# ---- micro_sequencer ----
==> config.mk <==
export PLATFORM = sky130hd
export DESIGN_NAME = micro_sequencer
export DESIGN_NICKNAME = d
export VERILOG_FILES = /design/src/rtl/micro_sequencer.sv
export SDC_FILE = /design/constraint.sdc
export NUM_CORES = 1
export LEC_CHECK = 0
export CAP_MARGIN = 10
export CORE_MARGIN = 8
export CORE_UTILIZATION = 40
export DETAILED_ROUTE_END_ITERATION = 7
export GPL_ROUTABILITY_DRIVEN = 0
export HOLD_SLACK_MARGIN = 0.08
export PLACE_DENSITY = 0.61
export REMOVE_ABC_BUFFERS = 1
export SLEW_MARGIN = 20
export SYNTH_ARGS = -nofsm -noshare
export SYNTH_HDL_FRONTEND = slang
export SYNTH_SLANG_ARGS = --single-unit
==> constraint.sdc <==
create_clock -name clk -period 5.3 [get_ports clk]
set_input_delay 1.06 -clock clk [delete_from_list [all_inputs] [get_ports clk]]
set_output_delay 1.06 -clock clk [all_outputs]
set_load 0.05 [all_outputs]
==> src/rtl/micro_sequencer.sv <==
// Microprogram sequencer: computes the next control address register (CAR) value from the
// status flags and the branch fields of the current microinstruction.
//
// Ports:
//   clk        - clock, all state updates on the rising edge
//   rst_n      - synchronous active-low reset (clears CAR, stack pointer, error flag, stack)
//   en         - advance enable; when low all state holds
//   V, Z, S, C - overflow, zero, sign and carry flags from the status register
//   cond_sel   - condition select: 0 true, 1 Z, 2 !Z, 3 C, 4 !C, 5 S, 6 V, 7 S^V
//   br_type    - 00 JMP, 01 CALL, 10 RET, 11 MAP
//   br_addr    - jump/call target address
//   map_addr   - address mapped from the instruction opcode
//   car        - control address register
//   sp         - return stack occupancy, 0..STACK_DEPTH
//   stack_err  - sticky flag: a taken CALL hit a full stack or a taken RET hit an empty one
module micro_sequencer #(
  parameter int unsigned ADDR_W      = 7,
  parameter int unsigned STACK_DEPTH = 4
) (
  input  logic              clk,
  input  logic              rst_n,
  input  logic              en,
  input  logic              V,
  input  logic              Z,
  input  logic              S,
  input  logic              C,
  input  logic [2:0]        cond_sel,
  input  logic [1:0]        br_type,
  input  logic [ADDR_W-1:0] br_addr,
  input  logic [ADDR_W-1:0] map_addr,
  output logic [ADDR_W-1:0] car,
  output logic [3:0]        sp,
  output logic              stack_err
);

  localparam logic [1:0] BrJmp  = 2'b00;
  localparam logic [1:0] BrCall = 2'b01;
  localparam logic [1:0] BrRet  = 2'b10;
  localparam logic [1:0] BrMap  = 2'b11;

  localparam logic [3:0]        SpFull  = 4'(STACK_DEPTH);
  localparam logic [ADDR_W-1:0] AddrOne = ADDR_W'(1);

  logic [ADDR_W-1:0] car_q, car_d;
  logic [3:0]        sp_q, sp_d;
  logic              err_q, err_d;
  logic [ADDR_W-1:0] stack_q [STACK_DEPTH];
  logic [ADDR_W-1:0] stack_d [STACK_DEPTH];

  logic              cond;
  logic [ADDR_W-1:0] inc;
  logic [ADDR_W-1:0] ret_addr;

  always_comb begin
    cond = 1'b1;
    case (cond_sel)
      3'd0:    cond = 1'b1;
      3'd1:    cond = Z;
      3'd2:    cond = ~Z;
      3'd3:    cond = C;
      3'd4:    cond = ~C;
      3'd5:    cond = S;
      3'd6:    cond = V;
      default: cond = S ^ V;  // signed less-than
    endcase
  end

  assign inc = car_q + AddrOne;  // wraps modulo 2^ADDR_W

  // Top-of-stack entry (stack[sp-1]); only meaningful when sp > 0.
  always_comb begin
    ret_addr = '0;
    for (int unsigned i = 0; i < STACK_DEPTH; i++) begin
      if (4'(i) + 4'd1 == sp_q) ret_addr = stack_q[i];
    end
  end

  always_comb begin
    car_d   = car_q;
    sp_d    = sp_q;
    err_d   = err_q;
    stack_d = stack_q;
    if (en) begin
      unique case (br_type)
        BrJmp: car_d = cond ? br_addr : inc;
        BrCall: begin
          if (!cond) begin
            car_d = inc;
          end else if (sp_q < SpFull) begin
            for (int unsigned i = 0; i < STACK_DEPTH; i++) begin
              if (4'(i) == sp_q) stack_d[i] = inc;
            end
            sp_d  = sp_q + 4'd1;
            car_d = br_addr;
          end else begin
            // Overflow: fall through sequentially and flag it.
            car_d = inc;
            err_d = 1'b1;
          end
        end
        BrRet: begin
          if (!cond) begin
            car_d = inc;
          end else if (sp_q != 4'd0) begin
            sp_d  = sp_q - 4'd1;
            car_d = ret_addr;
          end else begin
            car_d = inc;
            err_d = 1'b1;
          end
        end
        BrMap: car_d = map_addr;
        default: car_d = car_q;
      endcase
    end
  end

  always_ff @(posedge clk) begin
    if (!rst_n) begin
      car_q <= '0;
      sp_q  <= '0;
      err_q <= 1'b0;
      for (int unsigned i = 0; i < STACK_DEPTH; i++) stack_q[i] <= '0;
    end else begin
      car_q   <= car_d;
      sp_q    <= sp_d;
      err_q   <= err_d;
      stack_q <= stack_d;
    end
  end

  assign car       = car_q;
  assign sp        = sp_q;
  assign stack_err = err_q;

endmodule

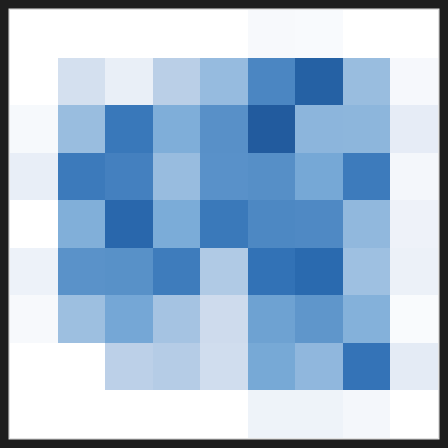
micro_sequencer: cell area per tile
9 x 9 tiles, from white (low) to dark blue (high), 0 to 100% covered.
mean over tiles: 32%
tiles over 75% full: 4.9%
densest ninth of the die: centre
floorplan utilization: 41.1%
area of the placeable core: 0.00592 mm2
final core utilization: 49.1%

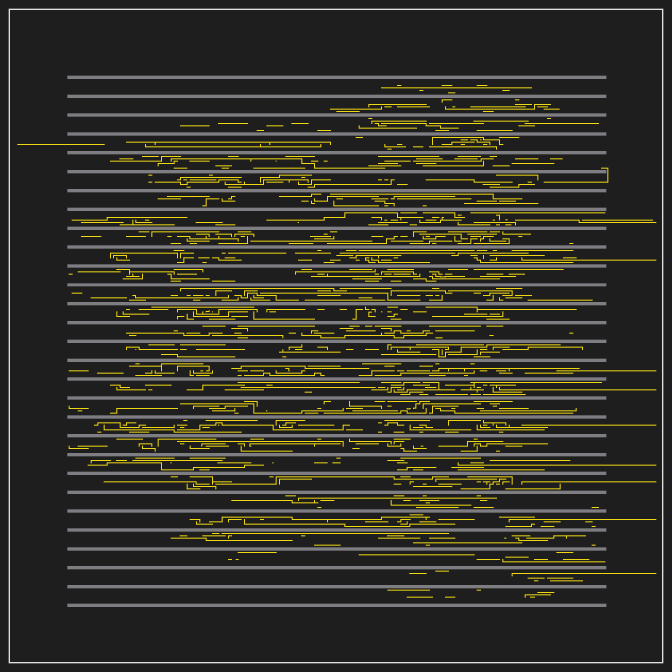
micro_sequencer: met1 routing
Supply wires on this layer in grey.
wire length on this layer: 3350 um
longest straight run: 32.7 um
total routed wirelength: 6980 um
met1 routing resource usage after global routing: 21.7%
via count: 2305

how the worst max path moves through the flow:
stage                        endpoint  depth (start not counted)        start  slack [ps]
after CTS                  stack_q[8]                          6   br_type[0]        1850
final                     stack_q[14]                          6   br_type[0]        1810
after detailed placement   stack_q[8]                          6   br_type[0]        1540
after floorplan           stack_q[14]                          6  cond_sel[1]        2530
after global placement     stack_q[8]                          6   br_type[0]        1580
after global routing      stack_q[14]                          6   br_type[0]        1500
sequential cells by signal, summed over array words and instances, names as in the netlist:
register and cells:
stack_err 1, stack_q 28, car 7, sp 4
==> impl_metrics.env <==
# yosys + openroad results
export IMPL_run_status="completed"
export IMPL_whs_endpoint="stack_err"
export IMPL_synth_area_mm2=0.00244
export IMPL_overflow=0
export IMPL_layout_area_top_class="multi-input combinational cells"
export IMPL_worst_ep_arrival_time_ps=3680
export IMPL_finalCriticalPeriod_ps=3490
export IMPL_drt_drc_violations_left=0
export IMPL_yosys_cells=294
export IMPL_netSwitchingPower_mw=0.226
export IMPL_pin_count_of_the_biggest_net_entering_global_routing=23
export IMPL_edf_count=0
export IMPL_worstPathCellList="clkdlybuf4s50_1 > nor2b_1 > nand2_2 > nor4b_2 > mux2i_1 > and2_1"
export IMPL_endpoint_kind="register"
export IMPL_cts_hold_buffers_added=0
export IMPL_post_synth_xor_area_fraction_pct=3.60
export IMPL_insertion_delay_ps=300
export IMPL_timing_hold_violations_final=0
export IMPL_timing_max_transition_violations_final=0
export IMPL_synthMuxAreaShare_pct=2.98
export IMPL_setup_repair_after_global_routing_missed_its_margin="no"
export IMPL_num_nets_final=349
export IMPL_final_signal_inverter_count=7
export IMPL_global_route_wire_length_before_repair_um=11400
export IMPL_grt_usage_pct=16.2
export IMPL_buffers_excl_clock=38
export IMPL_cts_buffers_inserted=5
export IMPL_synth_flop_count=40
export IMPL_chip_area_mm2=0.00884

# ---- h264_mb_fetch ----
`src/rtl/h264_mb_fetch.sv`:
```
// Macroblock fetch unit: walks a planar frame in MB raster order, reads words
// through a request/grant port under a credit limit and streams them out with MB position tags.
module h264_mb_fetch #(
    parameter int DATA_W     = 32,
    parameter int ADDR_W     = 32,
    parameter int DIM_W      = 12,
    parameter int FIFO_DEPTH = 8,
    parameter int MB_W       = 6
) (
    input  logic              clk_i,
    input  logic              rst_ni,
    input  logic              start_i,
    input  logic              chroma_en_i,
    input  logic [DIM_W-1:0]  frame_width_i,
    input  logic [DIM_W-1:0]  frame_height_i,
    input  logic [ADDR_W-1:0] y_base_i,
    input  logic [ADDR_W-1:0] cb_base_i,
    input  logic [ADDR_W-1:0] cr_base_i,
    output logic              mem_req_o,
    output logic [ADDR_W-1:0] mem_addr_o,
    input  logic              mem_gnt_i,
    input  logic              mem_rvalid_i,
    input  logic [DATA_W-1:0] mem_rdata_i,
    output logic              data_valid_o,
    output logic [DATA_W-1:0] data_word_o,
    input  logic              fetch_req_i,
    output logic [MB_W-1:0]   mb_x_o,
    output logic [MB_W-1:0]   mb_y_o,
    output logic              mb_last_o,
    output logic              frame_done_o,
    output logic              busy_o,
    output logic [2:0]        dbg_state_o
);
    localparam int PPW    = DATA_W / 8;
    localparam int PPW_SH = $clog2(PPW);
    localparam int PTR_W  = $clog2(FIFO_DEPTH);
    localparam int CNT_W  = PTR_W + 1;
    localparam logic [3:0]        LW_M1    = 4'(16 / PPW - 1);
    localparam logic [3:0]        CW_M1    = 4'(8 / PPW - 1);
    localparam logic [ADDR_W-1:0] LW_A     = ADDR_W'(16 / PPW);
    localparam logic [ADDR_W-1:0] CW_A     = ADDR_W'(8 / PPW);
    localparam logic [8:0]        WPM_L_M1 = 9'(256 / PPW - 1);
    localparam logic [8:0]        WPM_C_M1 = 9'(384 / PPW - 1);
    localparam logic [DIM_W-1:0]  DIM_ONE  = DIM_W'(1);
    localparam logic [PTR_W-1:0]  PTR_ONE  = PTR_W'(1);
    localparam logic [CNT_W-1:0]  CNT_ONE  = CNT_W'(1);

    typedef enum logic [2:0] {S_IDLE, S_LUMA, S_CB, S_CR, S_DONE} state_e;

    state_e            state_q, state_d;
    logic              chroma_q, chroma_d, zero_q, zero_d, frame_done_q, frame_done_d;
    logic [DIM_W-1:0]  mbs_x_q, mbs_x_d, mbs_y_q, mbs_y_d;
    logic [DIM_W-1:0]  req_mbx_q, req_mbx_d, req_mby_q, req_mby_d;
    logic [3:0]        row_q, row_d, col_q, col_d;
    logic [ADDR_W-1:0] lstride_q, lstride_d, cstride_q, cstride_d;
    logic [ADDR_W-1:0] ybase_q, ybase_d, cbbase_q, cbbase_d, crbase_q, crbase_d;
    logic [ADDR_W-1:0] l_mbrow_q, l_mbrow_d, l_mb_q, l_mb_d, l_row_q, l_row_d;
    logic [ADDR_W-1:0] c_mbrow_q, c_mbrow_d, c_mb_q, c_mb_d, c_row_q, c_row_d;
    logic [ADDR_W-1:0] l_next_mbrow, c_next_mbrow;

    logic [DATA_W-1:0] fifo_mem [FIFO_DEPTH];
    logic [PTR_W-1:0]  rd_q, rd_d, wr_q, wr_d;
    logic [CNT_W-1:0]  cnt_q, cnt_d, outst_q, outst_d;
    logic [CNT_W:0]    inflight;
    logic [8:0]        out_word_q, out_word_d, wpm_m1;
    logic [DIM_W-1:0]  out_mbx_q, out_mbx_d, out_mby_q, out_mby_d;
    logic              credit_ok, grant, push, pop, last_pop, start_acc, advance_mb;

    // Stream handshake: a word moves on data_valid_o && fetch_req_i; data_word_o and the
    // MB tags describe the FIFO head and only change when that word moves.
    assign push         = mem_rvalid_i;
    assign data_valid_o = (cnt_q != '0);
    assign pop          = data_valid_o && fetch_req_i;
    assign data_word_o  = data_valid_o ? fifo_mem[rd_q] : '0;
    assign wpm_m1       = chroma_q ? WPM_C_M1 : WPM_L_M1;
    assign mb_x_o       = out_mbx_q[MB_W-1:0];
    assign mb_y_o       = out_mby_q[MB_W-1:0];
    assign mb_last_o    = (out_word_q == wpm_m1);
    assign last_pop     = pop && mb_last_o && (out_mbx_q == mbs_x_q - DIM_ONE)
                          && (out_mby_q == mbs_y_q - DIM_ONE);
    assign frame_done_o = frame_done_q;
    assign busy_o       = (state_q != S_IDLE);
    assign dbg_state_o  = state_q;

    // Every granted read owns a FIFO slot until it is popped, so the FIFO cannot overflow.
    assign inflight     = {1'b0, outst_q} + {1'b0, cnt_q};
    assign credit_ok    = (inflight < (CNT_W + 1)'(FIFO_DEPTH));
    assign grant        = mem_req_o && mem_gnt_i;
    assign l_next_mbrow = l_mbrow_q + (lstride_q << 4);
    assign c_next_mbrow = c_mbrow_q + (cstride_q << 3);

    always_comb begin
        state_d      = state_q;
        chroma_d     = chroma_q;
        zero_d       = zero_q;
        frame_done_d = 1'b0;
        mbs_x_d      = mbs_x_q;
        mbs_y_d      = mbs_y_q;
        req_mbx_d    = req_mbx_q;
        req_mby_d    = req_mby_q;
        row_d        = row_q;
        col_d        = col_q;
        lstride_d    = lstride_q;
        cstride_d    = cstride_q;
        ybase_d      = ybase_q;
        cbbase_d     = cbbase_q;
        crbase_d     = crbase_q;
        l_mbrow_d    = l_mbrow_q;
        l_mb_d       = l_mb_q;
        l_row_d      = l_row_q;
        c_mbrow_d    = c_mbrow_q;
        c_mb_d       = c_mb_q;
        c_row_d      = c_row_q;
        mem_req_o    = 1'b0;
        mem_addr_o   = '0;
        start_acc    = 1'b0;
        advance_mb   = 1'b0;
        case (state_q)
            S_IDLE: begin
                if (start_i) begin
                    start_acc = 1'b1;
                    chroma_d  = chroma_en_i;
                    zero_d    = (frame_width_i == '0) || (frame_height_i == '0);
                    mbs_x_d   = frame_width_i >> 4;
                    mbs_y_d   = frame_height_i >> 4;
                    lstride_d = ADDR_W'(frame_width_i) >> PPW_SH;
                    cstride_d = ADDR_W'(frame_width_i) >> (PPW_SH + 1);
                    ybase_d   = y_base_i;
                    cbbase_d  = cb_base_i;
                    crbase_d  = cr_base_i;
                    req_mbx_d = '0;
                    req_mby_d = '0;
                    row_d     = '0;
                    col_d     = '0;
                    l_mbrow_d = '0;
                    l_mb_d    = '0;
                    l_row_d   = '0;
                    c_mbrow_d = '0;
                    c_mb_d    = '0;
                    c_row_d   = '0;
                    state_d   = zero_d ? S_DONE : S_LUMA;
                end
            end
            S_LUMA: begin
                mem_req_o  = credit_ok;
                mem_addr_o = ybase_q + l_row_q + ADDR_W'(col_q);
                if (grant) begin
                    if (col_q != LW_M1) begin
                        col_d = col_q + 4'd1;
                    end else begin
                        col_d = '0;
                        if (row_q != 4'd15) begin
                            row_d   = row_q + 4'd1;
                            l_row_d = l_row_q + lstride_q;
                        end else begin
                            row_d = '0;
                            if (chroma_q) begin
                                state_d = S_CB;
                                c_row_d = c_mb_q;
                            end else begin
                                advance_mb = 1'b1;
                            end
                        end
                    end
                end
            end
            S_CB, S_CR: begin
                mem_req_o  = credit_ok;
                mem_addr_o = ((state_q == S_CB) ? cbbase_q : crbase_q) + c_row_q + ADDR_W'(col_q);
                if (grant) begin
                    if (col_q != CW_M1) begin
                        col_d = col_q + 4'd1;
                    end else begin
                        col_d = '0;
                        if (row_q != 4'd7) begin
                            row_d   = row_q + 4'd1;
                            c_row_d = c_row_q + cstride_q;
                        end else begin
                            row_d = '0;
                            if (state_q == S_CB) begin
                                state_d = S_CR;
                                c_row_d = c_mb_q;
                            end else begin
                                advance_mb = 1'b1;
                            end
                        end
                    end
                end
            end
            S_DONE: begin
                if (zero_q || last_pop) begin
                    state_d      = S_IDLE;
                    frame_done_d = 1'b1;
                end
            end
            default: state_d = S_IDLE;
        endcase
        if (advance_mb) begin
            if (req_mbx_q == mbs_x_q - DIM_ONE) begin
                req_mbx_d = '0;
                if (req_mby_q == mbs_y_q - DIM_ONE) begin
                    state_d = S_DONE;
                end else begin
                    state_d   = S_LUMA;
                    req_mby_d = req_mby_q + DIM_ONE;
                    l_mbrow_d = l_next_mbrow;
                    l_mb_d    = l_next_mbrow;
                    l_row_d   = l_next_mbrow;
                    c_mbrow_d = c_next_mbrow;
                    c_mb_d    = c_next_mbrow;
                end
            end else begin
                state_d   = S_LUMA;
                req_mbx_d = req_mbx_q + DIM_ONE;
                l_mb_d    = l_mb_q + LW_A;
                l_row_d   = l_mb_q + LW_A;
                c_mb_d    = c_mb_q + CW_A;
            end
        end
    end

    // Output-side position counters follow the FIFO head, independent of the request walk.
    always_comb begin
        rd_d       = rd_q;
        wr_d       = wr_q;
        cnt_d      = cnt_q;
        outst_d    = outst_q;
        out_word_d = out_word_q;
        out_mbx_d  = out_mbx_q;
        out_mby_d  = out_mby_q;
        if (push) wr_d = wr_q + PTR_ONE;
        if (pop)  rd_d = rd_q + PTR_ONE;
        case ({push, pop})
            2'b10:   cnt_d = cnt_q + CNT_ONE;
            2'b01:   cnt_d = cnt_q - CNT_ONE;
            default: cnt_d = cnt_q;
        endcase
        case ({grant, mem_rvalid_i})
            2'b10:   outst_d = outst_q + CNT_ONE;
            2'b01:   outst_d = outst_q - CNT_ONE;
            default: outst_d = outst_q;
        endcase
        if (start_acc) begin
            out_word_d = '0;
            out_mbx_d  = '0;
            out_mby_d  = '0;
        end else if (pop) begin
            if (mb_last_o) begin
                out_word_d = '0;
                if (out_mbx_q == mbs_x_q - DIM_ONE) begin
                    out_mbx_d = '0;
                    out_mby_d = (out_mby_q == mbs_y_q - DIM_ONE) ? '0 : out_mby_q + DIM_ONE;
                end else begin
                    out_mbx_d = out_mbx_q + DIM_ONE;
                end
            end else begin
                out_word_d = out_word_q + 9'd1;
            end
        end
    end

    always_ff @(posedge clk_i) begin
        if (push) fifo_mem[wr_q] <= mem_rdata_i;
    end

    always_ff @(posedge clk_i or negedge rst_ni) begin
        if (!rst_ni) begin
            state_q      <= S_IDLE;
            chroma_q     <= 1'b0;
            zero_q       <= 1'b0;
            frame_done_q <= 1'b0;
            mbs_x_q      <= '0;
            mbs_y_q      <= '0;
            req_mbx_q    <= '0;
            req_mby_q    <= '0;
            row_q        <= '0;
            col_q        <= '0;
            lstride_q    <= '0;
            cstride_q    <= '0;
            ybase_q      <= '0;
            cbbase_q     <= '0;
            crbase_q     <= '0;
            l_mbrow_q    <= '0;
            l_mb_q       <= '0;
            l_row_q      <= '0;
            c_mbrow_q    <= '0;
            c_mb_q       <= '0;
            c_row_q      <= '0;
            rd_q         <= '0;
            wr_q         <= '0;
            cnt_q        <= '0;
            outst_q      <= '0;
            out_word_q   <= '0;
            out_mbx_q    <= '0;
            out_mby_q    <= '0;
        end else begin
            state_q      <= state_d;
            chroma_q     <= chroma_d;
            zero_q       <= zero_d;
            frame_done_q <= frame_done_d;
            mbs_x_q      <= mbs_x_d;
            mbs_y_q      <= mbs_y_d;
            req_mbx_q    <= req_mbx_d;
            req_mby_q    <= req_mby_d;
            row_q        <= row_d;
            col_q        <= col_d;
            lstride_q    <= lstride_d;
            cstride_q    <= cstride_d;
            ybase_q      <= ybase_d;
            cbbase_q     <= cbbase_d;
            crbase_q     <= crbase_d;
            l_mbrow_q    <= l_mbrow_d;
            l_mb_q       <= l_mb_d;
            l_row_q      <= l_row_d;
            c_mbrow_q    <= c_mbrow_d;
            c_mb_q       <= c_mb_d;
            c_row_q      <= c_row_d;
            rd_q         <= rd_d;
            wr_q         <= wr_d;
            cnt_q        <= cnt_d;
            outst_q      <= outst_d;
            out_word_q   <= out_word_d;
            out_mbx_q    <= out_mbx_d;
            out_mby_q    <= out_mby_d;
        end
    end
endmodule

```
`config.mk`:
```
export PLATFORM = sky130hd
export DESIGN_NAME = h264_mb_fetch
export DESIGN_NICKNAME = d
export VERILOG_FILES = /design/src/rtl/h264_mb_fetch.sv
export SDC_FILE = /design/constraint.sdc
export NUM_CORES = 2
export LEC_CHECK = 0
export CAP_MARGIN = 40
export CORE_MARGIN = 4
export CORE_UTILIZATION = 55
export DETAILED_ROUTE_END_ITERATION = 10
export PLACE_DENSITY = 0.73
export SLEW_MARGIN = 20
export SYNTH_ARGS = -nofsm -noshare
export SYNTH_HDL_FRONTEND = slang
export SYNTH_SLANG_ARGS = --single-unit
```
`constraint.sdc`:
```
create_clock -name clk_i -period 9.1 [get_ports clk_i]
set_input_delay 2.73 -clock clk_i [delete_from_list [all_inputs] [get_ports clk_i]]
set_output_delay 2.73 -clock clk_i [all_outputs]
set_load 0.01 [all_outputs]
```
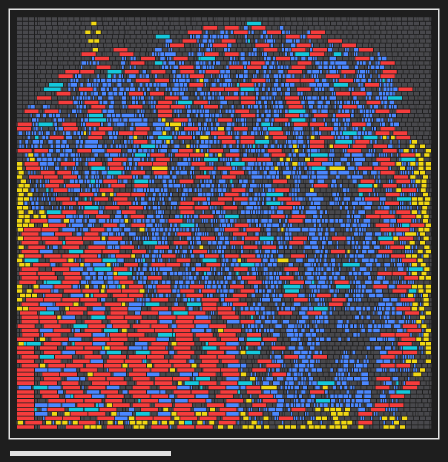
h264_mb_fetch: cell classes on the final placement
Scale bar: 100 um. Fill, decap, tap and diode cells in grey.
legend:
  red:
    class: registers
    cells: 647
    share_of_their_area: 42%
  yellow:
    class: remaining buffers and delay cells
    cells: 296
    share_of_their_area: 7.1%
  cyan:
    class: clock drivers and dummy loads
    cells: 129
    share_of_their_area: 5.8%
  blue:
    class: remaining logic cells
    cells: 2744
    share_of_their_area: 45%
final core utilization: 64.2%
Rows: 94
Finished Cell Area: 0.0422 mm2

==> impl_metrics.env <==
# yosys + openroad results
export IMPL_timing_rr_end="l_mbrow_q[31]"
export IMPL_worstPathCellList="nand2b_1 > nor2_2 > buf_4 > mux2_2 > ha_1 > ha_1 > nand2_1 > nor3_1 > a2111oi_0 > buf_1 > or4b_2 > a31oi_1 > nor3_1 > o31ai_1 > xnor2_1 > o22ai_1 > clkdlybuf4s50_1"
export IMPL_route_layer_met1_wl_um=43800
export IMPL_count_of_cells_along_the_worst_register_to_register_path=13
export IMPL_share_comb_of_total_power_pct=47.0
export IMPL_taps=864
export IMPL_pin_count_of_the_biggest_net_entering_global_routing=138
export IMPL_final_clock_skew_ps=40.9
export IMPL_insertion_delay_ps=640
export IMPL_netSwitchingPower_mw=5.29
export IMPL_power_per_cell_area_mw_per_mm2=319
export IMPL_worstHoldPathCells=2
export IMPL_route_met2_wl_um=48100
export IMPL_cts_max_path_buffers=3
export IMPL_grt_util_met2_pct=45.8
export IMPL_max_cap_viol_count=0
export IMPL_dr_total_vias=28756
export IMPL_seq_area_frac_synth_pct=48.0
export IMPL_buffers_excl_clock=296
export IMPL_non_clock_buffer_area_share_pct=6.94
export IMPL_ys_sh_simple_pct=16.5
export IMPL_critPathMaxFanout=27
export IMPL_yosys_cells=3559
export IMPL_pwr_share_clk_pct=22.0
export IMPL_firstDrtPassIters=7
export IMPL_post_layout_nonfiller_instances=4682
export IMPL_critPathBufInv=3
export IMPL_cts_tree="done"
export IMPL_run_status="completed"
export IMPL_power_ir_vdd_worst_v=0.000236
export IMPL_grt_most_used_layer="met2"
export IMPL_synthArstFlopShare_pct=60.4
export IMPL_global_route_wire_length_before_repair_um=160000
export IMPL_dr_wl_cell_um=22.1
export IMPL_synth_area_mm2=0.0364
export IMPL_clockRootBuffer="sky130_fd_sc_hd__clkbuf_16"
export IMPL_worst_slew_margin_relative_to_its_limit_pct=35.7
export IMPL_finalSetupViolCount=0
export IMPL_power_frac_seq_pct=31.0
export IMPL_die_h_um=265
export IMPL_initial_antenna_violation_count=3
export IMPL_regArea_mm2=0.0175
export IMPL_setup_repair_after_global_routing_missed_its_margin="no"
export IMPL_core_area_mm2=0.0657
export IMPL_grt_pass1_vias=27532
export IMPL_post_synth_cell_area_avg_um2=10.2
export IMPL_endpoint_kind="output port"
export IMPL_register_with_the_most_flip_flops="fifo_mem"
export IMPL_htree_levels=3
export IMPL_start_kind="register"
export IMPL_top_area_cell="sky130_fd_sc_hd__dfrtp_1"
export IMPL_final_clock_cell_share_pct=5.65
export IMPL_drtIter0Drc=2452
export IMPL_setup_tns_final_ps=0
export IMPL_whs_endpoint="cbbase_q[8]"
export IMPL_synth_warnings=0
export IMPL_post_synth_xor_area_fraction_pct=5.88
export IMPL_lay_top_count="sky130_fd_sc_hd__nand2_1"
==> power by group through the flow <==
stage / clock network, mW / logic (mW) / registers [mW]
after floorplan: 0 / 4.11 / 3.91
after global placement: 0 / 6.18 / 4.20
after detailed placement: 0 / 6.27 / 4.20
after CTS: 3.00 / 6.32 / 4.16
after global routing: 3.12 / 6.89 / 4.22
final: 2.96 / 6.33 / 4.17

# ---- serial_pattern_gen ----
serial_pattern_gen, I/O nets highlighted:
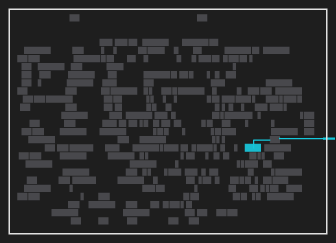
serial_pattern_gen, cell classes on the final placement:
Scale bar: 20 um. Fill, decap, tap and diode cells in grey.
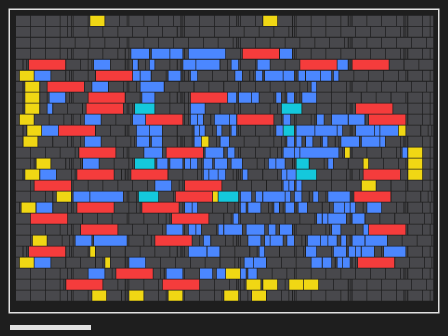
serial_pattern_gen, routing congestion map:
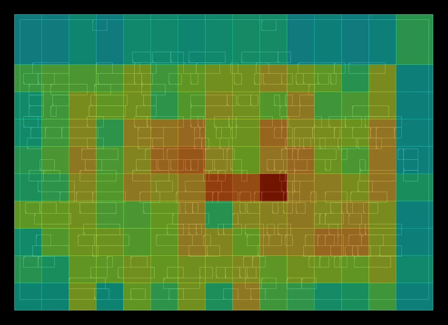
**src/rtl/serial_pattern_gen.sv**
```systemverilog
// Serial bit-stream transmitter: loads a pattern over valid/ready, shifts it out MSB-first with
// repeats and gaps. Define SERIAL_PATTERN_GEN_PRBS_GAP_EN to fill gaps with PRBS7 bits.
module serial_pattern_gen #(
  parameter int MAX_LEN = 8,
  parameter int LEN_W   = 4,
  parameter int CNT_W   = 4,
  parameter int GAP_W   = 4
) (
  input  logic               clk,
  input  logic               rst,
  input  logic               load_valid,
  output logic               load_ready,
  input  logic [MAX_LEN-1:0] load_pattern,
  input  logic [LEN_W-1:0]   load_len,
  input  logic [CNT_W-1:0]   load_repeat,
  input  logic [GAP_W-1:0]   load_gap,
  input  logic               enable,
  output logic               ser_out,
  output logic               ser_valid,
  output logic               pat_start,
  output logic               busy,
  output logic               done
);
  typedef enum logic [1:0] {IDLE, SEND, GAP} state_t;

  localparam logic [LEN_W-1:0] MAX_L = LEN_W'(MAX_LEN);

  state_t             state_q, state_d;
  logic [MAX_LEN-1:0] pat_q, pat_d, pat_sh;
  logic [LEN_W-1:0]   len_q, len_d, idx_q, idx_d, len_in, last_idx;
  logic [CNT_W-1:0]   rep_q, rep_d, rcnt_q, rcnt_d;
  logic [GAP_W-1:0]   gap_q, gap_d, gcnt_q, gcnt_d;
  logic               done_q, done_d;

  assign len_in   = (load_len > MAX_L) ? MAX_L : load_len;
  assign last_idx = len_q - LEN_W'(1);
  // shift instead of a variable bit-select so idx width need not match the pattern's index width
  assign pat_sh   = pat_q >> idx_q;

  assign load_ready = (state_q == IDLE);
  assign busy       = (state_q != IDLE);
  assign done       = done_q;

`ifdef SERIAL_PATTERN_GEN_PRBS_GAP_EN
  logic [6:0] lfsr_q;

  always_ff @(posedge clk or posedge rst) begin
    if (rst)                          lfsr_q <= 7'h7F;
    else if (state_q == GAP && enable) lfsr_q <= {lfsr_q[5:0], lfsr_q[6] ^ lfsr_q[5]};
  end
`endif

  always_ff @(posedge clk or posedge rst) begin
    if (rst) begin
      state_q <= IDLE;
      pat_q   <= '0;
      len_q   <= '0;
      idx_q   <= '0;
      rep_q   <= '0;
      rcnt_q  <= '0;
      gap_q   <= '0;
      gcnt_q  <= '0;
      done_q  <= 1'b0;
    end else begin
      state_q <= state_d;
      pat_q   <= pat_d;
      len_q   <= len_d;
      idx_q   <= idx_d;
      rep_q   <= rep_d;
      rcnt_q  <= rcnt_d;
      gap_q   <= gap_d;
      gcnt_q  <= gcnt_d;
      done_q  <= done_d;
    end
  end

  always_comb begin
    state_d   = state_q;
    pat_d     = pat_q;
    len_d     = len_q;
    idx_d     = idx_q;
    rep_d     = rep_q;
    rcnt_d    = rcnt_q;
    gap_d     = gap_q;
    gcnt_d    = gcnt_q;
    done_d    = 1'b0;
    ser_valid = 1'b0;
    ser_out   = 1'b0;
    pat_start = 1'b0;
    case (state_q)
      IDLE: begin
        if (load_valid) begin
          pat_d  = load_pattern;
          len_d  = len_in;
          rep_d  = load_repeat;
          gap_d  = load_gap;
          rcnt_d = '0;
          gcnt_d = '0;
          idx_d  = len_in - LEN_W'(1);
          // a zero-length load completes immediately without leaving IDLE
          if (len_in != '0) state_d = SEND;
          else              done_d  = 1'b1;
        end
      end
      SEND: begin
        ser_valid = enable;
        ser_out   = enable & pat_sh[0];
        pat_start = enable && (idx_q == last_idx);
        if (enable) begin
          if (idx_q == '0) begin
            if (rcnt_q == rep_q) begin
              state_d = IDLE;
              done_d  = 1'b1;
            end else begin
              rcnt_d  = rcnt_q + CNT_W'(1);
              idx_d   = last_idx;
              gcnt_d  = '0;
              state_d = (gap_q != '0) ? GAP : SEND;
            end
          end else begin
            idx_d = idx_q - LEN_W'(1);
          end
        end
      end
      GAP: begin
`ifdef SERIAL_PATTERN_GEN_PRBS_GAP_EN
        ser_valid = enable;
        ser_out   = enable & lfsr_q[6];
`endif
        if (enable) begin
          if (gcnt_q == gap_q - GAP_W'(1)) begin
            state_d = SEND;
            idx_d   = last_idx;
          end else begin
            gcnt_d = gcnt_q + GAP_W'(1);
          end
        end
      end
      default: state_d = IDLE;
    endcase
  end
endmodule

```
**config.mk**
```make
export PLATFORM = sky130hd
export DESIGN_NAME = serial_pattern_gen
export DESIGN_NICKNAME = d
export VERILOG_FILES = /design/src/rtl/serial_pattern_gen.sv
export SDC_FILE = /design/constraint.sdc
export NUM_CORES = 1
export LEC_CHECK = 0
export CORE_ASPECT_RATIO = 0.7
export CORE_UTILIZATION = 30
export CTS_BUF_LIST = sky130_fd_sc_hd__clkbuf_8
export DETAILED_ROUTE_END_ITERATION = 10
export GPL_TIMING_DRIVEN = 0
export PLACE_DENSITY = 0.46
export SETUP_SLACK_MARGIN = 0.2
export SYNTH_ARGS = -nofsm -noshare
export SYNTH_HDL_FRONTEND = slang
export SYNTH_SLANG_ARGS = --single-unit
```
**constraint.sdc**
```tcl
create_clock -name clk -period 4.6 [get_ports clk]
set_input_delay 0.92 -clock clk [delete_from_list [all_inputs] [get_ports clk]]
set_output_delay 0.92 -clock clk [all_outputs]
set_load 0.1 [all_outputs]
```
==> impl_metrics.env <==
# yosys + openroad results
export IMPL_clockRootBuffer="sky130_fd_sc_hd__clkbuf_8"
export IMPL_dr_total_vias=1712
export IMPL_layout_area_comb_mm2=0.00130
export IMPL_cpMostUsedCell="sky130_fd_sc_hd__clkdlybuf4s50_1"
export IMPL_pin_count_of_the_biggest_net_entering_global_routing=36
export IMPL_taps=98
export IMPL_leakage_power_figure_nw=1.16
export IMPL_cts_repair_resized=0
export IMPL_whs_endpoint="pat_q[1]"
export IMPL_grt_most_used_layer="met1"
export IMPL_critPathMaxFanout=4
export IMPL_power_clock_total_mw=0.246
export IMPL_firstDrtPassIters=4
export IMPL_clock_buffer_count=6
export IMPL_critical_path_top_delay_family="buffers and inverters"
export IMPL_run_status="completed"
export IMPL_dr_max_layer_used="met4"
export IMPL_drtIter0Drc=69
export IMPL_fillers=757
export IMPL_final_period_utilization_pct=92.3
export IMPL_via_per_inst=4.85
export IMPL_ant_nets=0
## Picture notes: 'I/O nets highlighted' of serial_pattern_gen
legend:
  cyan:
    port: ser_out
    bits: 1
    direction: output
    edge: east
    end_cells: 1
    buffers: 1
    wire: 23.4 um
I/O pin cnt: 30
# port buffers: 29

## Picture notes: 'cell classes on the final placement' of serial_pattern_gen
legend:
  cyan:
    class: clock drivers and dummy loads
    cells: 8
    share_of_their_area: 3.7%
  blue:
    class: remaining logic cells
    cells: 176
    share_of_their_area: 51%
  red:
    class: registers
    cells: 35
    share_of_their_area: 33%
  yellow:
    class: remaining buffers and delay cells
    cells: 36
    share_of_their_area: 12%
area of the placeable core: 0.00732 mm2
final core utilization: 38.1%

## Picture notes: 'routing congestion map' of serial_pattern_gen
met3 layer usage reported by global route: 3.20%
met2 Use GR: 20.6%
DR WL/cell: 15.1 um
GRT Total Usage: 15.1%
met1 routing resource usage after global routing: 23.7%

state kept, by name, indices dropped and copies added (netlist names):
register / flops
rep_q: 4
pat_q: 8
done: 1
state_q: 2
gcnt_q: 4
rcnt_q: 4
len_q: 4
gap_q: 4
idx_q: 4
stage by stage:
step | cells | power (mW) | setup slack, ps
after detailed placement | 345 | 1.74 | 342
after global placement | 345 | 1.74 | 349
final | 353 | 1.98 | 353
after floorplan | 218 | 1.46 | 254
after global routing | 353 | 2.15 | 230
after CTS | 353 | 2.00 | 341

# ---- prv664_ifetch_arbiter_flat ----
prv664_ifetch_arbiter_flat, cell area per tile:
21 x 21 tiles, from white (low) to dark blue (high), 0 to 100% covered.
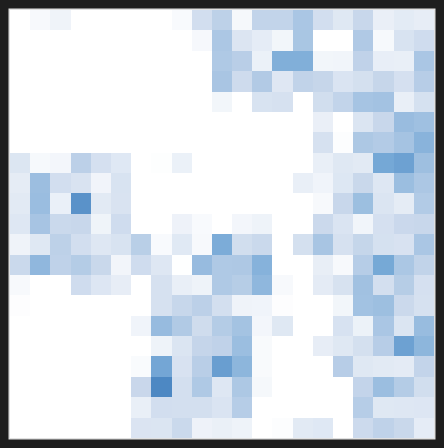
### config.mk
export PLATFORM = sky130hd
export DESIGN_NAME = prv664_ifetch_arbiter_flat
export DESIGN_NICKNAME = d
export VERILOG_FILES = /design/src/rtl/prv664_ifetch_arbiter_if.sv /design/src/rtl/prv664_ifetch_arbiter.sv /design/src/flat_wrapper.sv
export SDC_FILE = /design/constraint.sdc
export NUM_CORES = 1
export LEC_CHECK = 0
export ABC_AREA = 1
export CORE_AREA = 2 2 210 212
export CTS_CLUSTER_DIAMETER = 200
export DETAILED_ROUTE_END_ITERATION = 10
export DIE_AREA = 0 0 212 214
export PLACE_DENSITY_LB_ADDON = 0.1
export REMOVE_ABC_BUFFERS = 1
export SETUP_SLACK_MARGIN = 0.2
export SLEW_MARGIN = 5
export SYNTH_ARGS = -nofsm -noshare
export SYNTH_HDL_FRONTEND = slang
export SYNTH_SLANG_ARGS = --single-unit
### constraint.sdc
create_clock -name clk_i -period 3.3 [get_ports clk_i]
set_input_delay 0.99 -clock clk_i [delete_from_list [all_inputs] [get_ports clk_i]]
set_output_delay 0.99 -clock clk_i [all_outputs]
set_load 0.01 [all_outputs]
### src/rtl/prv664_ifetch_arbiter_if.sv
`default_nettype none
// ============================================================================
// Module      : prv664_ifetch_arbiter_if
// Description : Fetch request, MMU issue and cache return bundle for the
//               instruction fetch arbiter.
// Revision    : 1.0 - initial release
// ============================================================================
interface prv664_ifetch_arbiter_if #(
    parameter int IDWIDTH = 8
);
    logic                 flush_i;
    logic                 req0_valid_i;
    logic [63:0]          req0_addr_i;
    logic [IDWIDTH-2:0]   req0_id_i;
    logic                 req0_ready_o;
    logic                 req1_valid_i;
    logic [63:0]          req1_addr_i;
    logic [IDWIDTH-2:0]   req1_id_i;
    logic                 req1_ready_o;
    logic                 mmu_valid_o;
    logic [63:0]          mmu_addr_o;
    logic [IDWIDTH-1:0]   mmu_id_o;
    logic [4:0]           mmu_opcode_o;
    logic [9:0]           mmu_funct_o;
    logic                 mmu_full_i;
    logic                 ret_valid_i;
    logic [IDWIDTH-1:0]   ret_id_i;
    logic [5:0]           ret_error_i;
    logic [127:0]         ret_rdata_i;
    logic                 ret0_valid_o;
    logic                 ret1_valid_o;
    logic [IDWIDTH-2:0]   ret_id_o;
    logic [5:0]           ret_error_o;
    logic [127:0]         ret_rdata_o;
    logic [7:0]           outst0_o;
    logic [7:0]           outst1_o;
    logic                 proto_err_o;

    // Arbiter side: owns the MMU request port and the per-port returns.
    modport master (
        input  flush_i,
        input  req0_valid_i, req0_addr_i, req0_id_i,
        output req0_ready_o,
        input  req1_valid_i, req1_addr_i, req1_id_i,
        output req1_ready_o,
        output mmu_valid_o, mmu_addr_o, mmu_id_o, mmu_opcode_o, mmu_funct_o,
        input  mmu_full_i,
        input  ret_valid_i, ret_id_i, ret_error_i, ret_rdata_i,
        output ret0_valid_o, ret1_valid_o, ret_id_o, ret_error_o, ret_rdata_o,
        output outst0_o, outst1_o, proto_err_o
    );

    // Environment side: requesters, MMU queue and cache return path.
    modport slave (
        output flush_i,
        output req0_valid_i, req0_addr_i, req0_id_i,
        input  req0_ready_o,
        output req1_valid_i, req1_addr_i, req1_id_i,
        input  req1_ready_o,
        input  mmu_valid_o, mmu_addr_o, mmu_id_o, mmu_opcode_o, mmu_funct_o,
        output mmu_full_i,
        output ret_valid_i, ret_id_i, ret_error_i, ret_rdata_i,
        input  ret0_valid_o, ret1_valid_o, ret_id_o, ret_error_o, ret_rdata_o,
        input  outst0_o, outst1_o, proto_err_o
    );
endinterface
`default_nettype wire

### src/rtl/prv664_ifetch_arbiter.sv
`default_nettype none
// ============================================================================
// Module      : prv664_ifetch_arbiter
// Description : Two-port instruction fetch arbiter in front of the MMU with
//               port-0 priority, port-1 starvation guard and return routing.
// Revision    : 1.0 - initial release
// ============================================================================
module prv664_ifetch_arbiter #(
    parameter int IDWIDTH      = 8,
    parameter int MAX_OUTST    = 8,
    parameter int STARVE_LIMIT = 4
) (
    input wire                      clk_i,
    input wire                      arst_i,
    prv664_ifetch_arbiter_if.master bus
);
    localparam logic [7:0] C_MAX_OUTST    = 8'(MAX_OUTST);
    localparam logic [3:0] C_STARVE_LIMIT = 4'(STARVE_LIMIT);
    localparam logic [4:0] C_OPCODE_LOAD  = 5'b00000;
    localparam logic [9:0] C_FUNCT_128    = {7'b0, 3'b100};

    logic [1:0] w_elig;
    logic [1:0] w_grant;
    logic [1:0] w_ret;
    logic [1:0] w_underflow;
    logic [7:0] r_cnt     [2];
    logic [7:0] w_cnt_nxt [2];
    logic [3:0] r_starve;
    logic [3:0] w_starve_nxt;
    logic       r_proto_err;

    // ------------------------------------------------------------------------
    // Arbitration
    // ------------------------------------------------------------------------
    assign w_elig[0] = bus.req0_valid_i & ~bus.flush_i & (r_cnt[0] < C_MAX_OUTST);
    assign w_elig[1] = bus.req1_valid_i & (r_cnt[1] < C_MAX_OUTST);

    // Port 1 wins when port 0 is idle or when it has lost too many times in a row.
    assign w_grant[1] = ~bus.mmu_full_i & w_elig[1] &
                        ((r_starve == C_STARVE_LIMIT) | ~w_elig[0]);
    assign w_grant[0] = ~bus.mmu_full_i & w_elig[0] & ~w_grant[1];

    assign bus.req0_ready_o = w_grant[0];
    assign bus.req1_ready_o = w_grant[1];
    assign bus.mmu_valid_o  = |w_grant;
    assign bus.mmu_addr_o   = w_grant[1] ? bus.req1_addr_i :
                              w_grant[0] ? bus.req0_addr_i : 64'd0;
    assign bus.mmu_id_o     = w_grant[1] ? {1'b1, bus.req1_id_i} :
                              w_grant[0] ? {1'b0, bus.req0_id_i} : '0;
    assign bus.mmu_opcode_o = C_OPCODE_LOAD;
    assign bus.mmu_funct_o  = C_FUNCT_128;

    // ------------------------------------------------------------------------
    // Return routing
    // ------------------------------------------------------------------------
    assign w_ret[0] = bus.ret_valid_i & ~bus.ret_id_i[IDWIDTH-1];
    assign w_ret[1] = bus.ret_valid_i &  bus.ret_id_i[IDWIDTH-1];

    assign bus.ret0_valid_o = w_ret[0];
    assign bus.ret1_valid_o = w_ret[1];
    assign bus.ret_id_o     = bus.ret_id_i[IDWIDTH-2:0];
    assign bus.ret_error_o  = bus.ret_error_i;
    assign bus.ret_rdata_o  = bus.ret_rdata_i;

    // ------------------------------------------------------------------------
    // Next-state logic
    // ------------------------------------------------------------------------
    always_comb begin
        w_cnt_nxt   = r_cnt;
        w_underflow = 2'b00;
        for (int n = 0; n < 2; n++) begin
            w_underflow[n] = w_ret[n] & (r_cnt[n] == 8'd0);
            if (w_grant[n] & ~w_ret[n]) begin
                w_cnt_nxt[n] = r_cnt[n] + 8'd1;
            end else if (~w_grant[n] & w_ret[n] & (r_cnt[n] != 8'd0)) begin
                w_cnt_nxt[n] = r_cnt[n] - 8'd1;
            end
        end
    end

    always_comb begin
        w_starve_nxt = r_starve;
        if (bus.flush_i | w_grant[1]) begin
            w_starve_nxt = 4'd0;
        end else if (w_elig[1] & w_grant[0] & (r_starve != C_STARVE_LIMIT)) begin
            w_starve_nxt = r_starve + 4'd1;
        end
    end

    always_ff @(posedge clk_i or posedge arst_i) begin
        if (arst_i) begin
            r_cnt[0]    <= 8'd0;
            r_cnt[1]    <= 8'd0;
            r_starve    <= 4'd0;
            r_proto_err <= 1'b0;
        end else begin
            r_cnt[0]    <= w_cnt_nxt[0];
            r_cnt[1]    <= w_cnt_nxt[1];
            r_starve    <= w_starve_nxt;
            r_proto_err <= r_proto_err | (|w_underflow);
        end
    end

    assign bus.outst0_o    = r_cnt[0];
    assign bus.outst1_o    = r_cnt[1];
    assign bus.proto_err_o = r_proto_err;

endmodule
`default_nettype wire

### src/flat_wrapper.sv
// flat-port wrapper written by rule: the top's interface ports become plain ports
module prv664_ifetch_arbiter_flat 
#(
    parameter int IDWIDTH      = 8,
    parameter int MAX_OUTST    = 8,
    parameter int STARVE_LIMIT = 4
)
  (clk_i, arst_i, bus_flush_i, bus_req0_valid_i, bus_req0_addr_i, bus_req0_id_i, bus_req0_ready_o, bus_req1_valid_i, bus_req1_addr_i, bus_req1_id_i, bus_req1_ready_o, bus_mmu_valid_o, bus_mmu_addr_o, bus_mmu_id_o, bus_mmu_opcode_o, bus_mmu_funct_o, bus_mmu_full_i, bus_ret_valid_i, bus_ret_id_i, bus_ret_error_i, bus_ret_rdata_i, bus_ret0_valid_o, bus_ret1_valid_o, bus_ret_id_o, bus_ret_error_o, bus_ret_rdata_o, bus_outst0_o, bus_outst1_o, bus_proto_err_o);
  prv664_ifetch_arbiter_if #(.IDWIDTH(IDWIDTH)) bus_i ();
  input wire clk_i;
  input wire arst_i;
  input wire logic [$bits(bus_i.flush_i)-1:0] bus_flush_i;
  input wire logic [$bits(bus_i.req0_valid_i)-1:0] bus_req0_valid_i;
  input wire logic [$bits(bus_i.req0_addr_i)-1:0] bus_req0_addr_i;
  input wire logic [$bits(bus_i.req0_id_i)-1:0] bus_req0_id_i;
  output wire logic [$bits(bus_i.req0_ready_o)-1:0] bus_req0_ready_o;
  input wire logic [$bits(bus_i.req1_valid_i)-1:0] bus_req1_valid_i;
  input wire logic [$bits(bus_i.req1_addr_i)-1:0] bus_req1_addr_i;
  input wire logic [$bits(bus_i.req1_id_i)-1:0] bus_req1_id_i;
  output wire logic [$bits(bus_i.req1_ready_o)-1:0] bus_req1_ready_o;
  output wire logic [$bits(bus_i.mmu_valid_o)-1:0] bus_mmu_valid_o;
  output wire logic [$bits(bus_i.mmu_addr_o)-1:0] bus_mmu_addr_o;
  output wire logic [$bits(bus_i.mmu_id_o)-1:0] bus_mmu_id_o;
  output wire logic [$bits(bus_i.mmu_opcode_o)-1:0] bus_mmu_opcode_o;
  output wire logic [$bits(bus_i.mmu_funct_o)-1:0] bus_mmu_funct_o;
  input wire logic [$bits(bus_i.mmu_full_i)-1:0] bus_mmu_full_i;
  input wire logic [$bits(bus_i.ret_valid_i)-1:0] bus_ret_valid_i;
  input wire logic [$bits(bus_i.ret_id_i)-1:0] bus_ret_id_i;
  input wire logic [$bits(bus_i.ret_error_i)-1:0] bus_ret_error_i;
  input wire logic [$bits(bus_i.ret_rdata_i)-1:0] bus_ret_rdata_i;
  output wire logic [$bits(bus_i.ret0_valid_o)-1:0] bus_ret0_valid_o;
  output wire logic [$bits(bus_i.ret1_valid_o)-1:0] bus_ret1_valid_o;
  output wire logic [$bits(bus_i.ret_id_o)-1:0] bus_ret_id_o;
  output wire logic [$bits(bus_i.ret_error_o)-1:0] bus_ret_error_o;
  output wire logic [$bits(bus_i.ret_rdata_o)-1:0] bus_ret_rdata_o;
  output wire logic [$bits(bus_i.outst0_o)-1:0] bus_outst0_o;
  output wire logic [$bits(bus_i.outst1_o)-1:0] bus_outst1_o;
  output wire logic [$bits(bus_i.proto_err_o)-1:0] bus_proto_err_o;
  assign bus_i.flush_i = bus_flush_i;
  assign bus_i.req0_valid_i = bus_req0_valid_i;
  assign bus_i.req0_addr_i = bus_req0_addr_i;
  assign bus_i.req0_id_i = bus_req0_id_i;
  assign bus_req0_ready_o = bus_i.req0_ready_o;
  assign bus_i.req1_valid_i = bus_req1_valid_i;
  assign bus_i.req1_addr_i = bus_req1_addr_i;
  assign bus_i.req1_id_i = bus_req1_id_i;
  assign bus_req1_ready_o = bus_i.req1_ready_o;
  assign bus_mmu_valid_o = bus_i.mmu_valid_o;
  assign bus_mmu_addr_o = bus_i.mmu_addr_o;
  assign bus_mmu_id_o = bus_i.mmu_id_o;
  assign bus_mmu_opcode_o = bus_i.mmu_opcode_o;
  assign bus_mmu_funct_o = bus_i.mmu_funct_o;
  assign bus_i.mmu_full_i = bus_mmu_full_i;
  assign bus_i.ret_valid_i = bus_ret_valid_i;
  assign bus_i.ret_id_i = bus_ret_id_i;
  assign bus_i.ret_error_i = bus_ret_error_i;
  assign bus_i.ret_rdata_i = bus_ret_rdata_i;
  assign bus_ret0_valid_o = bus_i.ret0_valid_o;
  assign bus_ret1_valid_o = bus_i.ret1_valid_o;
  assign bus_ret_id_o = bus_i.ret_id_o;
  assign bus_ret_error_o = bus_i.ret_error_o;
  assign bus_ret_rdata_o = bus_i.ret_rdata_o;
  assign bus_outst0_o = bus_i.outst0_o;
  assign bus_outst1_o = bus_i.outst1_o;
  assign bus_proto_err_o = bus_i.proto_err_o;
  prv664_ifetch_arbiter #(.IDWIDTH(IDWIDTH), .MAX_OUTST(MAX_OUTST), .STARVE_LIMIT(STARVE_LIMIT)) u_core (.clk_i(clk_i), .arst_i(arst_i), .bus(bus_i));
endmodule
==> impl_metrics.env <==
# yosys + openroad results
export IMPL_run_status="completed"
export IMPL_route_met3_wl_um=10300
export IMPL_setup_repair_after_global_routing_missed_its_margin="yes"
export IMPL_overflow=0
export IMPL_edf_count=0
export IMPL_postRouteWirelength_um=49100
export IMPL_seq_share_pct=8.07
export IMPL_grt_use_met3_pct=21.2
export IMPL_htree_levels=1
export IMPL_cts_hold_buffers_added=0
export IMPL_post_synth_xor_area_fraction_pct=1.99
export IMPL_cp_depth=11
export IMPL_synth_flop_count=21
export IMPL_global_route_wire_length_before_repair_um=57700
export IMPL_power_per_cell_area_mw_per_mm2=430
export IMPL_netlist_logic_family_top="buffers and inverters"
export IMPL_final_clock_skew_ps=2.27
export IMPL_grt_usage_pct=20.9
export IMPL_ys_sh_simple_pct=13.7
export IMPL_max_cap_viol_count=0
export IMPL_final_period_utilization_pct=99.3
export IMPL_cts_max_path_buffers=2
export IMPL_number_of_openroad_warnings=28
export IMPL_io_pins=541
export IMPL_post_synth_cell_area_avg_um2=7.73
export IMPL_num_clock_sinks=21
export IMPL_syn2layout_area_growth_pct=85.1
export IMPL_cts_setup_buffers=16
export IMPL_combinationalPower_mw=2.04
export IMPL_dp_hpwl_um=43400
export IMPL_taps=585
export IMPL_seq_area_frac_synth_pct=14.9
export IMPL_postSynth_topFlopCell="sky130_fd_sc_hd__dfrtp_1"
export IMPL_whs_endpoint="u_core.r_starve[0]"
export IMPL_top_area_cell="sky130_fd_sc_hd__buf_4"
export IMPL_sw_frac_of_total_pct=41.0
export IMPL_clock_buffer_count=3
export IMPL_synthDistinctLibCells=28
export IMPL_critPathRequiredTime_ps=2310
export IMPL_post_layout_nonfiller_instances=1214
export IMPL_grt_most_used_layer="met2"
export IMPL_ant_nets=0
export IMPL_critical_path_top_delay_family="buffers and inverters"
About 'cell area per tile' of prv664_ifetch_arbiter_flat:
fullest tile: 64%
emptiest ninth of the die: north-west
mean over tiles: 13%
nearly empty tiles: 42%
floorplan utilization: 8.20%
area of the placeable core: 0.0429 mm2
final core utilization: 15.2%

## cells in the final DEF, fill, tap and decap left out, drive strengths merged, types with 3 or more instances in the layout
cell type | synthesis | final
a21oi | 9 | 9
a22o | 71 | 71
buf | 173 | 162
clkbuf | 0 | 6
clkdlybuf4s50 | 0 | 161
conb | 2 | 15
dfrtp | 21 | 21
dlygate4sd2 | 0 | 3
ha | 14 | 14
inv | 32 | 32
nand2 | 67 | 67
nand3 | 19 | 19
nor2 | 16 | 16
o21ai | 10 | 10
or2 | 3 | 3
xor2 | 8 | 8

# ---- alu_mem_sequencer ----
`config.mk`:
```
export PLATFORM = sky130hd
export DESIGN_NAME = alu_mem_sequencer
export DESIGN_NICKNAME = d
export VERILOG_FILES = /design/src/rtl/alu_mem_sequencer.sv
export SDC_FILE = /design/constraint.sdc
export NUM_CORES = 1
export LEC_CHECK = 0
export ABC_AREA = 1
export CELL_PAD_IN_SITES_DETAIL_PLACEMENT = 0
export CELL_PAD_IN_SITES_GLOBAL_PLACEMENT = 1
export CORE_MARGIN = 5
export CORE_UTILIZATION = 33
export DETAILED_ROUTE_END_ITERATION = 10
export HOLD_SLACK_MARGIN = 0.1
export PLACE_DENSITY_LB_ADDON = 0.1
export SLEW_MARGIN = 5
export SYNTH_ARGS = -nofsm -noshare
export SYNTH_HDL_FRONTEND = slang
export SYNTH_SLANG_ARGS = --single-unit
```
`constraint.sdc`:
```
create_clock -name clk -period 3.65 [get_ports clk]
set_clock_uncertainty 0.1 [all_clocks]
set_input_delay 0.9125 -clock clk [delete_from_list [all_inputs] [get_ports clk]]
set_output_delay 0.9125 -clock clk [all_outputs]
set_load 0.1 [all_outputs]
```
`src/rtl/alu_mem_sequencer.sv`:
```
// ---------------------------------------------------------------------------
// alu_mem_sequencer
//   Command-driven controller that owns the single port of a 512x8 synchronous
//   memory (MEM) and feeds a combinational 8-bit ALU (alu8bit). For every
//   accepted command it reads operand A, then operand B, lets the ALU evaluate,
//   writes the result back to MEM and pulses done.
//
// Ports
//   clk, reset            : clock, asynchronous active-high reset
//   cmd_valid / cmd_ready : command handshake (accept on valid && ready)
//   cmd_op, cmd_addr_a/b/z: ALU opcode and MEM addresses, latched on accept
//   done, result, op_count: completion pulse, last ALU result, saturating count
//   mem_*                 : MEM address / data_in / WE / RE / Enable, data_out
//   alu_*                 : ALU operands and ctrl, aluout
//
// Parameters
//   RD_LAT : MEM read latency in cycles after the RE cycle (1..3)
//   CNT_W  : width of the completed-command counter
// ---------------------------------------------------------------------------
module alu_mem_sequencer #(
  parameter int RD_LAT = 1,
  parameter int CNT_W  = 16
) (
  input  logic             clk,
  input  logic             reset,
  input  logic             cmd_valid,
  output logic             cmd_ready,
  input  logic [3:0]       cmd_op,
  input  logic [8:0]       cmd_addr_a,
  input  logic [8:0]       cmd_addr_b,
  input  logic [8:0]       cmd_addr_z,
  output logic             done,
  output logic [7:0]       result,
  output logic [CNT_W-1:0] op_count,
  output logic [8:0]       mem_address,
  output logic [7:0]       mem_data_in,
  output logic             mem_WE,
  output logic             mem_RE,
  output logic             mem_Enable,
  input  logic [7:0]       mem_data_out,
  output logic [7:0]       alu_ain,
  output logic [7:0]       alu_bin,
  output logic [3:0]       alu_ctrl,
  input  logic [7:0]       alu_aluout
);

  typedef enum logic [2:0] {
    ST_IDLE   = 3'd0,
    ST_RD_A   = 3'd1,
    ST_WAIT_A = 3'd2,
    ST_RD_B   = 3'd3,
    ST_WAIT_B = 3'd4,
    ST_EXEC   = 3'd5,
    ST_WR_Z   = 3'd6,
    ST_DONE   = 3'd7
  } state_t;

  // Wait counter value on the cycle whose closing edge samples mem_data_out.
  localparam logic [1:0]       LAST_WAIT = 2'(RD_LAT - 1);
  localparam logic [CNT_W-1:0] CNT_MAX   = {CNT_W{1'b1}};
  localparam logic [CNT_W-1:0] CNT_ONE   = {{(CNT_W-1){1'b0}}, 1'b1};

  state_t     state_r;
  state_t     nxt_state_s;
  logic [1:0] wait_cnt_r;
  logic [8:0] addr_b_r;
  logic [8:0] addr_z_r;
  logic       wait_last_s;
  logic       accept_s;

  logic       ready_nxt_s;
  logic       done_nxt_s;
  logic       re_nxt_s;
  logic       we_nxt_s;
  logic       en_nxt_s;
  logic [8:0] addr_nxt_s;

  assign wait_last_s = (wait_cnt_r == LAST_WAIT);
  assign accept_s    = (state_r == ST_IDLE) && cmd_valid;

  // State register.
  always_ff @(posedge clk or posedge reset) begin
    if (reset) begin
      state_r <= ST_IDLE;
    end else begin
      state_r <= nxt_state_s;
    end
  end

  // Next-state decode.
  always_comb begin
    nxt_state_s = state_r;
    case (state_r)
      ST_IDLE:   if (cmd_valid) nxt_state_s = ST_RD_A;   else nxt_state_s = ST_IDLE;
      ST_RD_A:   nxt_state_s = ST_WAIT_A;
      ST_WAIT_A: if (wait_last_s) nxt_state_s = ST_RD_B; else nxt_state_s = ST_WAIT_A;
      ST_RD_B:   nxt_state_s = ST_WAIT_B;
      ST_WAIT_B: if (wait_last_s) nxt_state_s = ST_EXEC; else nxt_state_s = ST_WAIT_B;
      ST_EXEC:   nxt_state_s = ST_WR_Z;
      ST_WR_Z:   nxt_state_s = ST_DONE;
      ST_DONE:   nxt_state_s = ST_IDLE;
      default:   nxt_state_s = ST_IDLE;
    endcase
  end

  // Output decode: values the control outputs take in the upcoming state, so
  // that they can be registered and still line up with that state.
  always_comb begin
    ready_nxt_s = 1'b0;
    done_nxt_s  = 1'b0;
    re_nxt_s    = 1'b0;
    we_nxt_s    = 1'b0;
    en_nxt_s    = 1'b0;
    addr_nxt_s  = mem_address;
    case (nxt_state_s)
      ST_IDLE:   ready_nxt_s = 1'b1;
      // RD_A is only entered from IDLE, so the address comes straight from the
      // command being accepted on this edge.
      ST_RD_A:   begin re_nxt_s = 1'b1; en_nxt_s = 1'b1; addr_nxt_s = cmd_addr_a; end
      ST_WAIT_A: en_nxt_s = 1'b1;
      ST_RD_B:   begin re_nxt_s = 1'b1; en_nxt_s = 1'b1; addr_nxt_s = addr_b_r; end
      ST_WAIT_B: en_nxt_s = 1'b1;
      ST_EXEC:   en_nxt_s = 1'b0;
      ST_WR_Z:   begin we_nxt_s = 1'b1; en_nxt_s = 1'b1; addr_nxt_s = addr_z_r; end
      ST_DONE:   done_nxt_s = 1'b1;
      default:   ready_nxt_s = 1'b0;
    endcase
  end

  // Registered control outputs and the completed-command counter.
  always_ff @(posedge clk or posedge reset) begin
    if (reset) begin
      cmd_ready   <= 1'b1;
      done        <= 1'b0;
      mem_RE      <= 1'b0;
      mem_WE      <= 1'b0;
      mem_Enable  <= 1'b0;
      mem_address <= 9'd0;
      op_count    <= {CNT_W{1'b0}};
    end else begin
      cmd_ready   <= ready_nxt_s;
      done        <= done_nxt_s;
      mem_RE      <= re_nxt_s;
      mem_WE      <= we_nxt_s;
      mem_Enable  <= en_nxt_s;
      mem_address <= addr_nxt_s;
      // Count on entry to DONE so op_count already reflects the command
      // while done is high.
      if ((nxt_state_s == ST_DONE) && (op_count != CNT_MAX)) begin
        op_count <= op_count + CNT_ONE;
      end
    end
  end

  // Command latches, read-wait counter, operand capture and ALU result.
  always_ff @(posedge clk or posedge reset) begin
    if (reset) begin
      alu_ctrl    <= 4'd0;
      addr_b_r    <= 9'd0;
      addr_z_r    <= 9'd0;
      wait_cnt_r  <= 2'd0;
      alu_ain     <= 8'd0;
      alu_bin     <= 8'd0;
      result      <= 8'd0;
      mem_data_in <= 8'd0;
    end else begin
      if (accept_s) begin
        alu_ctrl <= cmd_op;
        addr_b_r <= cmd_addr_b;
        addr_z_r <= cmd_addr_z;
      end
      if ((state_r == ST_WAIT_A) || (state_r == ST_WAIT_B)) begin
        wait_cnt_r <= wait_last_s ? 2'd0 : (wait_cnt_r + 2'd1);
      end else begin
        wait_cnt_r <= 2'd0;
      end
      if ((state_r == ST_WAIT_A) && wait_last_s) begin
        alu_ain <= mem_data_out;
      end
      if ((state_r == ST_WAIT_B) && wait_last_s) begin
        alu_bin <= mem_data_out;
      end
      // The write data is taken from the ALU directly so it is valid in WR_Z
      // together with the registered result.
      if (state_r == ST_EXEC) begin
        result      <= alu_aluout;
        mem_data_in <= alu_aluout;
      end
    end
  end

endmodule

```
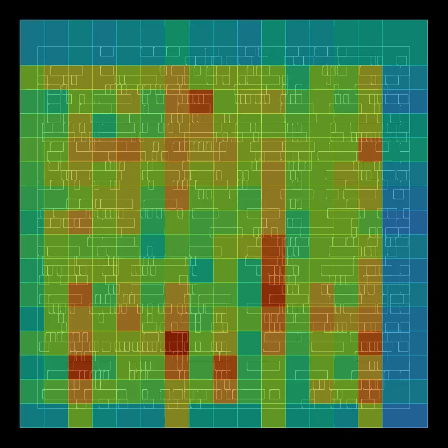
alu_mem_sequencer: routing congestion map
met1 routing resource usage after global routing: 20.4%
DR WL/cell: 13.6 um
met3 layer usage reported by global route: 3.99%

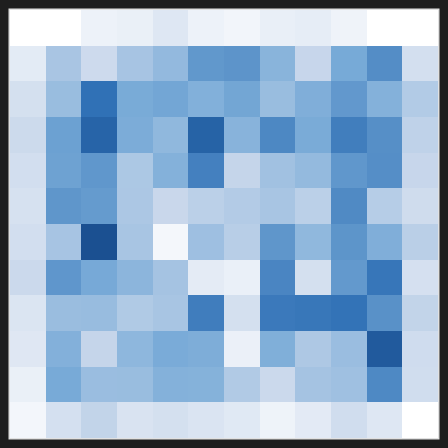
alu_mem_sequencer: cell area per tile
12 x 12 tiles, from white (low) to dark blue (high), 0 to 100% covered.
tiles over 75% full: 2.8%
nearly empty tiles: 3.5%
fullest tile: 87%
mean over tiles: 37%
final core utilization: 46.9%
area of the placeable core: 0.0110 mm2
floorplan utilization: 34.0%

==> impl_metrics.env <==
# yosys + openroad results
export IMPL_syn_instance_count=469
export IMPL_critPathRequiredTime_ps=3780
export IMPL_cts_repair_resized=0
export IMPL_post_place_cells=707
export IMPL_timing_critical_path_slowest_cell_delay_ps=420
export IMPL_crit_start="cmd_valid"
export IMPL_comb_share_pct=28.1
export IMPL_fillers=1111
export IMPL_yosys_cells=469
export IMPL_grt_pass1_vias=3131
export IMPL_grt_usage_pct=14.7
export IMPL_seq_area_frac_synth_pct=54.3
export IMPL_die_h_um=116
export IMPL_layout_area_comb_mm2=0.00145
export IMPL_non_clock_buffer_area_share_pct=19.8
export IMPL_critPathBufInv=3
export IMPL_portBuffers=115
export IMPL_global_route_wire_length_before_repair_um=15600
export IMPL_top_area_cell="sky130_fd_sc_hd__dfrtp_1"
export IMPL_synth_most_common_cell="sky130_fd_sc_hd__nand2_1"
export IMPL_endpoint_kind="register"
export IMPL_synth_area_mm2=0.00374
export IMPL_timing_fmax_mhz=445
export IMPL_drive_above_1_share_pct=17.5
export IMPL_num_nets_final=631
export IMPL_dp_hpwl_um=6890
export IMPL_largest_register_ffs=16
export IMPL_synth_flop_count=81
export IMPL_buffers_excl_clock=118
export IMPL_drt_drc_violations_left=0
export IMPL_post_synth_cell_area_avg_um2=7.97
export IMPL_num_clock_sinks=81
export IMPL_post_route_cell_area_mm2=0.00516
export IMPL_synth_warnings=0
export IMPL_timing_hold_violations_final=0
export IMPL_firstDrtPassIters=4
export IMPL_run_status="completed"
export IMPL_ys_chip_area_mm2=0.00374
export IMPL_worstPathCellList="clkdlybuf4s50_1 > nand3_2 > buf_4 > nand2_1 > nor2_4 > inv_2 > nand2_1 > nand2_1"
export IMPL_worst_slew_margin_relative_to_its_limit_pct=46.4
export IMPL_r2r_setup_slack_ps=1520
==> metal layers <==
layer	share of wire [%]	global-route usage, %
met1	48	20.4
met2	44	22.8
met3	7.2	3.99
met4	0.66	4.25
met5	0	0
==> logic make-up (layout without fill, tap and decap cells) <==
family,count (synthesis),count (layout),synth area share [%]
flops,81,81,54.3
xor+xnor,7,7,1.64
buf+inv,54,168,6.99
compound gates,24,24,3.51
fa+ha+maj,3,3,1.00
simple gates,300,300,32.6

# ---- bus_arbiter_flat ----
$ cat src/rtl/bus_arbiter_if.sv
// bus_arbiter_if: request/data/grant bundle between N masters and the bus arbiter
// Parameters: N masters, DATA_W data bits per master.
// master modport (requesters): drive req, data_in; observe ack, grant_id, busy, req_out, data_out.
// slave modport (arbiter): observe req, data_in; drive ack, grant_id, busy, req_out, data_out.
interface bus_arbiter_if #(
    parameter int N      = 4,
    parameter int DATA_W = 2
);
    localparam int GW = $clog2(N);
    logic [N-1:0]        req;
    logic [N*DATA_W-1:0] data_in;
    logic [N-1:0]        ack;
    logic [GW-1:0]       grant_id;
    logic                busy;
    logic                req_out;
    logic [DATA_W-1:0]   data_out;
    modport master (output req, data_in, input ack, grant_id, busy, req_out, data_out);
    modport slave  (input req, data_in, output ack, grant_id, busy, req_out, data_out);
endinterface

$ cat src/rtl/bus_arbiter.sv
// bus_arbiter: round-robin arbiter sharing one registered bus between N masters
// Ports: clk (rising-edge clock), reset (sync active-high), bus (bus_arbiter_if.slave:
//   req/data_in from masters; ack one-hot, grant_id, busy, registered req_out/data_out).
// Optional macro BUS_ARB_TIMEOUT_EN: force-release an owner after HOLD_MAX grant cycles.
module bus_arbiter #(
    parameter int N        = 4,
    parameter int DATA_W   = 2,
    parameter int HOLD_MAX = 16
) (
    input  logic          clk,
    input  logic          reset,
    bus_arbiter_if.slave  bus
);
    localparam int GW = $clog2(N);
    if (N < 2 || HOLD_MAX < 1) begin : g_bad_cfg
        $error("bus_arbiter: N must be >= 2 and HOLD_MAX >= 1");
    end
    typedef enum logic [1:0] {IDLE, GRANT, RELEASE} state_t;
    state_t            state;
    logic [GW-1:0]     rr_ptr;
    logic [GW-1:0]     pick;
    logic [N-1:0]      ack;
    logic [GW-1:0]     grant_id;
    logic              busy;
    logic              req_out;
    logic [DATA_W-1:0] data_out;
    logic              release_now;
    logic [GW-1:0]     next_ptr;
    // Scan from the highest rotation down so the lowest rotation offset from rr_ptr wins.
    always_comb begin
        pick = '0;
        for (int k = N - 1; k >= 0; k--) begin
            if (bus.req[(int'(rr_ptr) + k) % N]) pick = GW'((int'(rr_ptr) + k) % N);
        end
    end
    assign next_ptr = (grant_id == GW'(N - 1)) ? '0 : grant_id + 1'b1;
`ifdef BUS_ARB_TIMEOUT_EN
    localparam int HW = $clog2(HOLD_MAX + 1);
    logic [HW-1:0] hold;
    // hold counts completed grant cycles; the HOLD_MAX-th grant edge releases.
    assign release_now = !bus.req[grant_id] || (hold == HW'(HOLD_MAX - 1));
    always_ff @(posedge clk) begin
        if (reset || state != GRANT) hold <= '0;
        else if (!release_now) hold <= hold + 1'b1;
    end
`else
    assign release_now = !bus.req[grant_id];
`endif
    always_ff @(posedge clk) begin
        if (reset) begin
            state    <= IDLE;
            rr_ptr   <= '0;
            ack      <= '0;
            grant_id <= '0;
            busy     <= 1'b0;
            req_out  <= 1'b0;
            data_out <= '0;
        end else begin
            case (state)
                IDLE: begin
                    if (|bus.req) begin
                        ack      <= {{(N-1){1'b0}}, 1'b1} << pick;
                        grant_id <= pick;
                        busy     <= 1'b1;
                        state    <= GRANT;
                    end
                end
                GRANT: begin
                    if (release_now) begin
                        ack      <= '0;
                        grant_id <= '0;
                        busy     <= 1'b0;
                        req_out  <= 1'b0;
                        data_out <= '0;
                        rr_ptr   <= next_ptr;
                        state    <= RELEASE;
                    end else begin
                        req_out  <= 1'b1;
                        data_out <= bus.data_in[grant_id*DATA_W +: DATA_W];
                    end
                end
                RELEASE: state <= IDLE;
                default: state <= IDLE;
            endcase
        end
    end
    assign bus.ack      = ack;
    assign bus.grant_id = grant_id;
    assign bus.busy     = busy;
    assign bus.req_out  = req_out;
    assign bus.data_out = data_out;
endmodule

$ cat src/flat_wrapper.sv
// flat-port wrapper written by rule: the top's interface ports become plain ports
module bus_arbiter_flat 
#(
    parameter int N        = 4,
    parameter int DATA_W   = 2,
    parameter int HOLD_MAX = 16
)
  (clk, reset, bus_req, bus_data_in, bus_ack, bus_grant_id, bus_busy, bus_req_out, bus_data_out);
  bus_arbiter_if #(.N(N), .DATA_W(DATA_W)) bus_i ();
  input  logic clk;
  input  logic reset;
  input wire logic [$bits(bus_i.req)-1:0] bus_req;
  input wire logic [$bits(bus_i.data_in)-1:0] bus_data_in;
  output wire logic [$bits(bus_i.ack)-1:0] bus_ack;
  output wire logic [$bits(bus_i.grant_id)-1:0] bus_grant_id;
  output wire logic [$bits(bus_i.busy)-1:0] bus_busy;
  output wire logic [$bits(bus_i.req_out)-1:0] bus_req_out;
  output wire logic [$bits(bus_i.data_out)-1:0] bus_data_out;
  assign bus_i.req = bus_req;
  assign bus_i.data_in = bus_data_in;
  assign bus_ack = bus_i.ack;
  assign bus_grant_id = bus_i.grant_id;
  assign bus_busy = bus_i.busy;
  assign bus_req_out = bus_i.req_out;
  assign bus_data_out = bus_i.data_out;
  bus_arbiter #(.N(N), .DATA_W(DATA_W), .HOLD_MAX(HOLD_MAX)) u_core (.clk(clk), .reset(reset), .bus(bus_i));
endmodule
$ cat config.mk
export PLATFORM = sky130hd
export DESIGN_NAME = bus_arbiter_flat
export DESIGN_NICKNAME = d
export VERILOG_FILES = /design/src/rtl/bus_arbiter_if.sv /design/src/rtl/bus_arbiter.sv /design/src/flat_wrapper.sv
export SDC_FILE = /design/constraint.sdc
export NUM_CORES = 1
export LEC_CHECK = 0
export CORE_ASPECT_RATIO = 0.9
export CORE_UTILIZATION = 46
export CTS_BUF_LIST = sky130_fd_sc_hd__clkbuf_4
export CTS_CLUSTER_DIAMETER = 80
export CTS_CLUSTER_SIZE = 16
export DETAILED_ROUTE_END_ITERATION = 7
export PLACE_DENSITY = 0.81
export SLEW_MARGIN = 25
export SYNTH_ARGS = -nofsm -noshare
export SYNTH_HDL_FRONTEND = slang
export SYNTH_SLANG_ARGS = --single-unit
$ cat constraint.sdc
create_clock -name clk -period 2.1 [get_ports clk]
set_clock_uncertainty 0.2 [all_clocks]
set_input_delay 0.525 -clock clk [delete_from_list [all_inputs] [get_ports clk]]
set_output_delay 0.525 -clock clk [all_outputs]
set_load 0.01 [all_outputs]
==> impl_metrics.env <==
# yosys + openroad results
export IMPL_power_per_cell_area_mw_per_mm2=631
export IMPL_via_per_inst=5.88
export IMPL_syn2layout_area_growth_pct=47.8
export IMPL_share_comb_of_total_power_pct=28.6
export IMPL_cp_depth=1
export IMPL_timing_rr_end="u_core.bus.ack[3]"
export IMPL_run_status="finished with violations"
export IMPL_final_critical_path_setup_slack_ps=71.2
export IMPL_ant_nets=0
export IMPL_drt_drc_violations_left=2
export IMPL_r2r_setup_slack_ps=320
export IMPL_p_total_mw=0.660
export IMPL_worstSetupPathType="register to output port"
export IMPL_dr_total_vias=664
export IMPL_number_of_openroad_warnings=26
export IMPL_core_area_mm2=0.00145
export IMPL_largest_register_ffs=4
export IMPL_synth_warnings=0
export IMPL_setup_tns_final_ps=0
export IMPL_internal_power_mw=0.465
export IMPL_syn_instance_count=64
export IMPL_violations="DRC"
export IMPL_route_met2_wl_um=870
export IMPL_holdCritStartpoint="u_core.bus.busy"
export IMPL_power_clock_total_mw=0.162
export IMPL_worstPathCellList="clkdlybuf4s50_1"
-- cell type report --
| type | instances | area share, % |
|---|---|---|
| clock buffer | 3 | 2.16 |
| tap | 15 | 1.80 |
| multi-input combinational | 46 | 39.9 |
| timing repair buffer | 31 | 27.8 |
| clock inverter | 1 | 0.359 |
| inverter | 3 | 1.08 |
| sequential | 14 | 26.9 |
-- worst register-to-register path, stage by stage (launching register included) --
cell and delay [ps]:
sky130_fd_sc_hd__dfxtp_2 440, sky130_fd_sc_hd__mux4_2 590, sky130_fd_sc_hd__nand2_2 120, sky130_fd_sc_hd__a21oi_4 80, sky130_fd_sc_hd__a22o_1 250
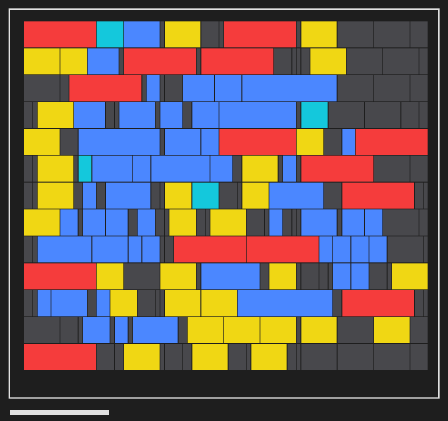
bus_arbiter_flat: cell classes on the final placement
Scale bar: 10 um. Fill, decap, tap and diode cells in grey.
legend:
  cyan:
    class: clock drivers and dummy loads
    cells: 4
    share_of_their_area: 2.6%
  blue:
    class: remaining logic cells
    cells: 49
    share_of_their_area: 42%
  red:
    class: registers
    cells: 14
    share_of_their_area: 27%
  yellow:
    class: remaining buffers and delay cells
    cells: 31
    share_of_their_area: 28%
Rows: 13
final core utilization: 72.2%

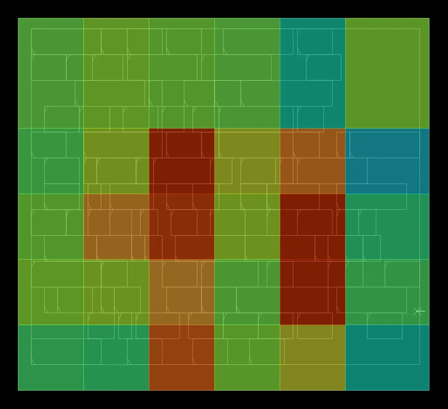
bus_arbiter_flat: routing congestion map
met2 Use GR: 42.4%
met1 routing resource usage after global routing: 22.5%
DR WL/cell: 15.0 um
GRT Total Usage: 22.7%
met3 layer usage reported by global route: 7.48%


# ---- iter_shifter_flat ----
### src/rtl/iter_shifter_pkg.sv
// shifter_pkg: shared types for the iterative shifter and its step element.
//   shift_op_t : operation encoding carried on sel_i (SLL/SRL/SRA/ROL).
//   sh_state_t : FSM states of iter_shifter.
// Optional feature macro (consumed by iter_shifter and shift_step):
//   SHIFTER_ROTATE_EN - compiles in the ROL step and the mod-WIDTH count.
package shifter_pkg;

    typedef enum logic [1:0] {
        SH_SLL = 2'b00,
        SH_SRL = 2'b01,
        SH_SRA = 2'b10,
        SH_ROL = 2'b11
    } shift_op_t;

    typedef enum logic [1:0] {
        ST_IDLE  = 2'b00,
        ST_SHIFT = 2'b01,
        ST_DONE  = 2'b10
    } sh_state_t;

endpackage

### src/rtl/iter_shifter_if.sv
// iter_shifter_if: request/response handshake bundle for iter_shifter.
//   Request : valid_i, ready_o, sel_i, A_i, shamt_i
//   Response: valid_o, ready_i, data_o
// Modports:
//   slave  - the shifter side (accepts requests, produces results)
//   master - the requester/consumer side
interface iter_shifter_if #(
    parameter int WIDTH = 8
);
    logic             valid_i;
    logic             ready_o;
    logic [1:0]       sel_i;
    logic [WIDTH-1:0] A_i;
    logic [WIDTH-1:0] shamt_i;
    logic             valid_o;
    logic             ready_i;
    logic [WIDTH-1:0] data_o;

    modport slave (
        input  valid_i, sel_i, A_i, shamt_i, ready_i,
        output ready_o, valid_o, data_o
    );

    modport master (
        output valid_i, sel_i, A_i, shamt_i, ready_i,
        input  ready_o, valid_o, data_o
    );
endinterface

### src/rtl/iter_shifter_shift_step.sv
// shift_step: combinational single-position shift (op, in) -> out.
// Used once on the iterative shifter's working register; it is also the
// chain element of the combinational barrel shifter.
//   op_i  - operation (shift_op_t)
//   in_i  - operand
//   out_o - operand shifted/rotated by one position
// Optional macro: SHIFTER_ROTATE_EN enables the ROL step; without it
// SH_ROL falls into the SLL step.
module shift_step
    import shifter_pkg::*;
#(
    parameter int WIDTH = 8
) (
    input  shift_op_t        op_i,
    input  logic [WIDTH-1:0] in_i,
    output logic [WIDTH-1:0] out_o
);

    always_comb begin
        out_o = {in_i[WIDTH-2:0], 1'b0};
        case (op_i)
            SH_SRL: out_o = {1'b0, in_i[WIDTH-1:1]};
            SH_SRA: out_o = {in_i[WIDTH-1], in_i[WIDTH-1:1]};
`ifdef SHIFTER_ROTATE_EN
            SH_ROL: out_o = {in_i[WIDTH-2:0], in_i[WIDTH-1]};
`endif
            default: out_o = {in_i[WIDTH-2:0], 1'b0};
        endcase
    end

endmodule

### src/rtl/iter_shifter.sv
// iter_shifter: multi-cycle shifter, one single-position step per clock.
//   clk_i   - clock, rising edge
//   rst_n_i - asynchronous active-low reset
//   bus     - iter_shifter_if.slave: request (valid_i/ready_o/sel_i/A_i/
//             shamt_i) and result (valid_o/ready_i/data_o) handshakes
// Outputs are decoded from state or taken straight from flops, so there is
// no combinational input-to-output path.
// Optional macro: SHIFTER_ROTATE_EN - sel_i=11 performs ROL with count
// shamt mod WIDTH; otherwise sel_i=11 behaves exactly as SLL.
module iter_shifter
    import shifter_pkg::*;
#(
    parameter int WIDTH = 8
) (
    input  logic           clk_i,
    input  logic           rst_n_i,
    iter_shifter_if.slave  bus
);

    localparam int CW = $clog2(WIDTH) + 1;
    localparam logic [WIDTH-1:0] W_VAL = WIDTH'(WIDTH);

    sh_state_t        state_q, state_d;
    logic [CW-1:0]    cnt_q, cnt_d;
    logic [WIDTH-1:0] work_q, work_d;
    shift_op_t        op_q, op_d;

    shift_op_t        req_op;
    logic [CW-1:0]    eff_cnt;
    logic [WIDTH-1:0] step_out;

    // Request decode; without rotate support ROL requests become SLL so the
    // whole downstream path (count + step) treats them identically.
    always_comb begin
        req_op = shift_op_t'(bus.sel_i);
`ifndef SHIFTER_ROTATE_EN
        if (req_op == SH_ROL) req_op = SH_SLL;
`endif
    end

    // Shifting WIDTH times already produces 0 / all-sign, so saturation is
    // just clamping the count at WIDTH.
    always_comb begin
        eff_cnt = (bus.shamt_i >= W_VAL) ? CW'(WIDTH) : CW'(bus.shamt_i);
`ifdef SHIFTER_ROTATE_EN
        if (req_op == SH_ROL) eff_cnt = CW'(bus.shamt_i % W_VAL);
`endif
    end

    shift_step #(.WIDTH(WIDTH)) u_step (
        .op_i  (op_q),
        .in_i  (work_q),
        .out_o (step_out)
    );

    always_comb begin
        state_d = state_q;
        cnt_d   = cnt_q;
        work_d  = work_q;
        op_d    = op_q;
        case (state_q)
            ST_IDLE: begin
                if (bus.valid_i) begin
                    work_d  = bus.A_i;
                    op_d    = req_op;
                    cnt_d   = eff_cnt;
                    state_d = ST_SHIFT;
                end
            end
            ST_SHIFT: begin
                if (cnt_q != '0) begin
                    work_d = step_out;
                    cnt_d  = cnt_q - CW'(1);
                end else begin
                    state_d = ST_DONE;
                end
            end
            ST_DONE: begin
                if (bus.ready_i) state_d = ST_IDLE;
            end
            default: state_d = ST_IDLE;
        endcase
    end

    always_ff @(posedge clk_i or negedge rst_n_i) begin
        if (!rst_n_i) begin
            state_q <= ST_IDLE;
            cnt_q   <= '0;
            work_q  <= '0;
            op_q    <= SH_SLL;
        end else begin
            state_q <= state_d;
            cnt_q   <= cnt_d;
            work_q  <= work_d;
            op_q    <= op_d;
        end
    end

    assign bus.ready_o = (state_q == ST_IDLE);
    assign bus.valid_o = (state_q == ST_DONE);
    assign bus.data_o  = work_q;

endmodule

### src/flat_wrapper.sv
// flat-port wrapper written by rule: the top's interface ports become plain ports
module iter_shifter_flat import shifter_pkg::*;
#(
    parameter int WIDTH = 8
)
  (clk_i, rst_n_i, bus_valid_i, bus_sel_i, bus_A_i, bus_shamt_i, bus_ready_i, bus_ready_o, bus_valid_o, bus_data_o);
  iter_shifter_if #(.WIDTH(WIDTH)) bus_i ();
  input  logic clk_i;
  input  logic rst_n_i;
  input wire logic [$bits(bus_i.valid_i)-1:0] bus_valid_i;
  input wire logic [$bits(bus_i.sel_i)-1:0] bus_sel_i;
  input wire logic [$bits(bus_i.A_i)-1:0] bus_A_i;
  input wire logic [$bits(bus_i.shamt_i)-1:0] bus_shamt_i;
  input wire logic [$bits(bus_i.ready_i)-1:0] bus_ready_i;
  output wire logic [$bits(bus_i.ready_o)-1:0] bus_ready_o;
  output wire logic [$bits(bus_i.valid_o)-1:0] bus_valid_o;
  output wire logic [$bits(bus_i.data_o)-1:0] bus_data_o;
  assign bus_i.valid_i = bus_valid_i;
  assign bus_i.sel_i = bus_sel_i;
  assign bus_i.A_i = bus_A_i;
  assign bus_i.shamt_i = bus_shamt_i;
  assign bus_i.ready_i = bus_ready_i;
  assign bus_ready_o = bus_i.ready_o;
  assign bus_valid_o = bus_i.valid_o;
  assign bus_data_o = bus_i.data_o;
  iter_shifter #(.WIDTH(WIDTH)) u_core (.clk_i(clk_i), .rst_n_i(rst_n_i), .bus(bus_i));
endmodule
### config.mk
export PLATFORM = sky130hd
export DESIGN_NAME = iter_shifter_flat
export DESIGN_NICKNAME = d
export VERILOG_FILES = /design/src/rtl/iter_shifter_pkg.sv /design/src/rtl/iter_shifter_if.sv /design/src/rtl/iter_shifter_shift_step.sv /design/src/rtl/iter_shifter.sv /design/src/flat_wrapper.sv
export SDC_FILE = /design/constraint.sdc
export NUM_CORES = 1
export LEC_CHECK = 0
export CAP_MARGIN = 20
export CORE_MARGIN = 2
export CORE_UTILIZATION = 45
export DETAILED_ROUTE_END_ITERATION = 6
export GPL_ROUTABILITY_DRIVEN = 0
export HOLD_SLACK_MARGIN = 0.15
export PLACE_DENSITY = 0.76
export SLEW_MARGIN = 25
export SYNTH_ARGS = -nofsm -noshare
export SYNTH_HDL_FRONTEND = slang
export SYNTH_HIERARCHICAL = 1
export SYNTH_SLANG_ARGS = --single-unit
### constraint.sdc
create_clock -name clk_i -period 1.8 [get_ports clk_i]
set_clock_uncertainty 0.05 [all_clocks]
set_input_delay 0.36 -clock clk_i [delete_from_list [all_inputs] [get_ports clk_i]]
set_output_delay 0.36 -clock clk_i [all_outputs]
set_load 0.02 [all_outputs]
==> impl_metrics.env <==
# yosys + openroad results
export IMPL_synthArstFlopShare_pct=100
export IMPL_setup_tns_final_ps=0
export IMPL_synth_area_mm2=0.00103
export IMPL_final_layout_top_logic_cells="29 x sky130_fd_sc_hd__clkdlybuf4s50_1, 23 x sky130_fd_sc_hd__o21ai_0, 16 x sky130_fd_sc_hd__dfrtp_1, 11 x sky130_fd_sc_hd__nand2_1, 9 x sky130_fd_sc_hd__o21ai_1"
export IMPL_syn2layout_area_growth_pct=39.9
export IMPL_post_synth_cell_area_avg_um2=8.84
export IMPL_clock_buffer_count=4
export IMPL_timing_critical_path_slowest_cell_delay_ps=630
export IMPL_nFlopsAndLatches=16
export IMPL_grt_use_met3_pct=2.59
export IMPL_taps=28
export IMPL_top_area_cell="sky130_fd_sc_hd__dfrtp_1"
export IMPL_timing_fmax_mhz=571
export IMPL_placed_area_mm2=0.00140
export IMPL_holdCritPathClass="primary input to asynchronous set/reset pin"
export IMPL_setup_repair_after_global_routing_missed_its_margin="no"
export IMPL_power_frac_seq_pct=27.6
export IMPL_grt_most_used_layer="met2"
export IMPL_yosys_cells=116
export IMPL_leakage_power_figure_nw=0.606
export IMPL_worstPathCellList="clkdlybuf4s50_1"
export IMPL_comb_share_pct=39.1
export IMPL_edf_count=0
export IMPL_drive_above_1_share_pct=9.80
export IMPL_synth_flop_count=16
export IMPL_netlist_area_leader_share_pct=39.0
export IMPL_dieWidth_um=51.8
export IMPL_worst_ep_arrival_time_ps=1340
export IMPL_via_per_inst=5.65
export IMPL_floorplan_core_util_pct=46.8
export IMPL_die_h_um=51.8
export IMPL_critical_path_top_delay_family="buffers and inverters"
export IMPL_critPathBufInv=1
export IMPL_num_nets_final=179
export IMPL_route_met2_wl_um=1340
export IMPL_dr_wl_cell_um=14.4
export IMPL_run_status="completed"
export IMPL_cts_hold_buffers_added=0
export IMPL_layout_area_comb_um2=562
export IMPL_hold_slack_ps=321
## metrics by stage
stage	power (mW)	util, %	cells
floorplan	1.68	-	116
global placement	2.14	64.0	177
detailed placement	2.20	64.0	177
CTS	2.45	65.5	181
global route	2.64	65.5	181
finish	2.45	65.5	181
## power groups by stage
stage          clock network [mW]  registers [mW]  logic [mW]
4_1_cts                     0.258           0.672        1.52
3_3_place_gp                    0           0.670        1.47
2_1_floorplan                   0           0.733       0.949
5_1_grt                     0.269           0.697        1.67
3_5_place_dp                    0           0.680        1.52
6_report                    0.250           0.675        1.52
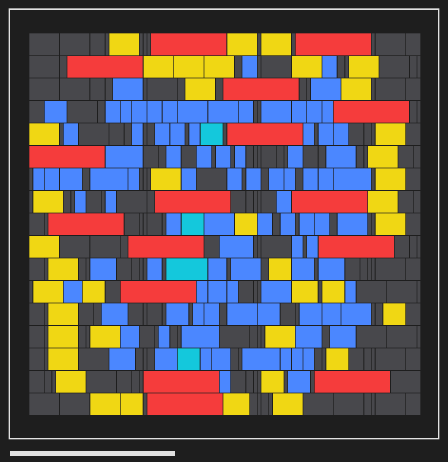
iter_shifter_flat: cell classes on the final placement
Scale bar: 20 um. Fill, decap, tap and diode cells in grey.
legend:
  red:
    class: registers
    cells: 16
    share_of_their_area: 29%
  cyan:
    class: clock drivers and dummy loads
    cells: 4
    share_of_their_area: 2.6%
  yellow:
    class: remaining buffers and delay cells
    cells: 39
    share_of_their_area: 26%
  blue:
    class: remaining logic cells
    cells: 94
    share_of_their_area: 43%
Rows: 17
area of the placeable core: 0.00219 mm2

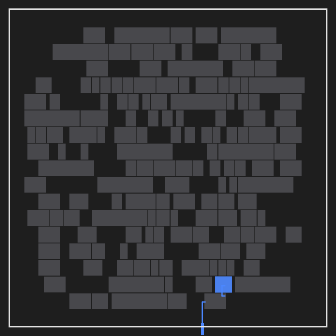
iter_shifter_flat: I/O nets highlighted
legend:
  blue:
    port: bus_ready_i
    bits: 1
    direction: input
    edge: south
    end_cells: 1
    buffers: 1
    wire: 6.70 um
# port buffers: 31
I/O pin cnt: 32


# ---- mem_port_arbiter ----
File: src/rtl/mem_port_arbiter.sv
`timescale 1ns/1ps
`default_nettype none
// ============================================================================
// Module   : mem_port_arbiter
// Purpose  : Shares one 32-bit memory port between the fetch stage
//            (instruction reads) and the mem stage (data loads/stores).
//            Each access is a request/ready handshake with a memory of
//            variable latency. The data side normally wins, but after
//            STARVE_LIMIT data grants with a fetch waiting, the fetch goes next.
// Ports    : clk, rst (async, active-low)
//            inst_req/inst_addr        -> inst_done/inst_rdata
//            data_req/data_wr/data_wstrb/data_addr/data_wdata
//                                      -> data_done/data_rdata
//            mem_req/mem_wr/mem_wstrb/mem_addr/mem_wdata (registered)
//            mem_rdata/mem_ready (from memory), mem_err (abort pulse)
// Options  : MEM_ARB_TIMEOUT_EN - abort an access after TIMEOUT_CYCLES cycles
//            without mem_ready. The done pulse then comes with mem_err, and
//            the owner's read data becomes zero.
// Revision : 1.0 - initial release
// ============================================================================
module mem_port_arbiter #(
  parameter int STARVE_LIMIT = 4
`ifdef MEM_ARB_TIMEOUT_EN
  ,
  parameter int TIMEOUT_CYCLES = 255
`endif
) (
  input  logic        clk,
  input  logic        rst,
  input  logic        inst_req,
  input  logic [31:0] inst_addr,
  output logic        inst_done,
  output logic [31:0] inst_rdata,
  input  logic        data_req,
  input  logic        data_wr,
  input  logic [3:0]  data_wstrb,
  input  logic [31:0] data_addr,
  input  logic [31:0] data_wdata,
  output logic        data_done,
  output logic [31:0] data_rdata,
  output logic        mem_req,
  output logic        mem_wr,
  output logic [3:0]  mem_wstrb,
  output logic [31:0] mem_addr,
  output logic [31:0] mem_wdata,
  input  logic [31:0] mem_rdata,
  input  logic        mem_ready,
  output logic        mem_err
);

  localparam logic [3:0] c_starveLimit = 4'(STARVE_LIMIT);

  typedef enum logic [1:0] {
    IDLE = 2'd0,
    DATA = 2'd1,
    INST = 2'd2,
    RESP = 2'd3
  } state_t;

  state_t      r_state;
  state_t      w_nextState;
  logic [3:0]  r_starveCnt;
  logic        r_instDone;
  logic        r_dataDone;
  logic [31:0] r_instRdata;
  logic [31:0] r_dataRdata;
  logic        r_memReq;
  logic        r_memWr;
  logic [3:0]  r_memWstrb;
  logic [31:0] r_memAddr;
  logic [31:0] r_memWdata;

  logic w_starveHit;
  logic w_grantData;
  logic w_grantInst;
  logic w_abort;
  logic w_finish;

  // A fetch that has waited through STARVE_LIMIT data grants goes first.
  assign w_starveHit = inst_req && (r_starveCnt == c_starveLimit);
  assign w_grantData = data_req && !w_starveHit;
  assign w_grantInst = inst_req && !w_grantData;
  assign w_finish    = mem_ready || w_abort;

`ifdef MEM_ARB_TIMEOUT_EN
  localparam logic [7:0] c_timeoutLast = 8'(TIMEOUT_CYCLES - 1);

  logic [7:0] r_waitCnt;
  logic       r_memErr;

  // The counter starts at 0 in the first cycle mem_req is high. An abort
  // therefore happens after exactly TIMEOUT_CYCLES cycles of mem_req.
  assign w_abort = !mem_ready && (r_waitCnt == c_timeoutLast);

  always_ff @(posedge clk or negedge rst) begin
    if (!rst) begin
      r_waitCnt <= 8'd0;
      r_memErr  <= 1'b0;
    end else begin
      r_memErr <= ((r_state == DATA) || (r_state == INST)) && w_abort;
      if ((r_state == DATA) || (r_state == INST))
        r_waitCnt <= r_waitCnt + 8'd1;
      else
        r_waitCnt <= 8'd0;
    end
  end

  assign mem_err = r_memErr;
`else
  assign w_abort = 1'b0;
  assign mem_err = 1'b0;
`endif

  // State register
  always_ff @(posedge clk or negedge rst) begin
    if (!rst)
      r_state <= IDLE;
    else
      r_state <= w_nextState;
  end

  // Next-state logic
  always_comb begin
    w_nextState = r_state;
    case (r_state)
      IDLE: begin
        if (w_grantData)
          w_nextState = DATA;
        else if (w_grantInst)
          w_nextState = INST;
      end
      DATA, INST: begin
        if (w_finish)
          w_nextState = RESP;
      end
      RESP:    w_nextState = IDLE;
      default: w_nextState = IDLE;
    endcase
  end

  // Memory-port registers, read-data holding registers, done pulses
  always_ff @(posedge clk or negedge rst) begin
    if (!rst) begin
      r_starveCnt <= 4'd0;
      r_instDone  <= 1'b0;
      r_dataDone  <= 1'b0;
      r_instRdata <= 32'h0;
      r_dataRdata <= 32'h0;
      r_memReq    <= 1'b0;
      r_memWr     <= 1'b0;
      r_memWstrb  <= 4'h0;
      r_memAddr   <= 32'h0;
      r_memWdata  <= 32'h0;
    end else begin
      // Done is set on the edge into RESP, so it is high only during RESP.
      r_instDone <= 1'b0;
      r_dataDone <= 1'b0;
      case (r_state)
        IDLE: begin
          if (!inst_req || w_grantInst)
            r_starveCnt <= 4'd0;
          else if (w_grantData && (r_starveCnt != c_starveLimit))
            r_starveCnt <= r_starveCnt + 4'd1;

          if (w_grantData) begin
            r_memReq   <= 1'b1;
            r_memWr    <= data_wr;
            r_memWstrb <= data_wr ? data_wstrb : 4'h0;
            r_memAddr  <= data_addr;
            r_memWdata <= data_wdata;
          end else if (w_grantInst) begin
            r_memReq   <= 1'b1;
            r_memWr    <= 1'b0;
            r_memWstrb <= 4'h0;
            r_memAddr  <= inst_addr;
            r_memWdata <= 32'h0;
          end
        end
        DATA, INST: begin
          if (w_finish) begin
            r_memReq   <= 1'b0;
            r_memWr    <= 1'b0;
            r_memWstrb <= 4'h0;
            if (r_state == DATA) begin
              r_dataDone <= 1'b1;
              // An aborted access returns zero. A completed store leaves
              // the load data register unchanged.
              if (!mem_ready)
                r_dataRdata <= 32'h0;
              else if (!r_memWr)
                r_dataRdata <= mem_rdata;
            end else begin
              r_instDone  <= 1'b1;
              r_instRdata <= mem_ready ? mem_rdata : 32'h0;
            end
          end
        end
        default: ;
      endcase
    end
  end

  assign inst_done  = r_instDone;
  assign inst_rdata = r_instRdata;
  assign data_done  = r_dataDone;
  assign data_rdata = r_dataRdata;
  assign mem_req    = r_memReq;
  assign mem_wr     = r_memWr;
  assign mem_wstrb  = r_memWstrb;
  assign mem_addr   = r_memAddr;
  assign mem_wdata  = r_memWdata;

endmodule
`default_nettype wire

File: config.mk
export PLATFORM = sky130hd
export DESIGN_NAME = mem_port_arbiter
export DESIGN_NICKNAME = d
export VERILOG_FILES = /design/src/rtl/mem_port_arbiter.sv
export SDC_FILE = /design/constraint.sdc
export NUM_CORES = 1
export LEC_CHECK = 0
export ABC_CLOCK_PERIOD_IN_PS = 2800
export CORE_MARGIN = 1
export CORE_UTILIZATION = 25
export DETAILED_ROUTE_END_ITERATION = 10
export GPL_ROUTABILITY_DRIVEN = 0
export GPL_TIMING_DRIVEN = 0
export PLACE_DENSITY = 0.53
export SYNTH_ARGS = -nofsm -noshare
export SYNTH_HDL_FRONTEND = slang
export SYNTH_SLANG_ARGS = --single-unit
File: constraint.sdc
create_clock -name clk -period 2.8 [get_ports clk]
set_clock_uncertainty 0.1 [all_clocks]
set_input_delay 0.28 -clock clk [delete_from_list [all_inputs] [get_ports clk]]
set_output_delay 0.28 -clock clk [all_outputs]
set_load 0.02 [all_outputs]
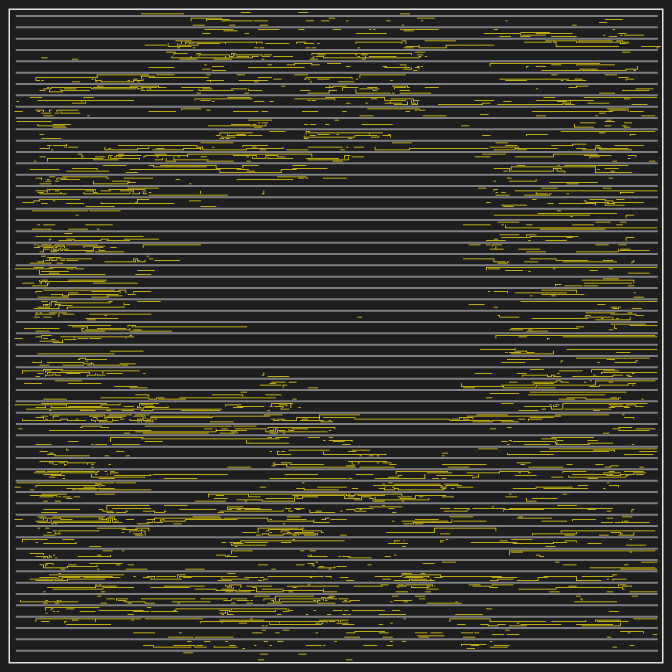
mem_port_arbiter: met1 routing
Supply wires on this layer in grey.
longest straight run: 40.9 um
wire length on this layer: 8060 um
total routed wirelength: 18400 um
via count: 5043
met1 routing resource usage after global routing: 18.9%

==> impl_metrics.env <==
# yosys + openroad results
export IMPL_drt_drc_violations_left=0
export IMPL_antenna_cells_inserted=0
export IMPL_top_cells_by_count="142 x sky130_fd_sc_hd__dfrtp_1, 131 x sky130_fd_sc_hd__nand2_1, 66 x sky130_fd_sc_hd__mux2_2"
export IMPL_route_met2_wl_um=8310
export IMPL_power_per_cell_area_mw_per_mm2=1200
export IMPL_cts_repair_resized=0
export IMPL_grt_use_met3_pct=5.82
export IMPL_portBuffers=273
export IMPL_num_clock_sinks=142
export IMPL_power_ir_vdd_worst_v=0.000388
export IMPL_post_synth_main_area_contributors="sky130_fd_sc_hd__dfrtp_1 60%, sky130_fd_sc_hd__mux2_2 12%, sky130_fd_sc_hd__nand2_1 8.2%"
export IMPL_post_route_util_pct=41.3
export IMPL_post_synth_cell_area_avg_um2=11.3
export IMPL_p_total_mw=11.6
export IMPL_setup_repair_after_global_routing_missed_its_margin="no"
export IMPL_power_frac_seq_pct=31.0
export IMPL_run_status="completed"
export IMPL_clock_buffer_count=17
export IMPL_crit_start="r_state[0]"
export IMPL_post_layout_nonfiller_instances=1155
export IMPL_power_clock_total_mw=2.15
export IMPL_worst_ep_arrival_time_ps=2520
export IMPL_cts_hold_buffers_added=1
export IMPL_synth_most_common_cell="sky130_fd_sc_hd__dfrtp_1"
export IMPL_cp_depth=7
export IMPL_cts_max_path_buffers=2
export IMPL_cts_setup_buffers=0
export IMPL_max_cap_viol_count=0
export IMPL_route_met3_wl_um=1790
export IMPL_placed_area_mm2=0.00913
export IMPL_synthDistinctLibCells=32
export IMPL_setup_tns_final_ps=0
export IMPL_final_period_utilization_pct=81.7
export IMPL_pwr_share_clk_pct=18.5
export IMPL_hold_slack_ps=312
export IMPL_num_nets_final=968
export IMPL_timing_rr_end="mem_addr[16]"
export IMPL_clk_pin_slew_ps=70
export IMPL_timing_hold_violations_final=0
export IMPL_ys_sh_simple_pct=13.9
export IMPL_non_clock_buffer_area_share_pct=30.5
export IMPL_whs_endpoint="mem_wdata[0]"
export IMPL_timing_fmax_mhz=437
export IMPL_final_critical_path_setup_slack_ps=512
export IMPL_edf_count=0
export IMPL_r2r_setup_slack_ps=510
export IMPL_worstHoldPathCells=3
export IMPL_dp_hpwl_um=13300
export IMPL_critPathMaxFanout=10
export IMPL_combinationalPower_mw=5.87
export IMPL_firstDrtPassIters=4
export IMPL_post_synth_xor_area_fraction_pct=0
export IMPL_leakage_power_figure_nw=3.95
export IMPL_io_pins=275
export IMPL_critPathRequiredTime_ps=3030
export IMPL_finalSetupViolCount=0
export IMPL_chip_area_mm2=0.0245
export IMPL_holdCritStartpoint="data_wdata[0]"
export IMPL_timing_critical_path_slowest_cell_delay_ps=520
export IMPL_pin_count_of_the_biggest_net_entering_global_routing=83
export IMPL_r2r_start="r_state[0]"
export IMPL_post_route_cell_area_mm2=0.00969
export IMPL_fillers=2350
export IMPL_regArea_mm2=0.00355
export IMPL_nFlopsAndLatches=142
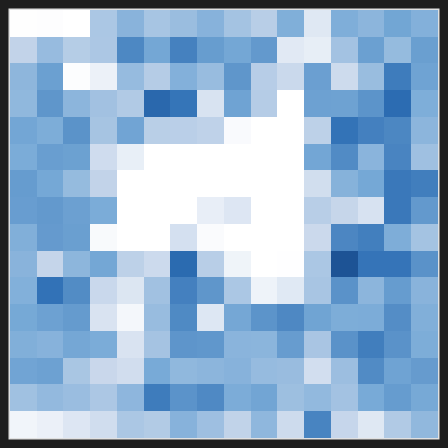
mem_port_arbiter: cell area per tile
16 x 16 tiles, from white (low) to dark blue (high), 0 to 100% covered.
tiles over 75% full: 1.6%
fullest tile: 86%
nearly empty tiles: 13%
floorplan utilization: 25.4%
area of the placeable core: 0.0235 mm2

[logic make-up (layout without fill, tap and decap cells)]
kind of cell / Yosys count / in the layout
AND-OR/OR-AND: 77 / 77
buffers and inverters: 49 / 356
multiplexers: 70 / 70
other: 1 / 1
adder cells (fa/ha/maj): 7 / 7
AND/OR/NAND/NOR: 183 / 183
flip-flops: 142 / 142
[sequential cells by signal, summed over array words and instances (netlist names)]
signal / flops
r_state: 2
mem_wstrb: 4
mem_addr: 32
inst_rdata: 32
inst_done: 1
mem_req: 1
mem_wr: 1
data_rdata: 32
r_starveCnt: 4
data_done: 1
mem_wdata: 32

# ---- conv2_maxpool_relu ----
==> src/rtl/conv2_maxpool_relu.sv <==
// conv2_maxpool_relu: 2x2 stride-2 max pooling, then ReLU and saturation,
// over one channel's raster-ordered stream of signed conv2 sums.
// The horizontal max of each pair is formed on odd columns. Even rows park
// it in a half-width line buffer. Odd rows combine it with the parked value
// and emit one registered result per 2x2 window.
module conv2_maxpool_relu #(
  parameter int IN_W  = 14,
  parameter int OUT_W = 12,
  parameter int IMG_W = 8,
  parameter int IMG_H = 8
) (
  input  logic                    clk,
  input  logic                    rst_n,
  input  logic                    valid_in,
  input  logic signed [IN_W-1:0]  data_in,
  output logic [OUT_W-1:0]        pool_out,
  output logic                    valid_out,
  output logic                    frame_done
);

  // Counter widths assume IMG_W >= 4 and IMG_H >= 2, both even.
  localparam int CW = $clog2(IMG_W);
  localparam int RW = (IMG_H > 2) ? $clog2(IMG_H) : 1;
  localparam logic [CW-1:0] COL_LAST = CW'(IMG_W - 1);
  localparam logic [RW-1:0] ROW_LAST = RW'(IMG_H - 1);
  localparam logic signed [IN_W-1:0] SAT_MAX = IN_W'((1 << (OUT_W - 1)) - 1);

  logic [CW-1:0]          col_reg;
  logic [RW-1:0]          row_reg;
  logic signed [IN_W-1:0] h_reg;
  logic [OUT_W-1:0]       pool_reg;
  logic                   valid_reg;
  logic                   done_reg;

  // Half-width line buffer holding the horizontal maxima of the even row.
  // It needs no reset because each entry is written before it is read.
  logic signed [IN_W-1:0] line_buf [IMG_W/2];

  logic [CW-2:0]          buf_idx;
  logic signed [IN_W-1:0] hmax;
  logic signed [IN_W-1:0] buf_rd;
  logic signed [IN_W-1:0] win_max;
  logic [OUT_W-1:0]       relu_next;
  logic                   win_done;
  logic                   last_win;

  // Window maximum, ReLU clamp and saturation for the current sample.
  always_comb begin
    buf_idx   = col_reg[CW-1:1];
    hmax      = (data_in > h_reg) ? data_in : h_reg;
    buf_rd    = line_buf[buf_idx];
    win_max   = (buf_rd > hmax) ? buf_rd : hmax;
    relu_next = '0;
    if (win_max < 0)
      relu_next = '0;
    else if (win_max > SAT_MAX)
      relu_next = SAT_MAX[OUT_W-1:0];
    else
      relu_next = win_max[OUT_W-1:0];
    win_done  = valid_in && col_reg[0] && row_reg[0];
    last_win  = win_done && (col_reg == COL_LAST) && (row_reg == ROW_LAST);
  end

  // Raster counters, horizontal hold and the registered output stage.
  always_ff @(posedge clk) begin
    if (!rst_n) begin
      col_reg   <= '0;
      row_reg   <= '0;
      h_reg     <= '0;
      pool_reg  <= '0;
      valid_reg <= 1'b0;
      done_reg  <= 1'b0;
    end else begin
      valid_reg <= 1'b0;
      done_reg  <= 1'b0;
      if (valid_in) begin
        if (col_reg == COL_LAST) begin
          col_reg <= '0;
          row_reg <= (row_reg == ROW_LAST) ? '0 : row_reg + RW'(1);
        end else begin
          col_reg <= col_reg + CW'(1);
        end
        if (!col_reg[0])
          h_reg <= data_in;
      end
      if (win_done) begin
        pool_reg  <= relu_next;
        valid_reg <= 1'b1;
        done_reg  <= last_win;
      end
    end
  end

  // Even rows store the horizontal max of each column pair.
  always_ff @(posedge clk) begin
    if (rst_n && valid_in && col_reg[0] && !row_reg[0])
      line_buf[buf_idx] <= hmax;
  end

  assign pool_out   = pool_reg;
  assign valid_out  = valid_reg;
  assign frame_done = done_reg;

endmodule
==> config.mk <==
export PLATFORM = sky130hd
export DESIGN_NAME = conv2_maxpool_relu
export DESIGN_NICKNAME = d
export VERILOG_FILES = /design/src/rtl/conv2_maxpool_relu.sv
export SDC_FILE = /design/constraint.sdc
export NUM_CORES = 1
export LEC_CHECK = 0
export CAP_MARGIN = 20
export CELL_PAD_IN_SITES_DETAIL_PLACEMENT = 1
export CELL_PAD_IN_SITES_GLOBAL_PLACEMENT = 2
export CORE_ASPECT_RATIO = 1.25
export CORE_MARGIN = 2
export CORE_UTILIZATION = 43
export CTS_CLUSTER_SIZE = 8
export DETAILED_ROUTE_END_ITERATION = 16
export GPL_TIMING_DRIVEN = 0
export HOLD_SLACK_MARGIN = 0.1
export PLACE_DENSITY = 0.82
export SLEW_MARGIN = 15
export SYNTH_ARGS = -nofsm -noshare
export SYNTH_HDL_FRONTEND = slang
export SYNTH_SLANG_ARGS = --single-unit
export TNS_END_PERCENT = 50
==> constraint.sdc <==
create_clock -name clk -period 8.7 [get_ports clk]
set_input_delay 0.87 -clock clk [delete_from_list [all_inputs] [get_ports clk]]
set_output_delay 0.87 -clock clk [all_outputs]
set_load 0.005 [all_outputs]
==> impl_metrics.env <==
# yosys + openroad results
export IMPL_run_status="completed"
export IMPL_p_total_mw=1.09
export IMPL_ys_chip_area_mm2=0.00473
export IMPL_netlist_logic_family_top="AND-OR/OR-AND gates"
export IMPL_synthArstFlopShare_pct=0
export IMPL_die_h_um=121
export IMPL_placed_area_mm2=0.00524
export IMPL_post_synth_main_area_contributors="sky130_fd_sc_hd__edfxtp_1 36%, sky130_fd_sc_hd__dfxtp_1 15%, sky130_fd_sc_hd__ha_1 6.9%"
export IMPL_power_ir_vdd_worst_v=0.0000811
export IMPL_final_period_utilization_pct=76.3
export IMPL_post_synth_cell_area_avg_um2=11.2
export IMPL_cts_max_path_buffers=2
export IMPL_clk_pin_slew_ps=70
export IMPL_timing_max_transition_violations_final=0
export IMPL_overflow=0
export IMPL_finalCriticalPeriod_ps=6640
export IMPL_start_kind="primary input"
-- worst max-delay path by stage --
stage	startpoint	end	slack, ps	depth (start not counted)
floorplan	data_in[4]	pool_out[2]	3320	19
detailed placement	data_in[2]	pool_out[8]	1770	20
CTS	data_in[2]	pool_out[8]	2120	20
global placement	data_in[3]	pool_out[8]	1870	20
global route	data_in[9]	pool_out[2]	1710	20
finish	data_in[2]	pool_out[8]	2060	20
-- power breakdown --
group,total (mW),leakage [nW],switching [mW],internal (mW)
sequential,0.483,0.803,0.00557,0.477
combinational,0.185,1.03,0.118,0.0671
clock,0.426,0.156,0.173,0.254
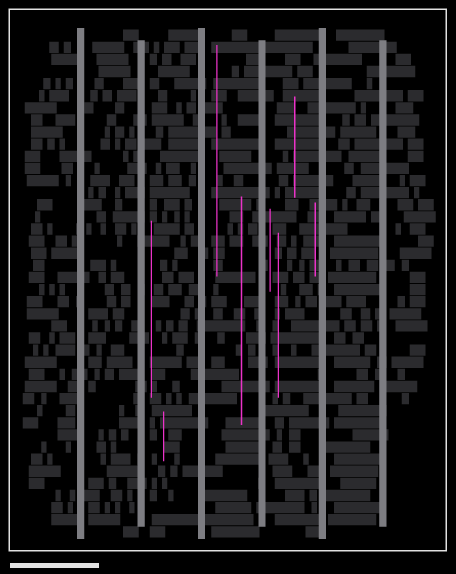
conv2_maxpool_relu: met4 routing
Scale bar: 20 um. Supply wires on this layer in grey. Cells faint in the background.
wire length on this layer: 247 um
nets with wire on the layer: 6
main direction: vertical
share of all routed wire: 2.0%
via count: 3494
total routed wirelength: 12600 um

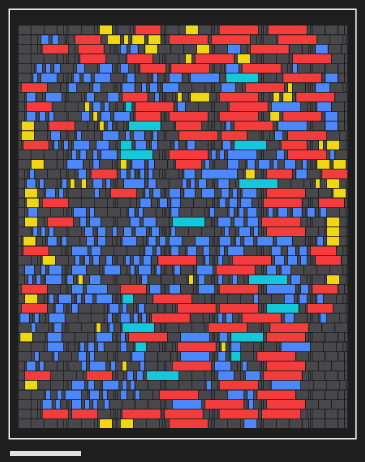
conv2_maxpool_relu: cell classes on the final placement
Scale bar: 20 um. Fill, decap, tap and diode cells in grey.
legend:
  blue:
    class: remaining logic cells
    cells: 313
    share_of_their_area: 42%
  yellow:
    class: remaining buffers and delay cells
    cells: 52
    share_of_their_area: 7.6%
  cyan:
    class: clock drivers and dummy loads
    cells: 16
    share_of_their_area: 6.0%
  red:
    class: registers
    cells: 92
    share_of_their_area: 45%
flip-flop and latch share of the layout cell area: 43.2%
Rows: 42
final core utilization: 52.1%
area of the placeable core: 0.0107 mm2


# ---- mult_hilo_ctrl_flat ----
mult_hilo_ctrl_flat, cell classes on the final placement:
Scale bar: 20 um. Fill, decap, tap and diode cells in grey.
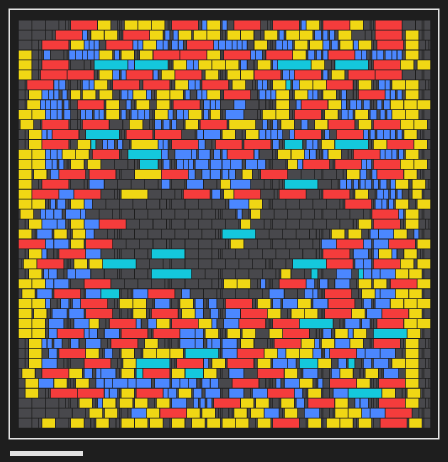
mult_hilo_ctrl_flat, cell area per tile:
12 x 12 tiles, from white (low) to dark blue (high), 0 to 100% covered.
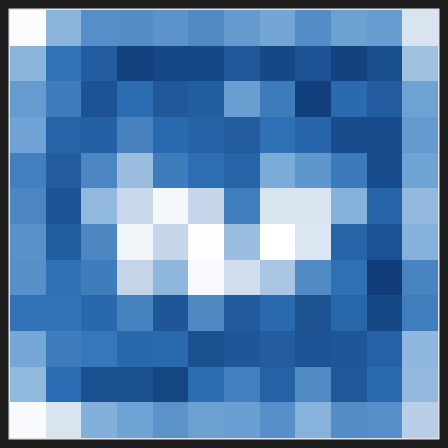
mult_hilo_ctrl_flat, routing congestion map:
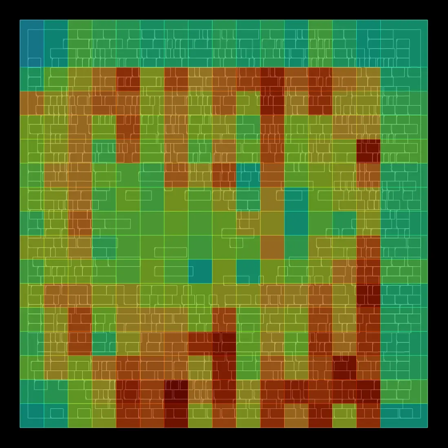
### config.mk
export PLATFORM = sky130hd
export DESIGN_NAME = mult_hilo_ctrl_flat
export DESIGN_NICKNAME = d
export VERILOG_FILES = /design/src/rtl/mult_hilo_ctrl_if.sv /design/src/rtl/mult_hilo_ctrl.sv /design/src/flat_wrapper.sv
export SDC_FILE = /design/constraint.sdc
export NUM_CORES = 1
export LEC_CHECK = 0
export CAP_MARGIN = 30
export CORE_MARGIN = 2
export CORE_UTILIZATION = 41
export CTS_CLUSTER_SIZE = 30
export DETAILED_ROUTE_END_ITERATION = 8
export PLACE_DENSITY = 0.85
export SYNTH_ARGS = -nofsm -noshare
export SYNTH_HDL_FRONTEND = slang
export SYNTH_SLANG_ARGS = --single-unit
### constraint.sdc
create_clock -name clk -period 2.43 [get_ports clk]
set_clock_uncertainty 0.15 [all_clocks]
set_input_delay 0.6075 -clock clk [delete_from_list [all_inputs] [get_ports clk]]
set_output_delay 0.6075 -clock clk [all_outputs]
set_load 0.05 [all_outputs]
### src/rtl/mult_hilo_ctrl_if.sv
// Bundle of the HI/LO controller's core-side request/write bus and its external multiplier link.
// The acc signal exists only when MULT_HILO_ACC_EN is defined.
interface mult_hilo_ctrl_if;
  logic        start;
  logic [31:0] op_a;
  logic [31:0] op_b;
  logic [31:0] mcnd;
  logic [31:0] mplr;
  logic [31:0] mult_hi;
  logic [31:0] mult_lo;
  logic        wr_hi;
  logic        wr_lo;
  logic [31:0] wr_data;
  logic [31:0] hi;
  logic [31:0] lo;
  logic        busy;
  logic        done;
`ifdef MULT_HILO_ACC_EN
  logic        acc;
`endif

  // The controller's view.
  modport slave (
    input  start, op_a, op_b, mult_hi, mult_lo, wr_hi, wr_lo, wr_data,
`ifdef MULT_HILO_ACC_EN
    input  acc,
`endif
    output mcnd, mplr, hi, lo, busy, done
  );

  // The view of whatever drives requests and hosts the multiplier.
  modport master (
    output start, op_a, op_b, mult_hi, mult_lo, wr_hi, wr_lo, wr_data,
`ifdef MULT_HILO_ACC_EN
    output acc,
`endif
    input  mcnd, mplr, hi, lo, busy, done
  );
endinterface

### src/rtl/mult_hilo_ctrl.sv
// HI/LO register controller for an external combinational multiplier with a fixed settle time.
// Optional accumulate mode (HI:LO += product) is enabled by defining MULT_HILO_ACC_EN.
module mult_hilo_ctrl #(
  parameter int unsigned LATENCY = 4
) (
  input logic              clk,
  input logic              rst,
  mult_hilo_ctrl_if.slave  bus
);

  typedef enum logic [1:0] {
    ST_IDLE = 2'd0,
    ST_WAIT = 2'd1,
    ST_DONE = 2'd2
  } state_t;

  localparam logic [3:0] CNT_LOAD = 4'(LATENCY);

  state_t      state;
  state_t      state_nxt;
  logic [3:0]  cnt;
  logic [31:0] mcnd;
  logic [31:0] mplr;
  logic [31:0] hi;
  logic [31:0] lo;
  logic        busy;
  logic        done;
  logic        accept;
  logic        capture;
  logic [63:0] product;
  logic [63:0] result;

  assign product = {bus.mult_hi, bus.mult_lo};

`ifdef MULT_HILO_ACC_EN
  logic acc_q;

  // The carry out of bit 63 is intentionally dropped.
  assign result = acc_q ? ({hi, lo} + product) : product;
`else
  assign result = product;
`endif

  // ---------------------------------------------------------------
  // FSM
  // ---------------------------------------------------------------
  always_ff @(posedge clk) begin
    // NOTE: sequential state uses non-blocking assignments so every
    // register samples the pre-edge values of the others.
    if (rst) state <= ST_IDLE;
    else     state <= state_nxt;
  end

  always_comb begin
    // NOTE: every output of this block gets a default first, so no
    // path through the case can leave one unassigned and infer a latch.
    state_nxt = state;
    busy      = 1'b0;
    done      = 1'b0;
    accept    = 1'b0;
    capture   = 1'b0;
    unique case (state)
      ST_IDLE, ST_DONE: begin
        done      = (state == ST_DONE);
        accept    = bus.start;
        state_nxt = bus.start ? ST_WAIT : ST_IDLE;
      end
      ST_WAIT: begin
        busy = 1'b1;
        if (cnt == 4'd1) begin
          capture   = 1'b1;
          state_nxt = ST_DONE;
        end
      end
      default: state_nxt = ST_IDLE;
    endcase
  end

  // ---------------------------------------------------------------
  // Datapath: operand latches, settle counter, HI/LO
  // ---------------------------------------------------------------
  always_ff @(posedge clk) begin
    if (rst) begin
      cnt   <= '0;
      mcnd  <= '0;
      mplr  <= '0;
      hi    <= '0;
      lo    <= '0;
`ifdef MULT_HILO_ACC_EN
      acc_q <= 1'b0;
`endif
    end else if (busy) begin
      // Direct writes are dropped here; HI/LO move only on capture.
      if (capture) begin
        {hi, lo} <= result;
        cnt      <= '0;
      end else begin
        cnt <= cnt - 4'd1;
      end
    end else begin
      // A write coinciding with an accepted start lands now and is later
      // overwritten (or accumulated into) by the capture.
      if (bus.wr_hi) hi <= bus.wr_data;
      if (bus.wr_lo) lo <= bus.wr_data;
      if (accept) begin
        mcnd  <= bus.op_a;
        mplr  <= bus.op_b;
        cnt   <= CNT_LOAD;
`ifdef MULT_HILO_ACC_EN
        acc_q <= bus.acc;
`endif
      end
    end
  end

  assign bus.mcnd = mcnd;
  assign bus.mplr = mplr;
  assign bus.hi   = hi;
  assign bus.lo   = lo;
  assign bus.busy = busy;
  assign bus.done = done;

endmodule

### src/flat_wrapper.sv
// flat-port wrapper written by rule: the top's interface ports become plain ports
module mult_hilo_ctrl_flat 
#(
  parameter int unsigned LATENCY = 4
)
  (clk, rst, bus_start, bus_op_a, bus_op_b, bus_mult_hi, bus_mult_lo, bus_wr_hi, bus_wr_lo, bus_wr_data, bus_mcnd, bus_mplr, bus_hi, bus_lo, bus_busy, bus_done);
  mult_hilo_ctrl_if bus_i ();
  input logic clk;
  input logic rst;
  input wire logic [$bits(bus_i.start)-1:0] bus_start;
  input wire logic [$bits(bus_i.op_a)-1:0] bus_op_a;
  input wire logic [$bits(bus_i.op_b)-1:0] bus_op_b;
  input wire logic [$bits(bus_i.mult_hi)-1:0] bus_mult_hi;
  input wire logic [$bits(bus_i.mult_lo)-1:0] bus_mult_lo;
  input wire logic [$bits(bus_i.wr_hi)-1:0] bus_wr_hi;
  input wire logic [$bits(bus_i.wr_lo)-1:0] bus_wr_lo;
  input wire logic [$bits(bus_i.wr_data)-1:0] bus_wr_data;
  output wire logic [$bits(bus_i.mcnd)-1:0] bus_mcnd;
  output wire logic [$bits(bus_i.mplr)-1:0] bus_mplr;
  output wire logic [$bits(bus_i.hi)-1:0] bus_hi;
  output wire logic [$bits(bus_i.lo)-1:0] bus_lo;
  output wire logic [$bits(bus_i.busy)-1:0] bus_busy;
  output wire logic [$bits(bus_i.done)-1:0] bus_done;
  assign bus_i.start = bus_start;
  assign bus_i.op_a = bus_op_a;
  assign bus_i.op_b = bus_op_b;
  assign bus_i.mult_hi = bus_mult_hi;
  assign bus_i.mult_lo = bus_mult_lo;
  assign bus_i.wr_hi = bus_wr_hi;
  assign bus_i.wr_lo = bus_wr_lo;
  assign bus_i.wr_data = bus_wr_data;
  assign bus_mcnd = bus_i.mcnd;
  assign bus_mplr = bus_i.mplr;
  assign bus_hi = bus_i.hi;
  assign bus_lo = bus_i.lo;
  assign bus_busy = bus_i.busy;
  assign bus_done = bus_i.done;
  mult_hilo_ctrl #(.LATENCY(LATENCY)) u_core (.clk(clk), .rst(rst), .bus(bus_i));
endmodule
==> impl_metrics.env <==
# yosys + openroad results
export IMPL_top_area_cell="sky130_fd_sc_hd__dfxtp_1"
export IMPL_final_period_utilization_pct=97.9
export IMPL_finalSetupViolCount=0
export IMPL_internal_power_mw=4.61
export IMPL_critPathMaxFanout=2
export IMPL_synth_flop_count=134
export IMPL_critical_path_top_delay_family="buffers and inverters"
export IMPL_timing_critical_path_slowest_cell_delay_ps=850
export IMPL_syn2layout_area_growth_pct=67.8
export IMPL_netSwitchingPower_mw=2.04
export IMPL_gp_congestion=0.857
export IMPL_timing_fmax_mhz=420
export IMPL_lay_top_count="sky130_fd_sc_hd__clkdlybuf4s50_1"
export IMPL_antenna_cells_inserted=0
export IMPL_layout_area_top_class="non-clock buffers"
export IMPL_dr_total_vias=5474
export IMPL_p_total_mw=6.64
export IMPL_pin_count_of_the_biggest_net_entering_global_routing=68
export IMPL_leakage_power_figure_nw=3.32
export IMPL_final_layout_top_logic_cells="290 x sky130_fd_sc_hd__clkdlybuf4s50_1, 134 x sky130_fd_sc_hd__dfxtp_1, 128 x sky130_fd_sc_hd__nand2_1, 67 x sky130_fd_sc_hd__a21oi_1, 65 x sky130_fd_sc_hd__a31oi_1"
export IMPL_combinationalPower_mw=1.75
export IMPL_route_met3_wl_um=1410
export IMPL_postRouteWirelength_um=18300
export IMPL_endpoint_kind="output port"
export IMPL_power_frac_seq_pct=37.5
export IMPL_r2r_start="u_core.cnt[1]"
export IMPL_regArea_mm2=0.00268
export IMPL_post_synth_main_area_contributors="sky130_fd_sc_hd__dfxtp_1 51%, sky130_fd_sc_hd__o221a_1 14%, sky130_fd_sc_hd__nand2_1 9.2%"
export IMPL_ant_nets=0
export IMPL_cts_max_path_buffers=2
export IMPL_clock_buffer_count=25
export IMPL_num_nets_final=1008
export IMPL_grt_pass1_vias=5238
export IMPL_io_pins=295
export IMPL_syn_instance_count=576
export IMPL_final_signal_inverter_count=35
export IMPL_worstMarginPinSlew_ps=692
export IMPL_postSynth_topFlopCell="sky130_fd_sc_hd__dfxtp_1"
export IMPL_fillers=943
export IMPL_worst_slew_margin_relative_to_its_limit_pct=53.8
export IMPL_clockRootBuffer="sky130_fd_sc_hd__clkbuf_16"
export IMPL_cts_repair_resized=0
export IMPL_yosys_cells=576
export IMPL_max_cap_viol_count=0
export IMPL_seq_share_pct=30.5
export IMPL_netlist_logic_family_top="AND-OR/OR-AND gates"
export IMPL_cts_hold_buffers_added=0
export IMPL_top_cells_by_count="134 x sky130_fd_sc_hd__dfxtp_1, 129 x sky130_fd_sc_hd__nand2_1, 67 x sky130_fd_sc_hd__a21oi_1"
export IMPL_nMultiInputCombCells=348
export IMPL_run_status="completed"
export IMPL_crit_path_top_delay_cell="sky130_fd_sc_hd__clkdlybuf4s50_1"
export IMPL_setup_repair_after_global_routing_missed_its_margin="no"
export IMPL_finalCriticalPeriod_ps=2380
export IMPL_buffers_excl_clock=305
export IMPL_drtIter0Drc=474
export IMPL_die_h_um=117
export IMPL_route_met2_wl_um=9200
export IMPL_cts_buffers_inserted=17
export IMPL_critPathBufInv=1
export IMPL_layout_area_comb_mm2=0.00214
export IMPL_synthMuxAreaShare_pct=0.573
export IMPL_initial_antenna_violation_count=0
export IMPL_synth_area_mm2=0.00524
export IMPL_timing_rr_end="u_core.bus.hi[21]"
Notes on 'cell classes on the final placement' of mult_hilo_ctrl_flat above:
legend:
  cyan:
    class: clock drivers and dummy loads
    cells: 29
    share_of_their_area: 6.4%
  yellow:
    class: remaining buffers and delay cells
    cells: 305
    share_of_their_area: 36%
  blue:
    class: remaining logic cells
    cells: 383
    share_of_their_area: 27%
  red:
    class: registers
    cells: 134
    share_of_their_area: 31%
final core utilization: 69.9%
area of the placeable core: 0.0126 mm2
Finished Cell Area: 0.00879 mm2
Rows: 41

Notes on 'cell area per tile' of mult_hilo_ctrl_flat above:
mean over tiles: 63%
tiles over 75% full: 40%
nearly empty tiles: 2.1%
floorplan utilization: 41.7%

Notes on 'routing congestion map' of mult_hilo_ctrl_flat above:
met1 routing resource usage after global routing: 28.5%
DR WL/cell: 17.8 um
GRT Total Usage: 25.4%
layer with the highest usage after global routing: met2
met2 Use GR: 43.2%

## sequential cells by signal (all words and copies together), names as in the netlist
register / count
u_core.bus.hi: 32
u_core.cnt: 4
u_core.bus.lo: 32
u_core.state: 2
u_core.bus.mplr: 32
u_core.bus.mcnd: 32
## per-stage QoR
| step | util [%] | hold WS, ps | setup WS (ps) |
|---|---|---|---|
| after floorplan | - | 307 | 664 |
| after global placement | 65.5 | 292 | 342 |
| after detailed placement | 65.5 | 295 | 306 |
| after CTS | 69.9 | 303 | 33.3 |
| after global routing | 69.9 | 325 | 20.8 |
| final | 69.9 | 300 | 51.9 |


==> gallery <==
Met1 routing.
Supply wires on this layer in grey.
Plate I
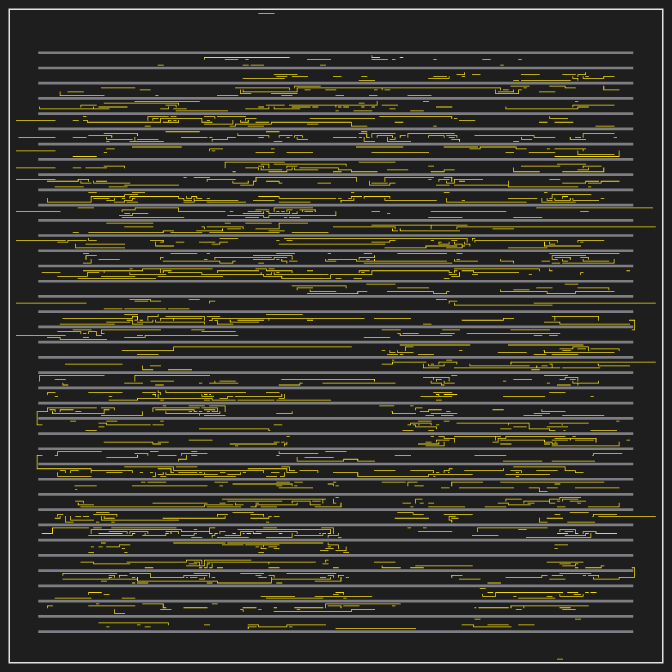
Plate II
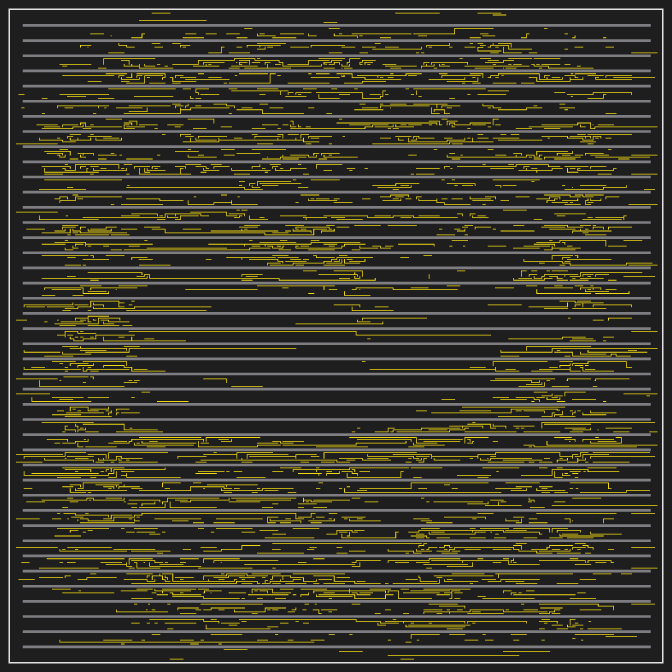
Plate III
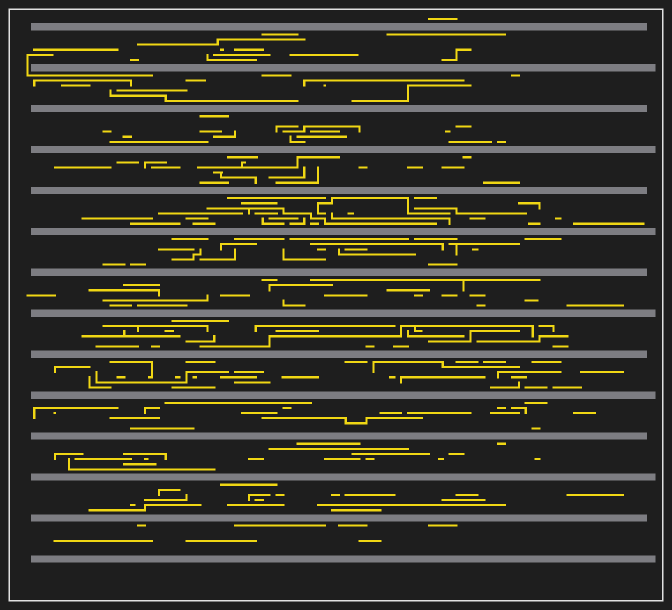
Plate IV
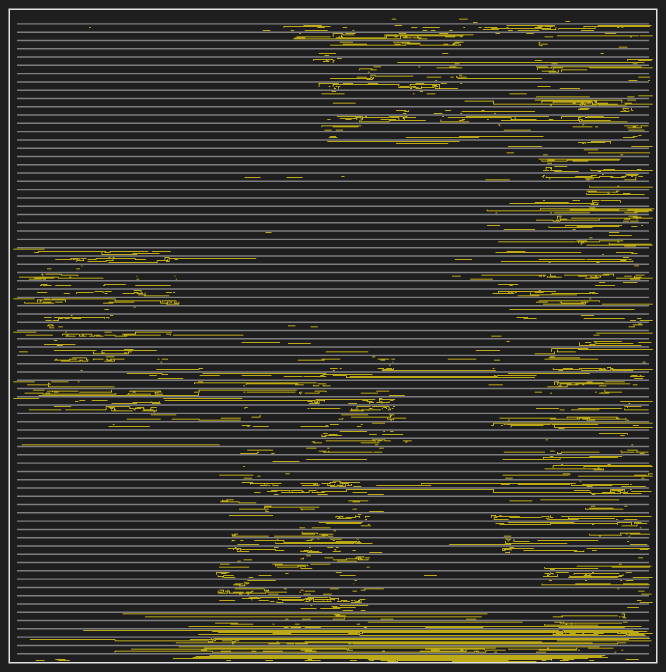
Plate V
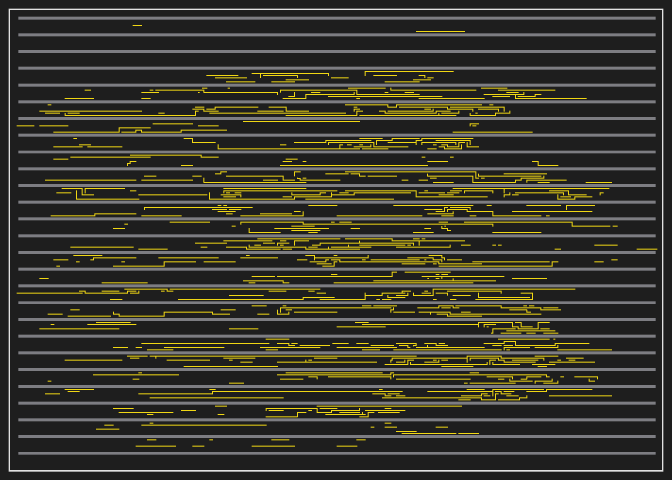
Plate VI
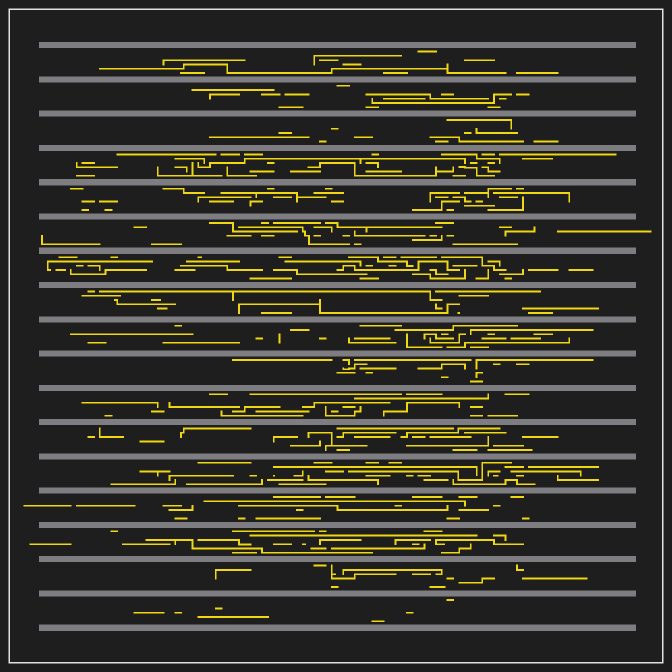
- mult_hilo_ctrl_flat = Plate II
- bus_arbiter_flat = Plate III
- prv664_ifetch_arbiter_flat = Plate IV
- alu_mem_sequencer = Plate I
- iter_shifter_flat = Plate VI
- serial_pattern_gen = Plate V


==> layout pictures side by side <==
I/O nets highlighted.
(a)
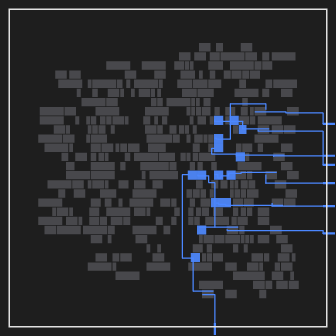
(b)
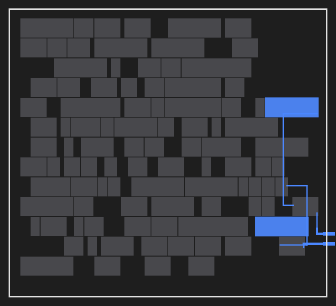
(c)
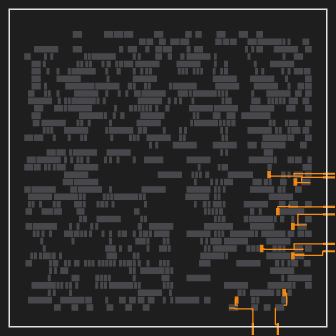
The one with the most cells is (c).
bus_arbiter_flat: (b)
alu_mem_sequencer: (c)
micro_sequencer: (a)

Key to (b):
legend:
  blue:
    port: bus_data_out
    bits: 2
    direction: output
    edge: east
    end_cells: 2
    buffers: 2
    wire: 39.8 um

Power figures rest on the tool's default switching activity, not on a simulated workload.
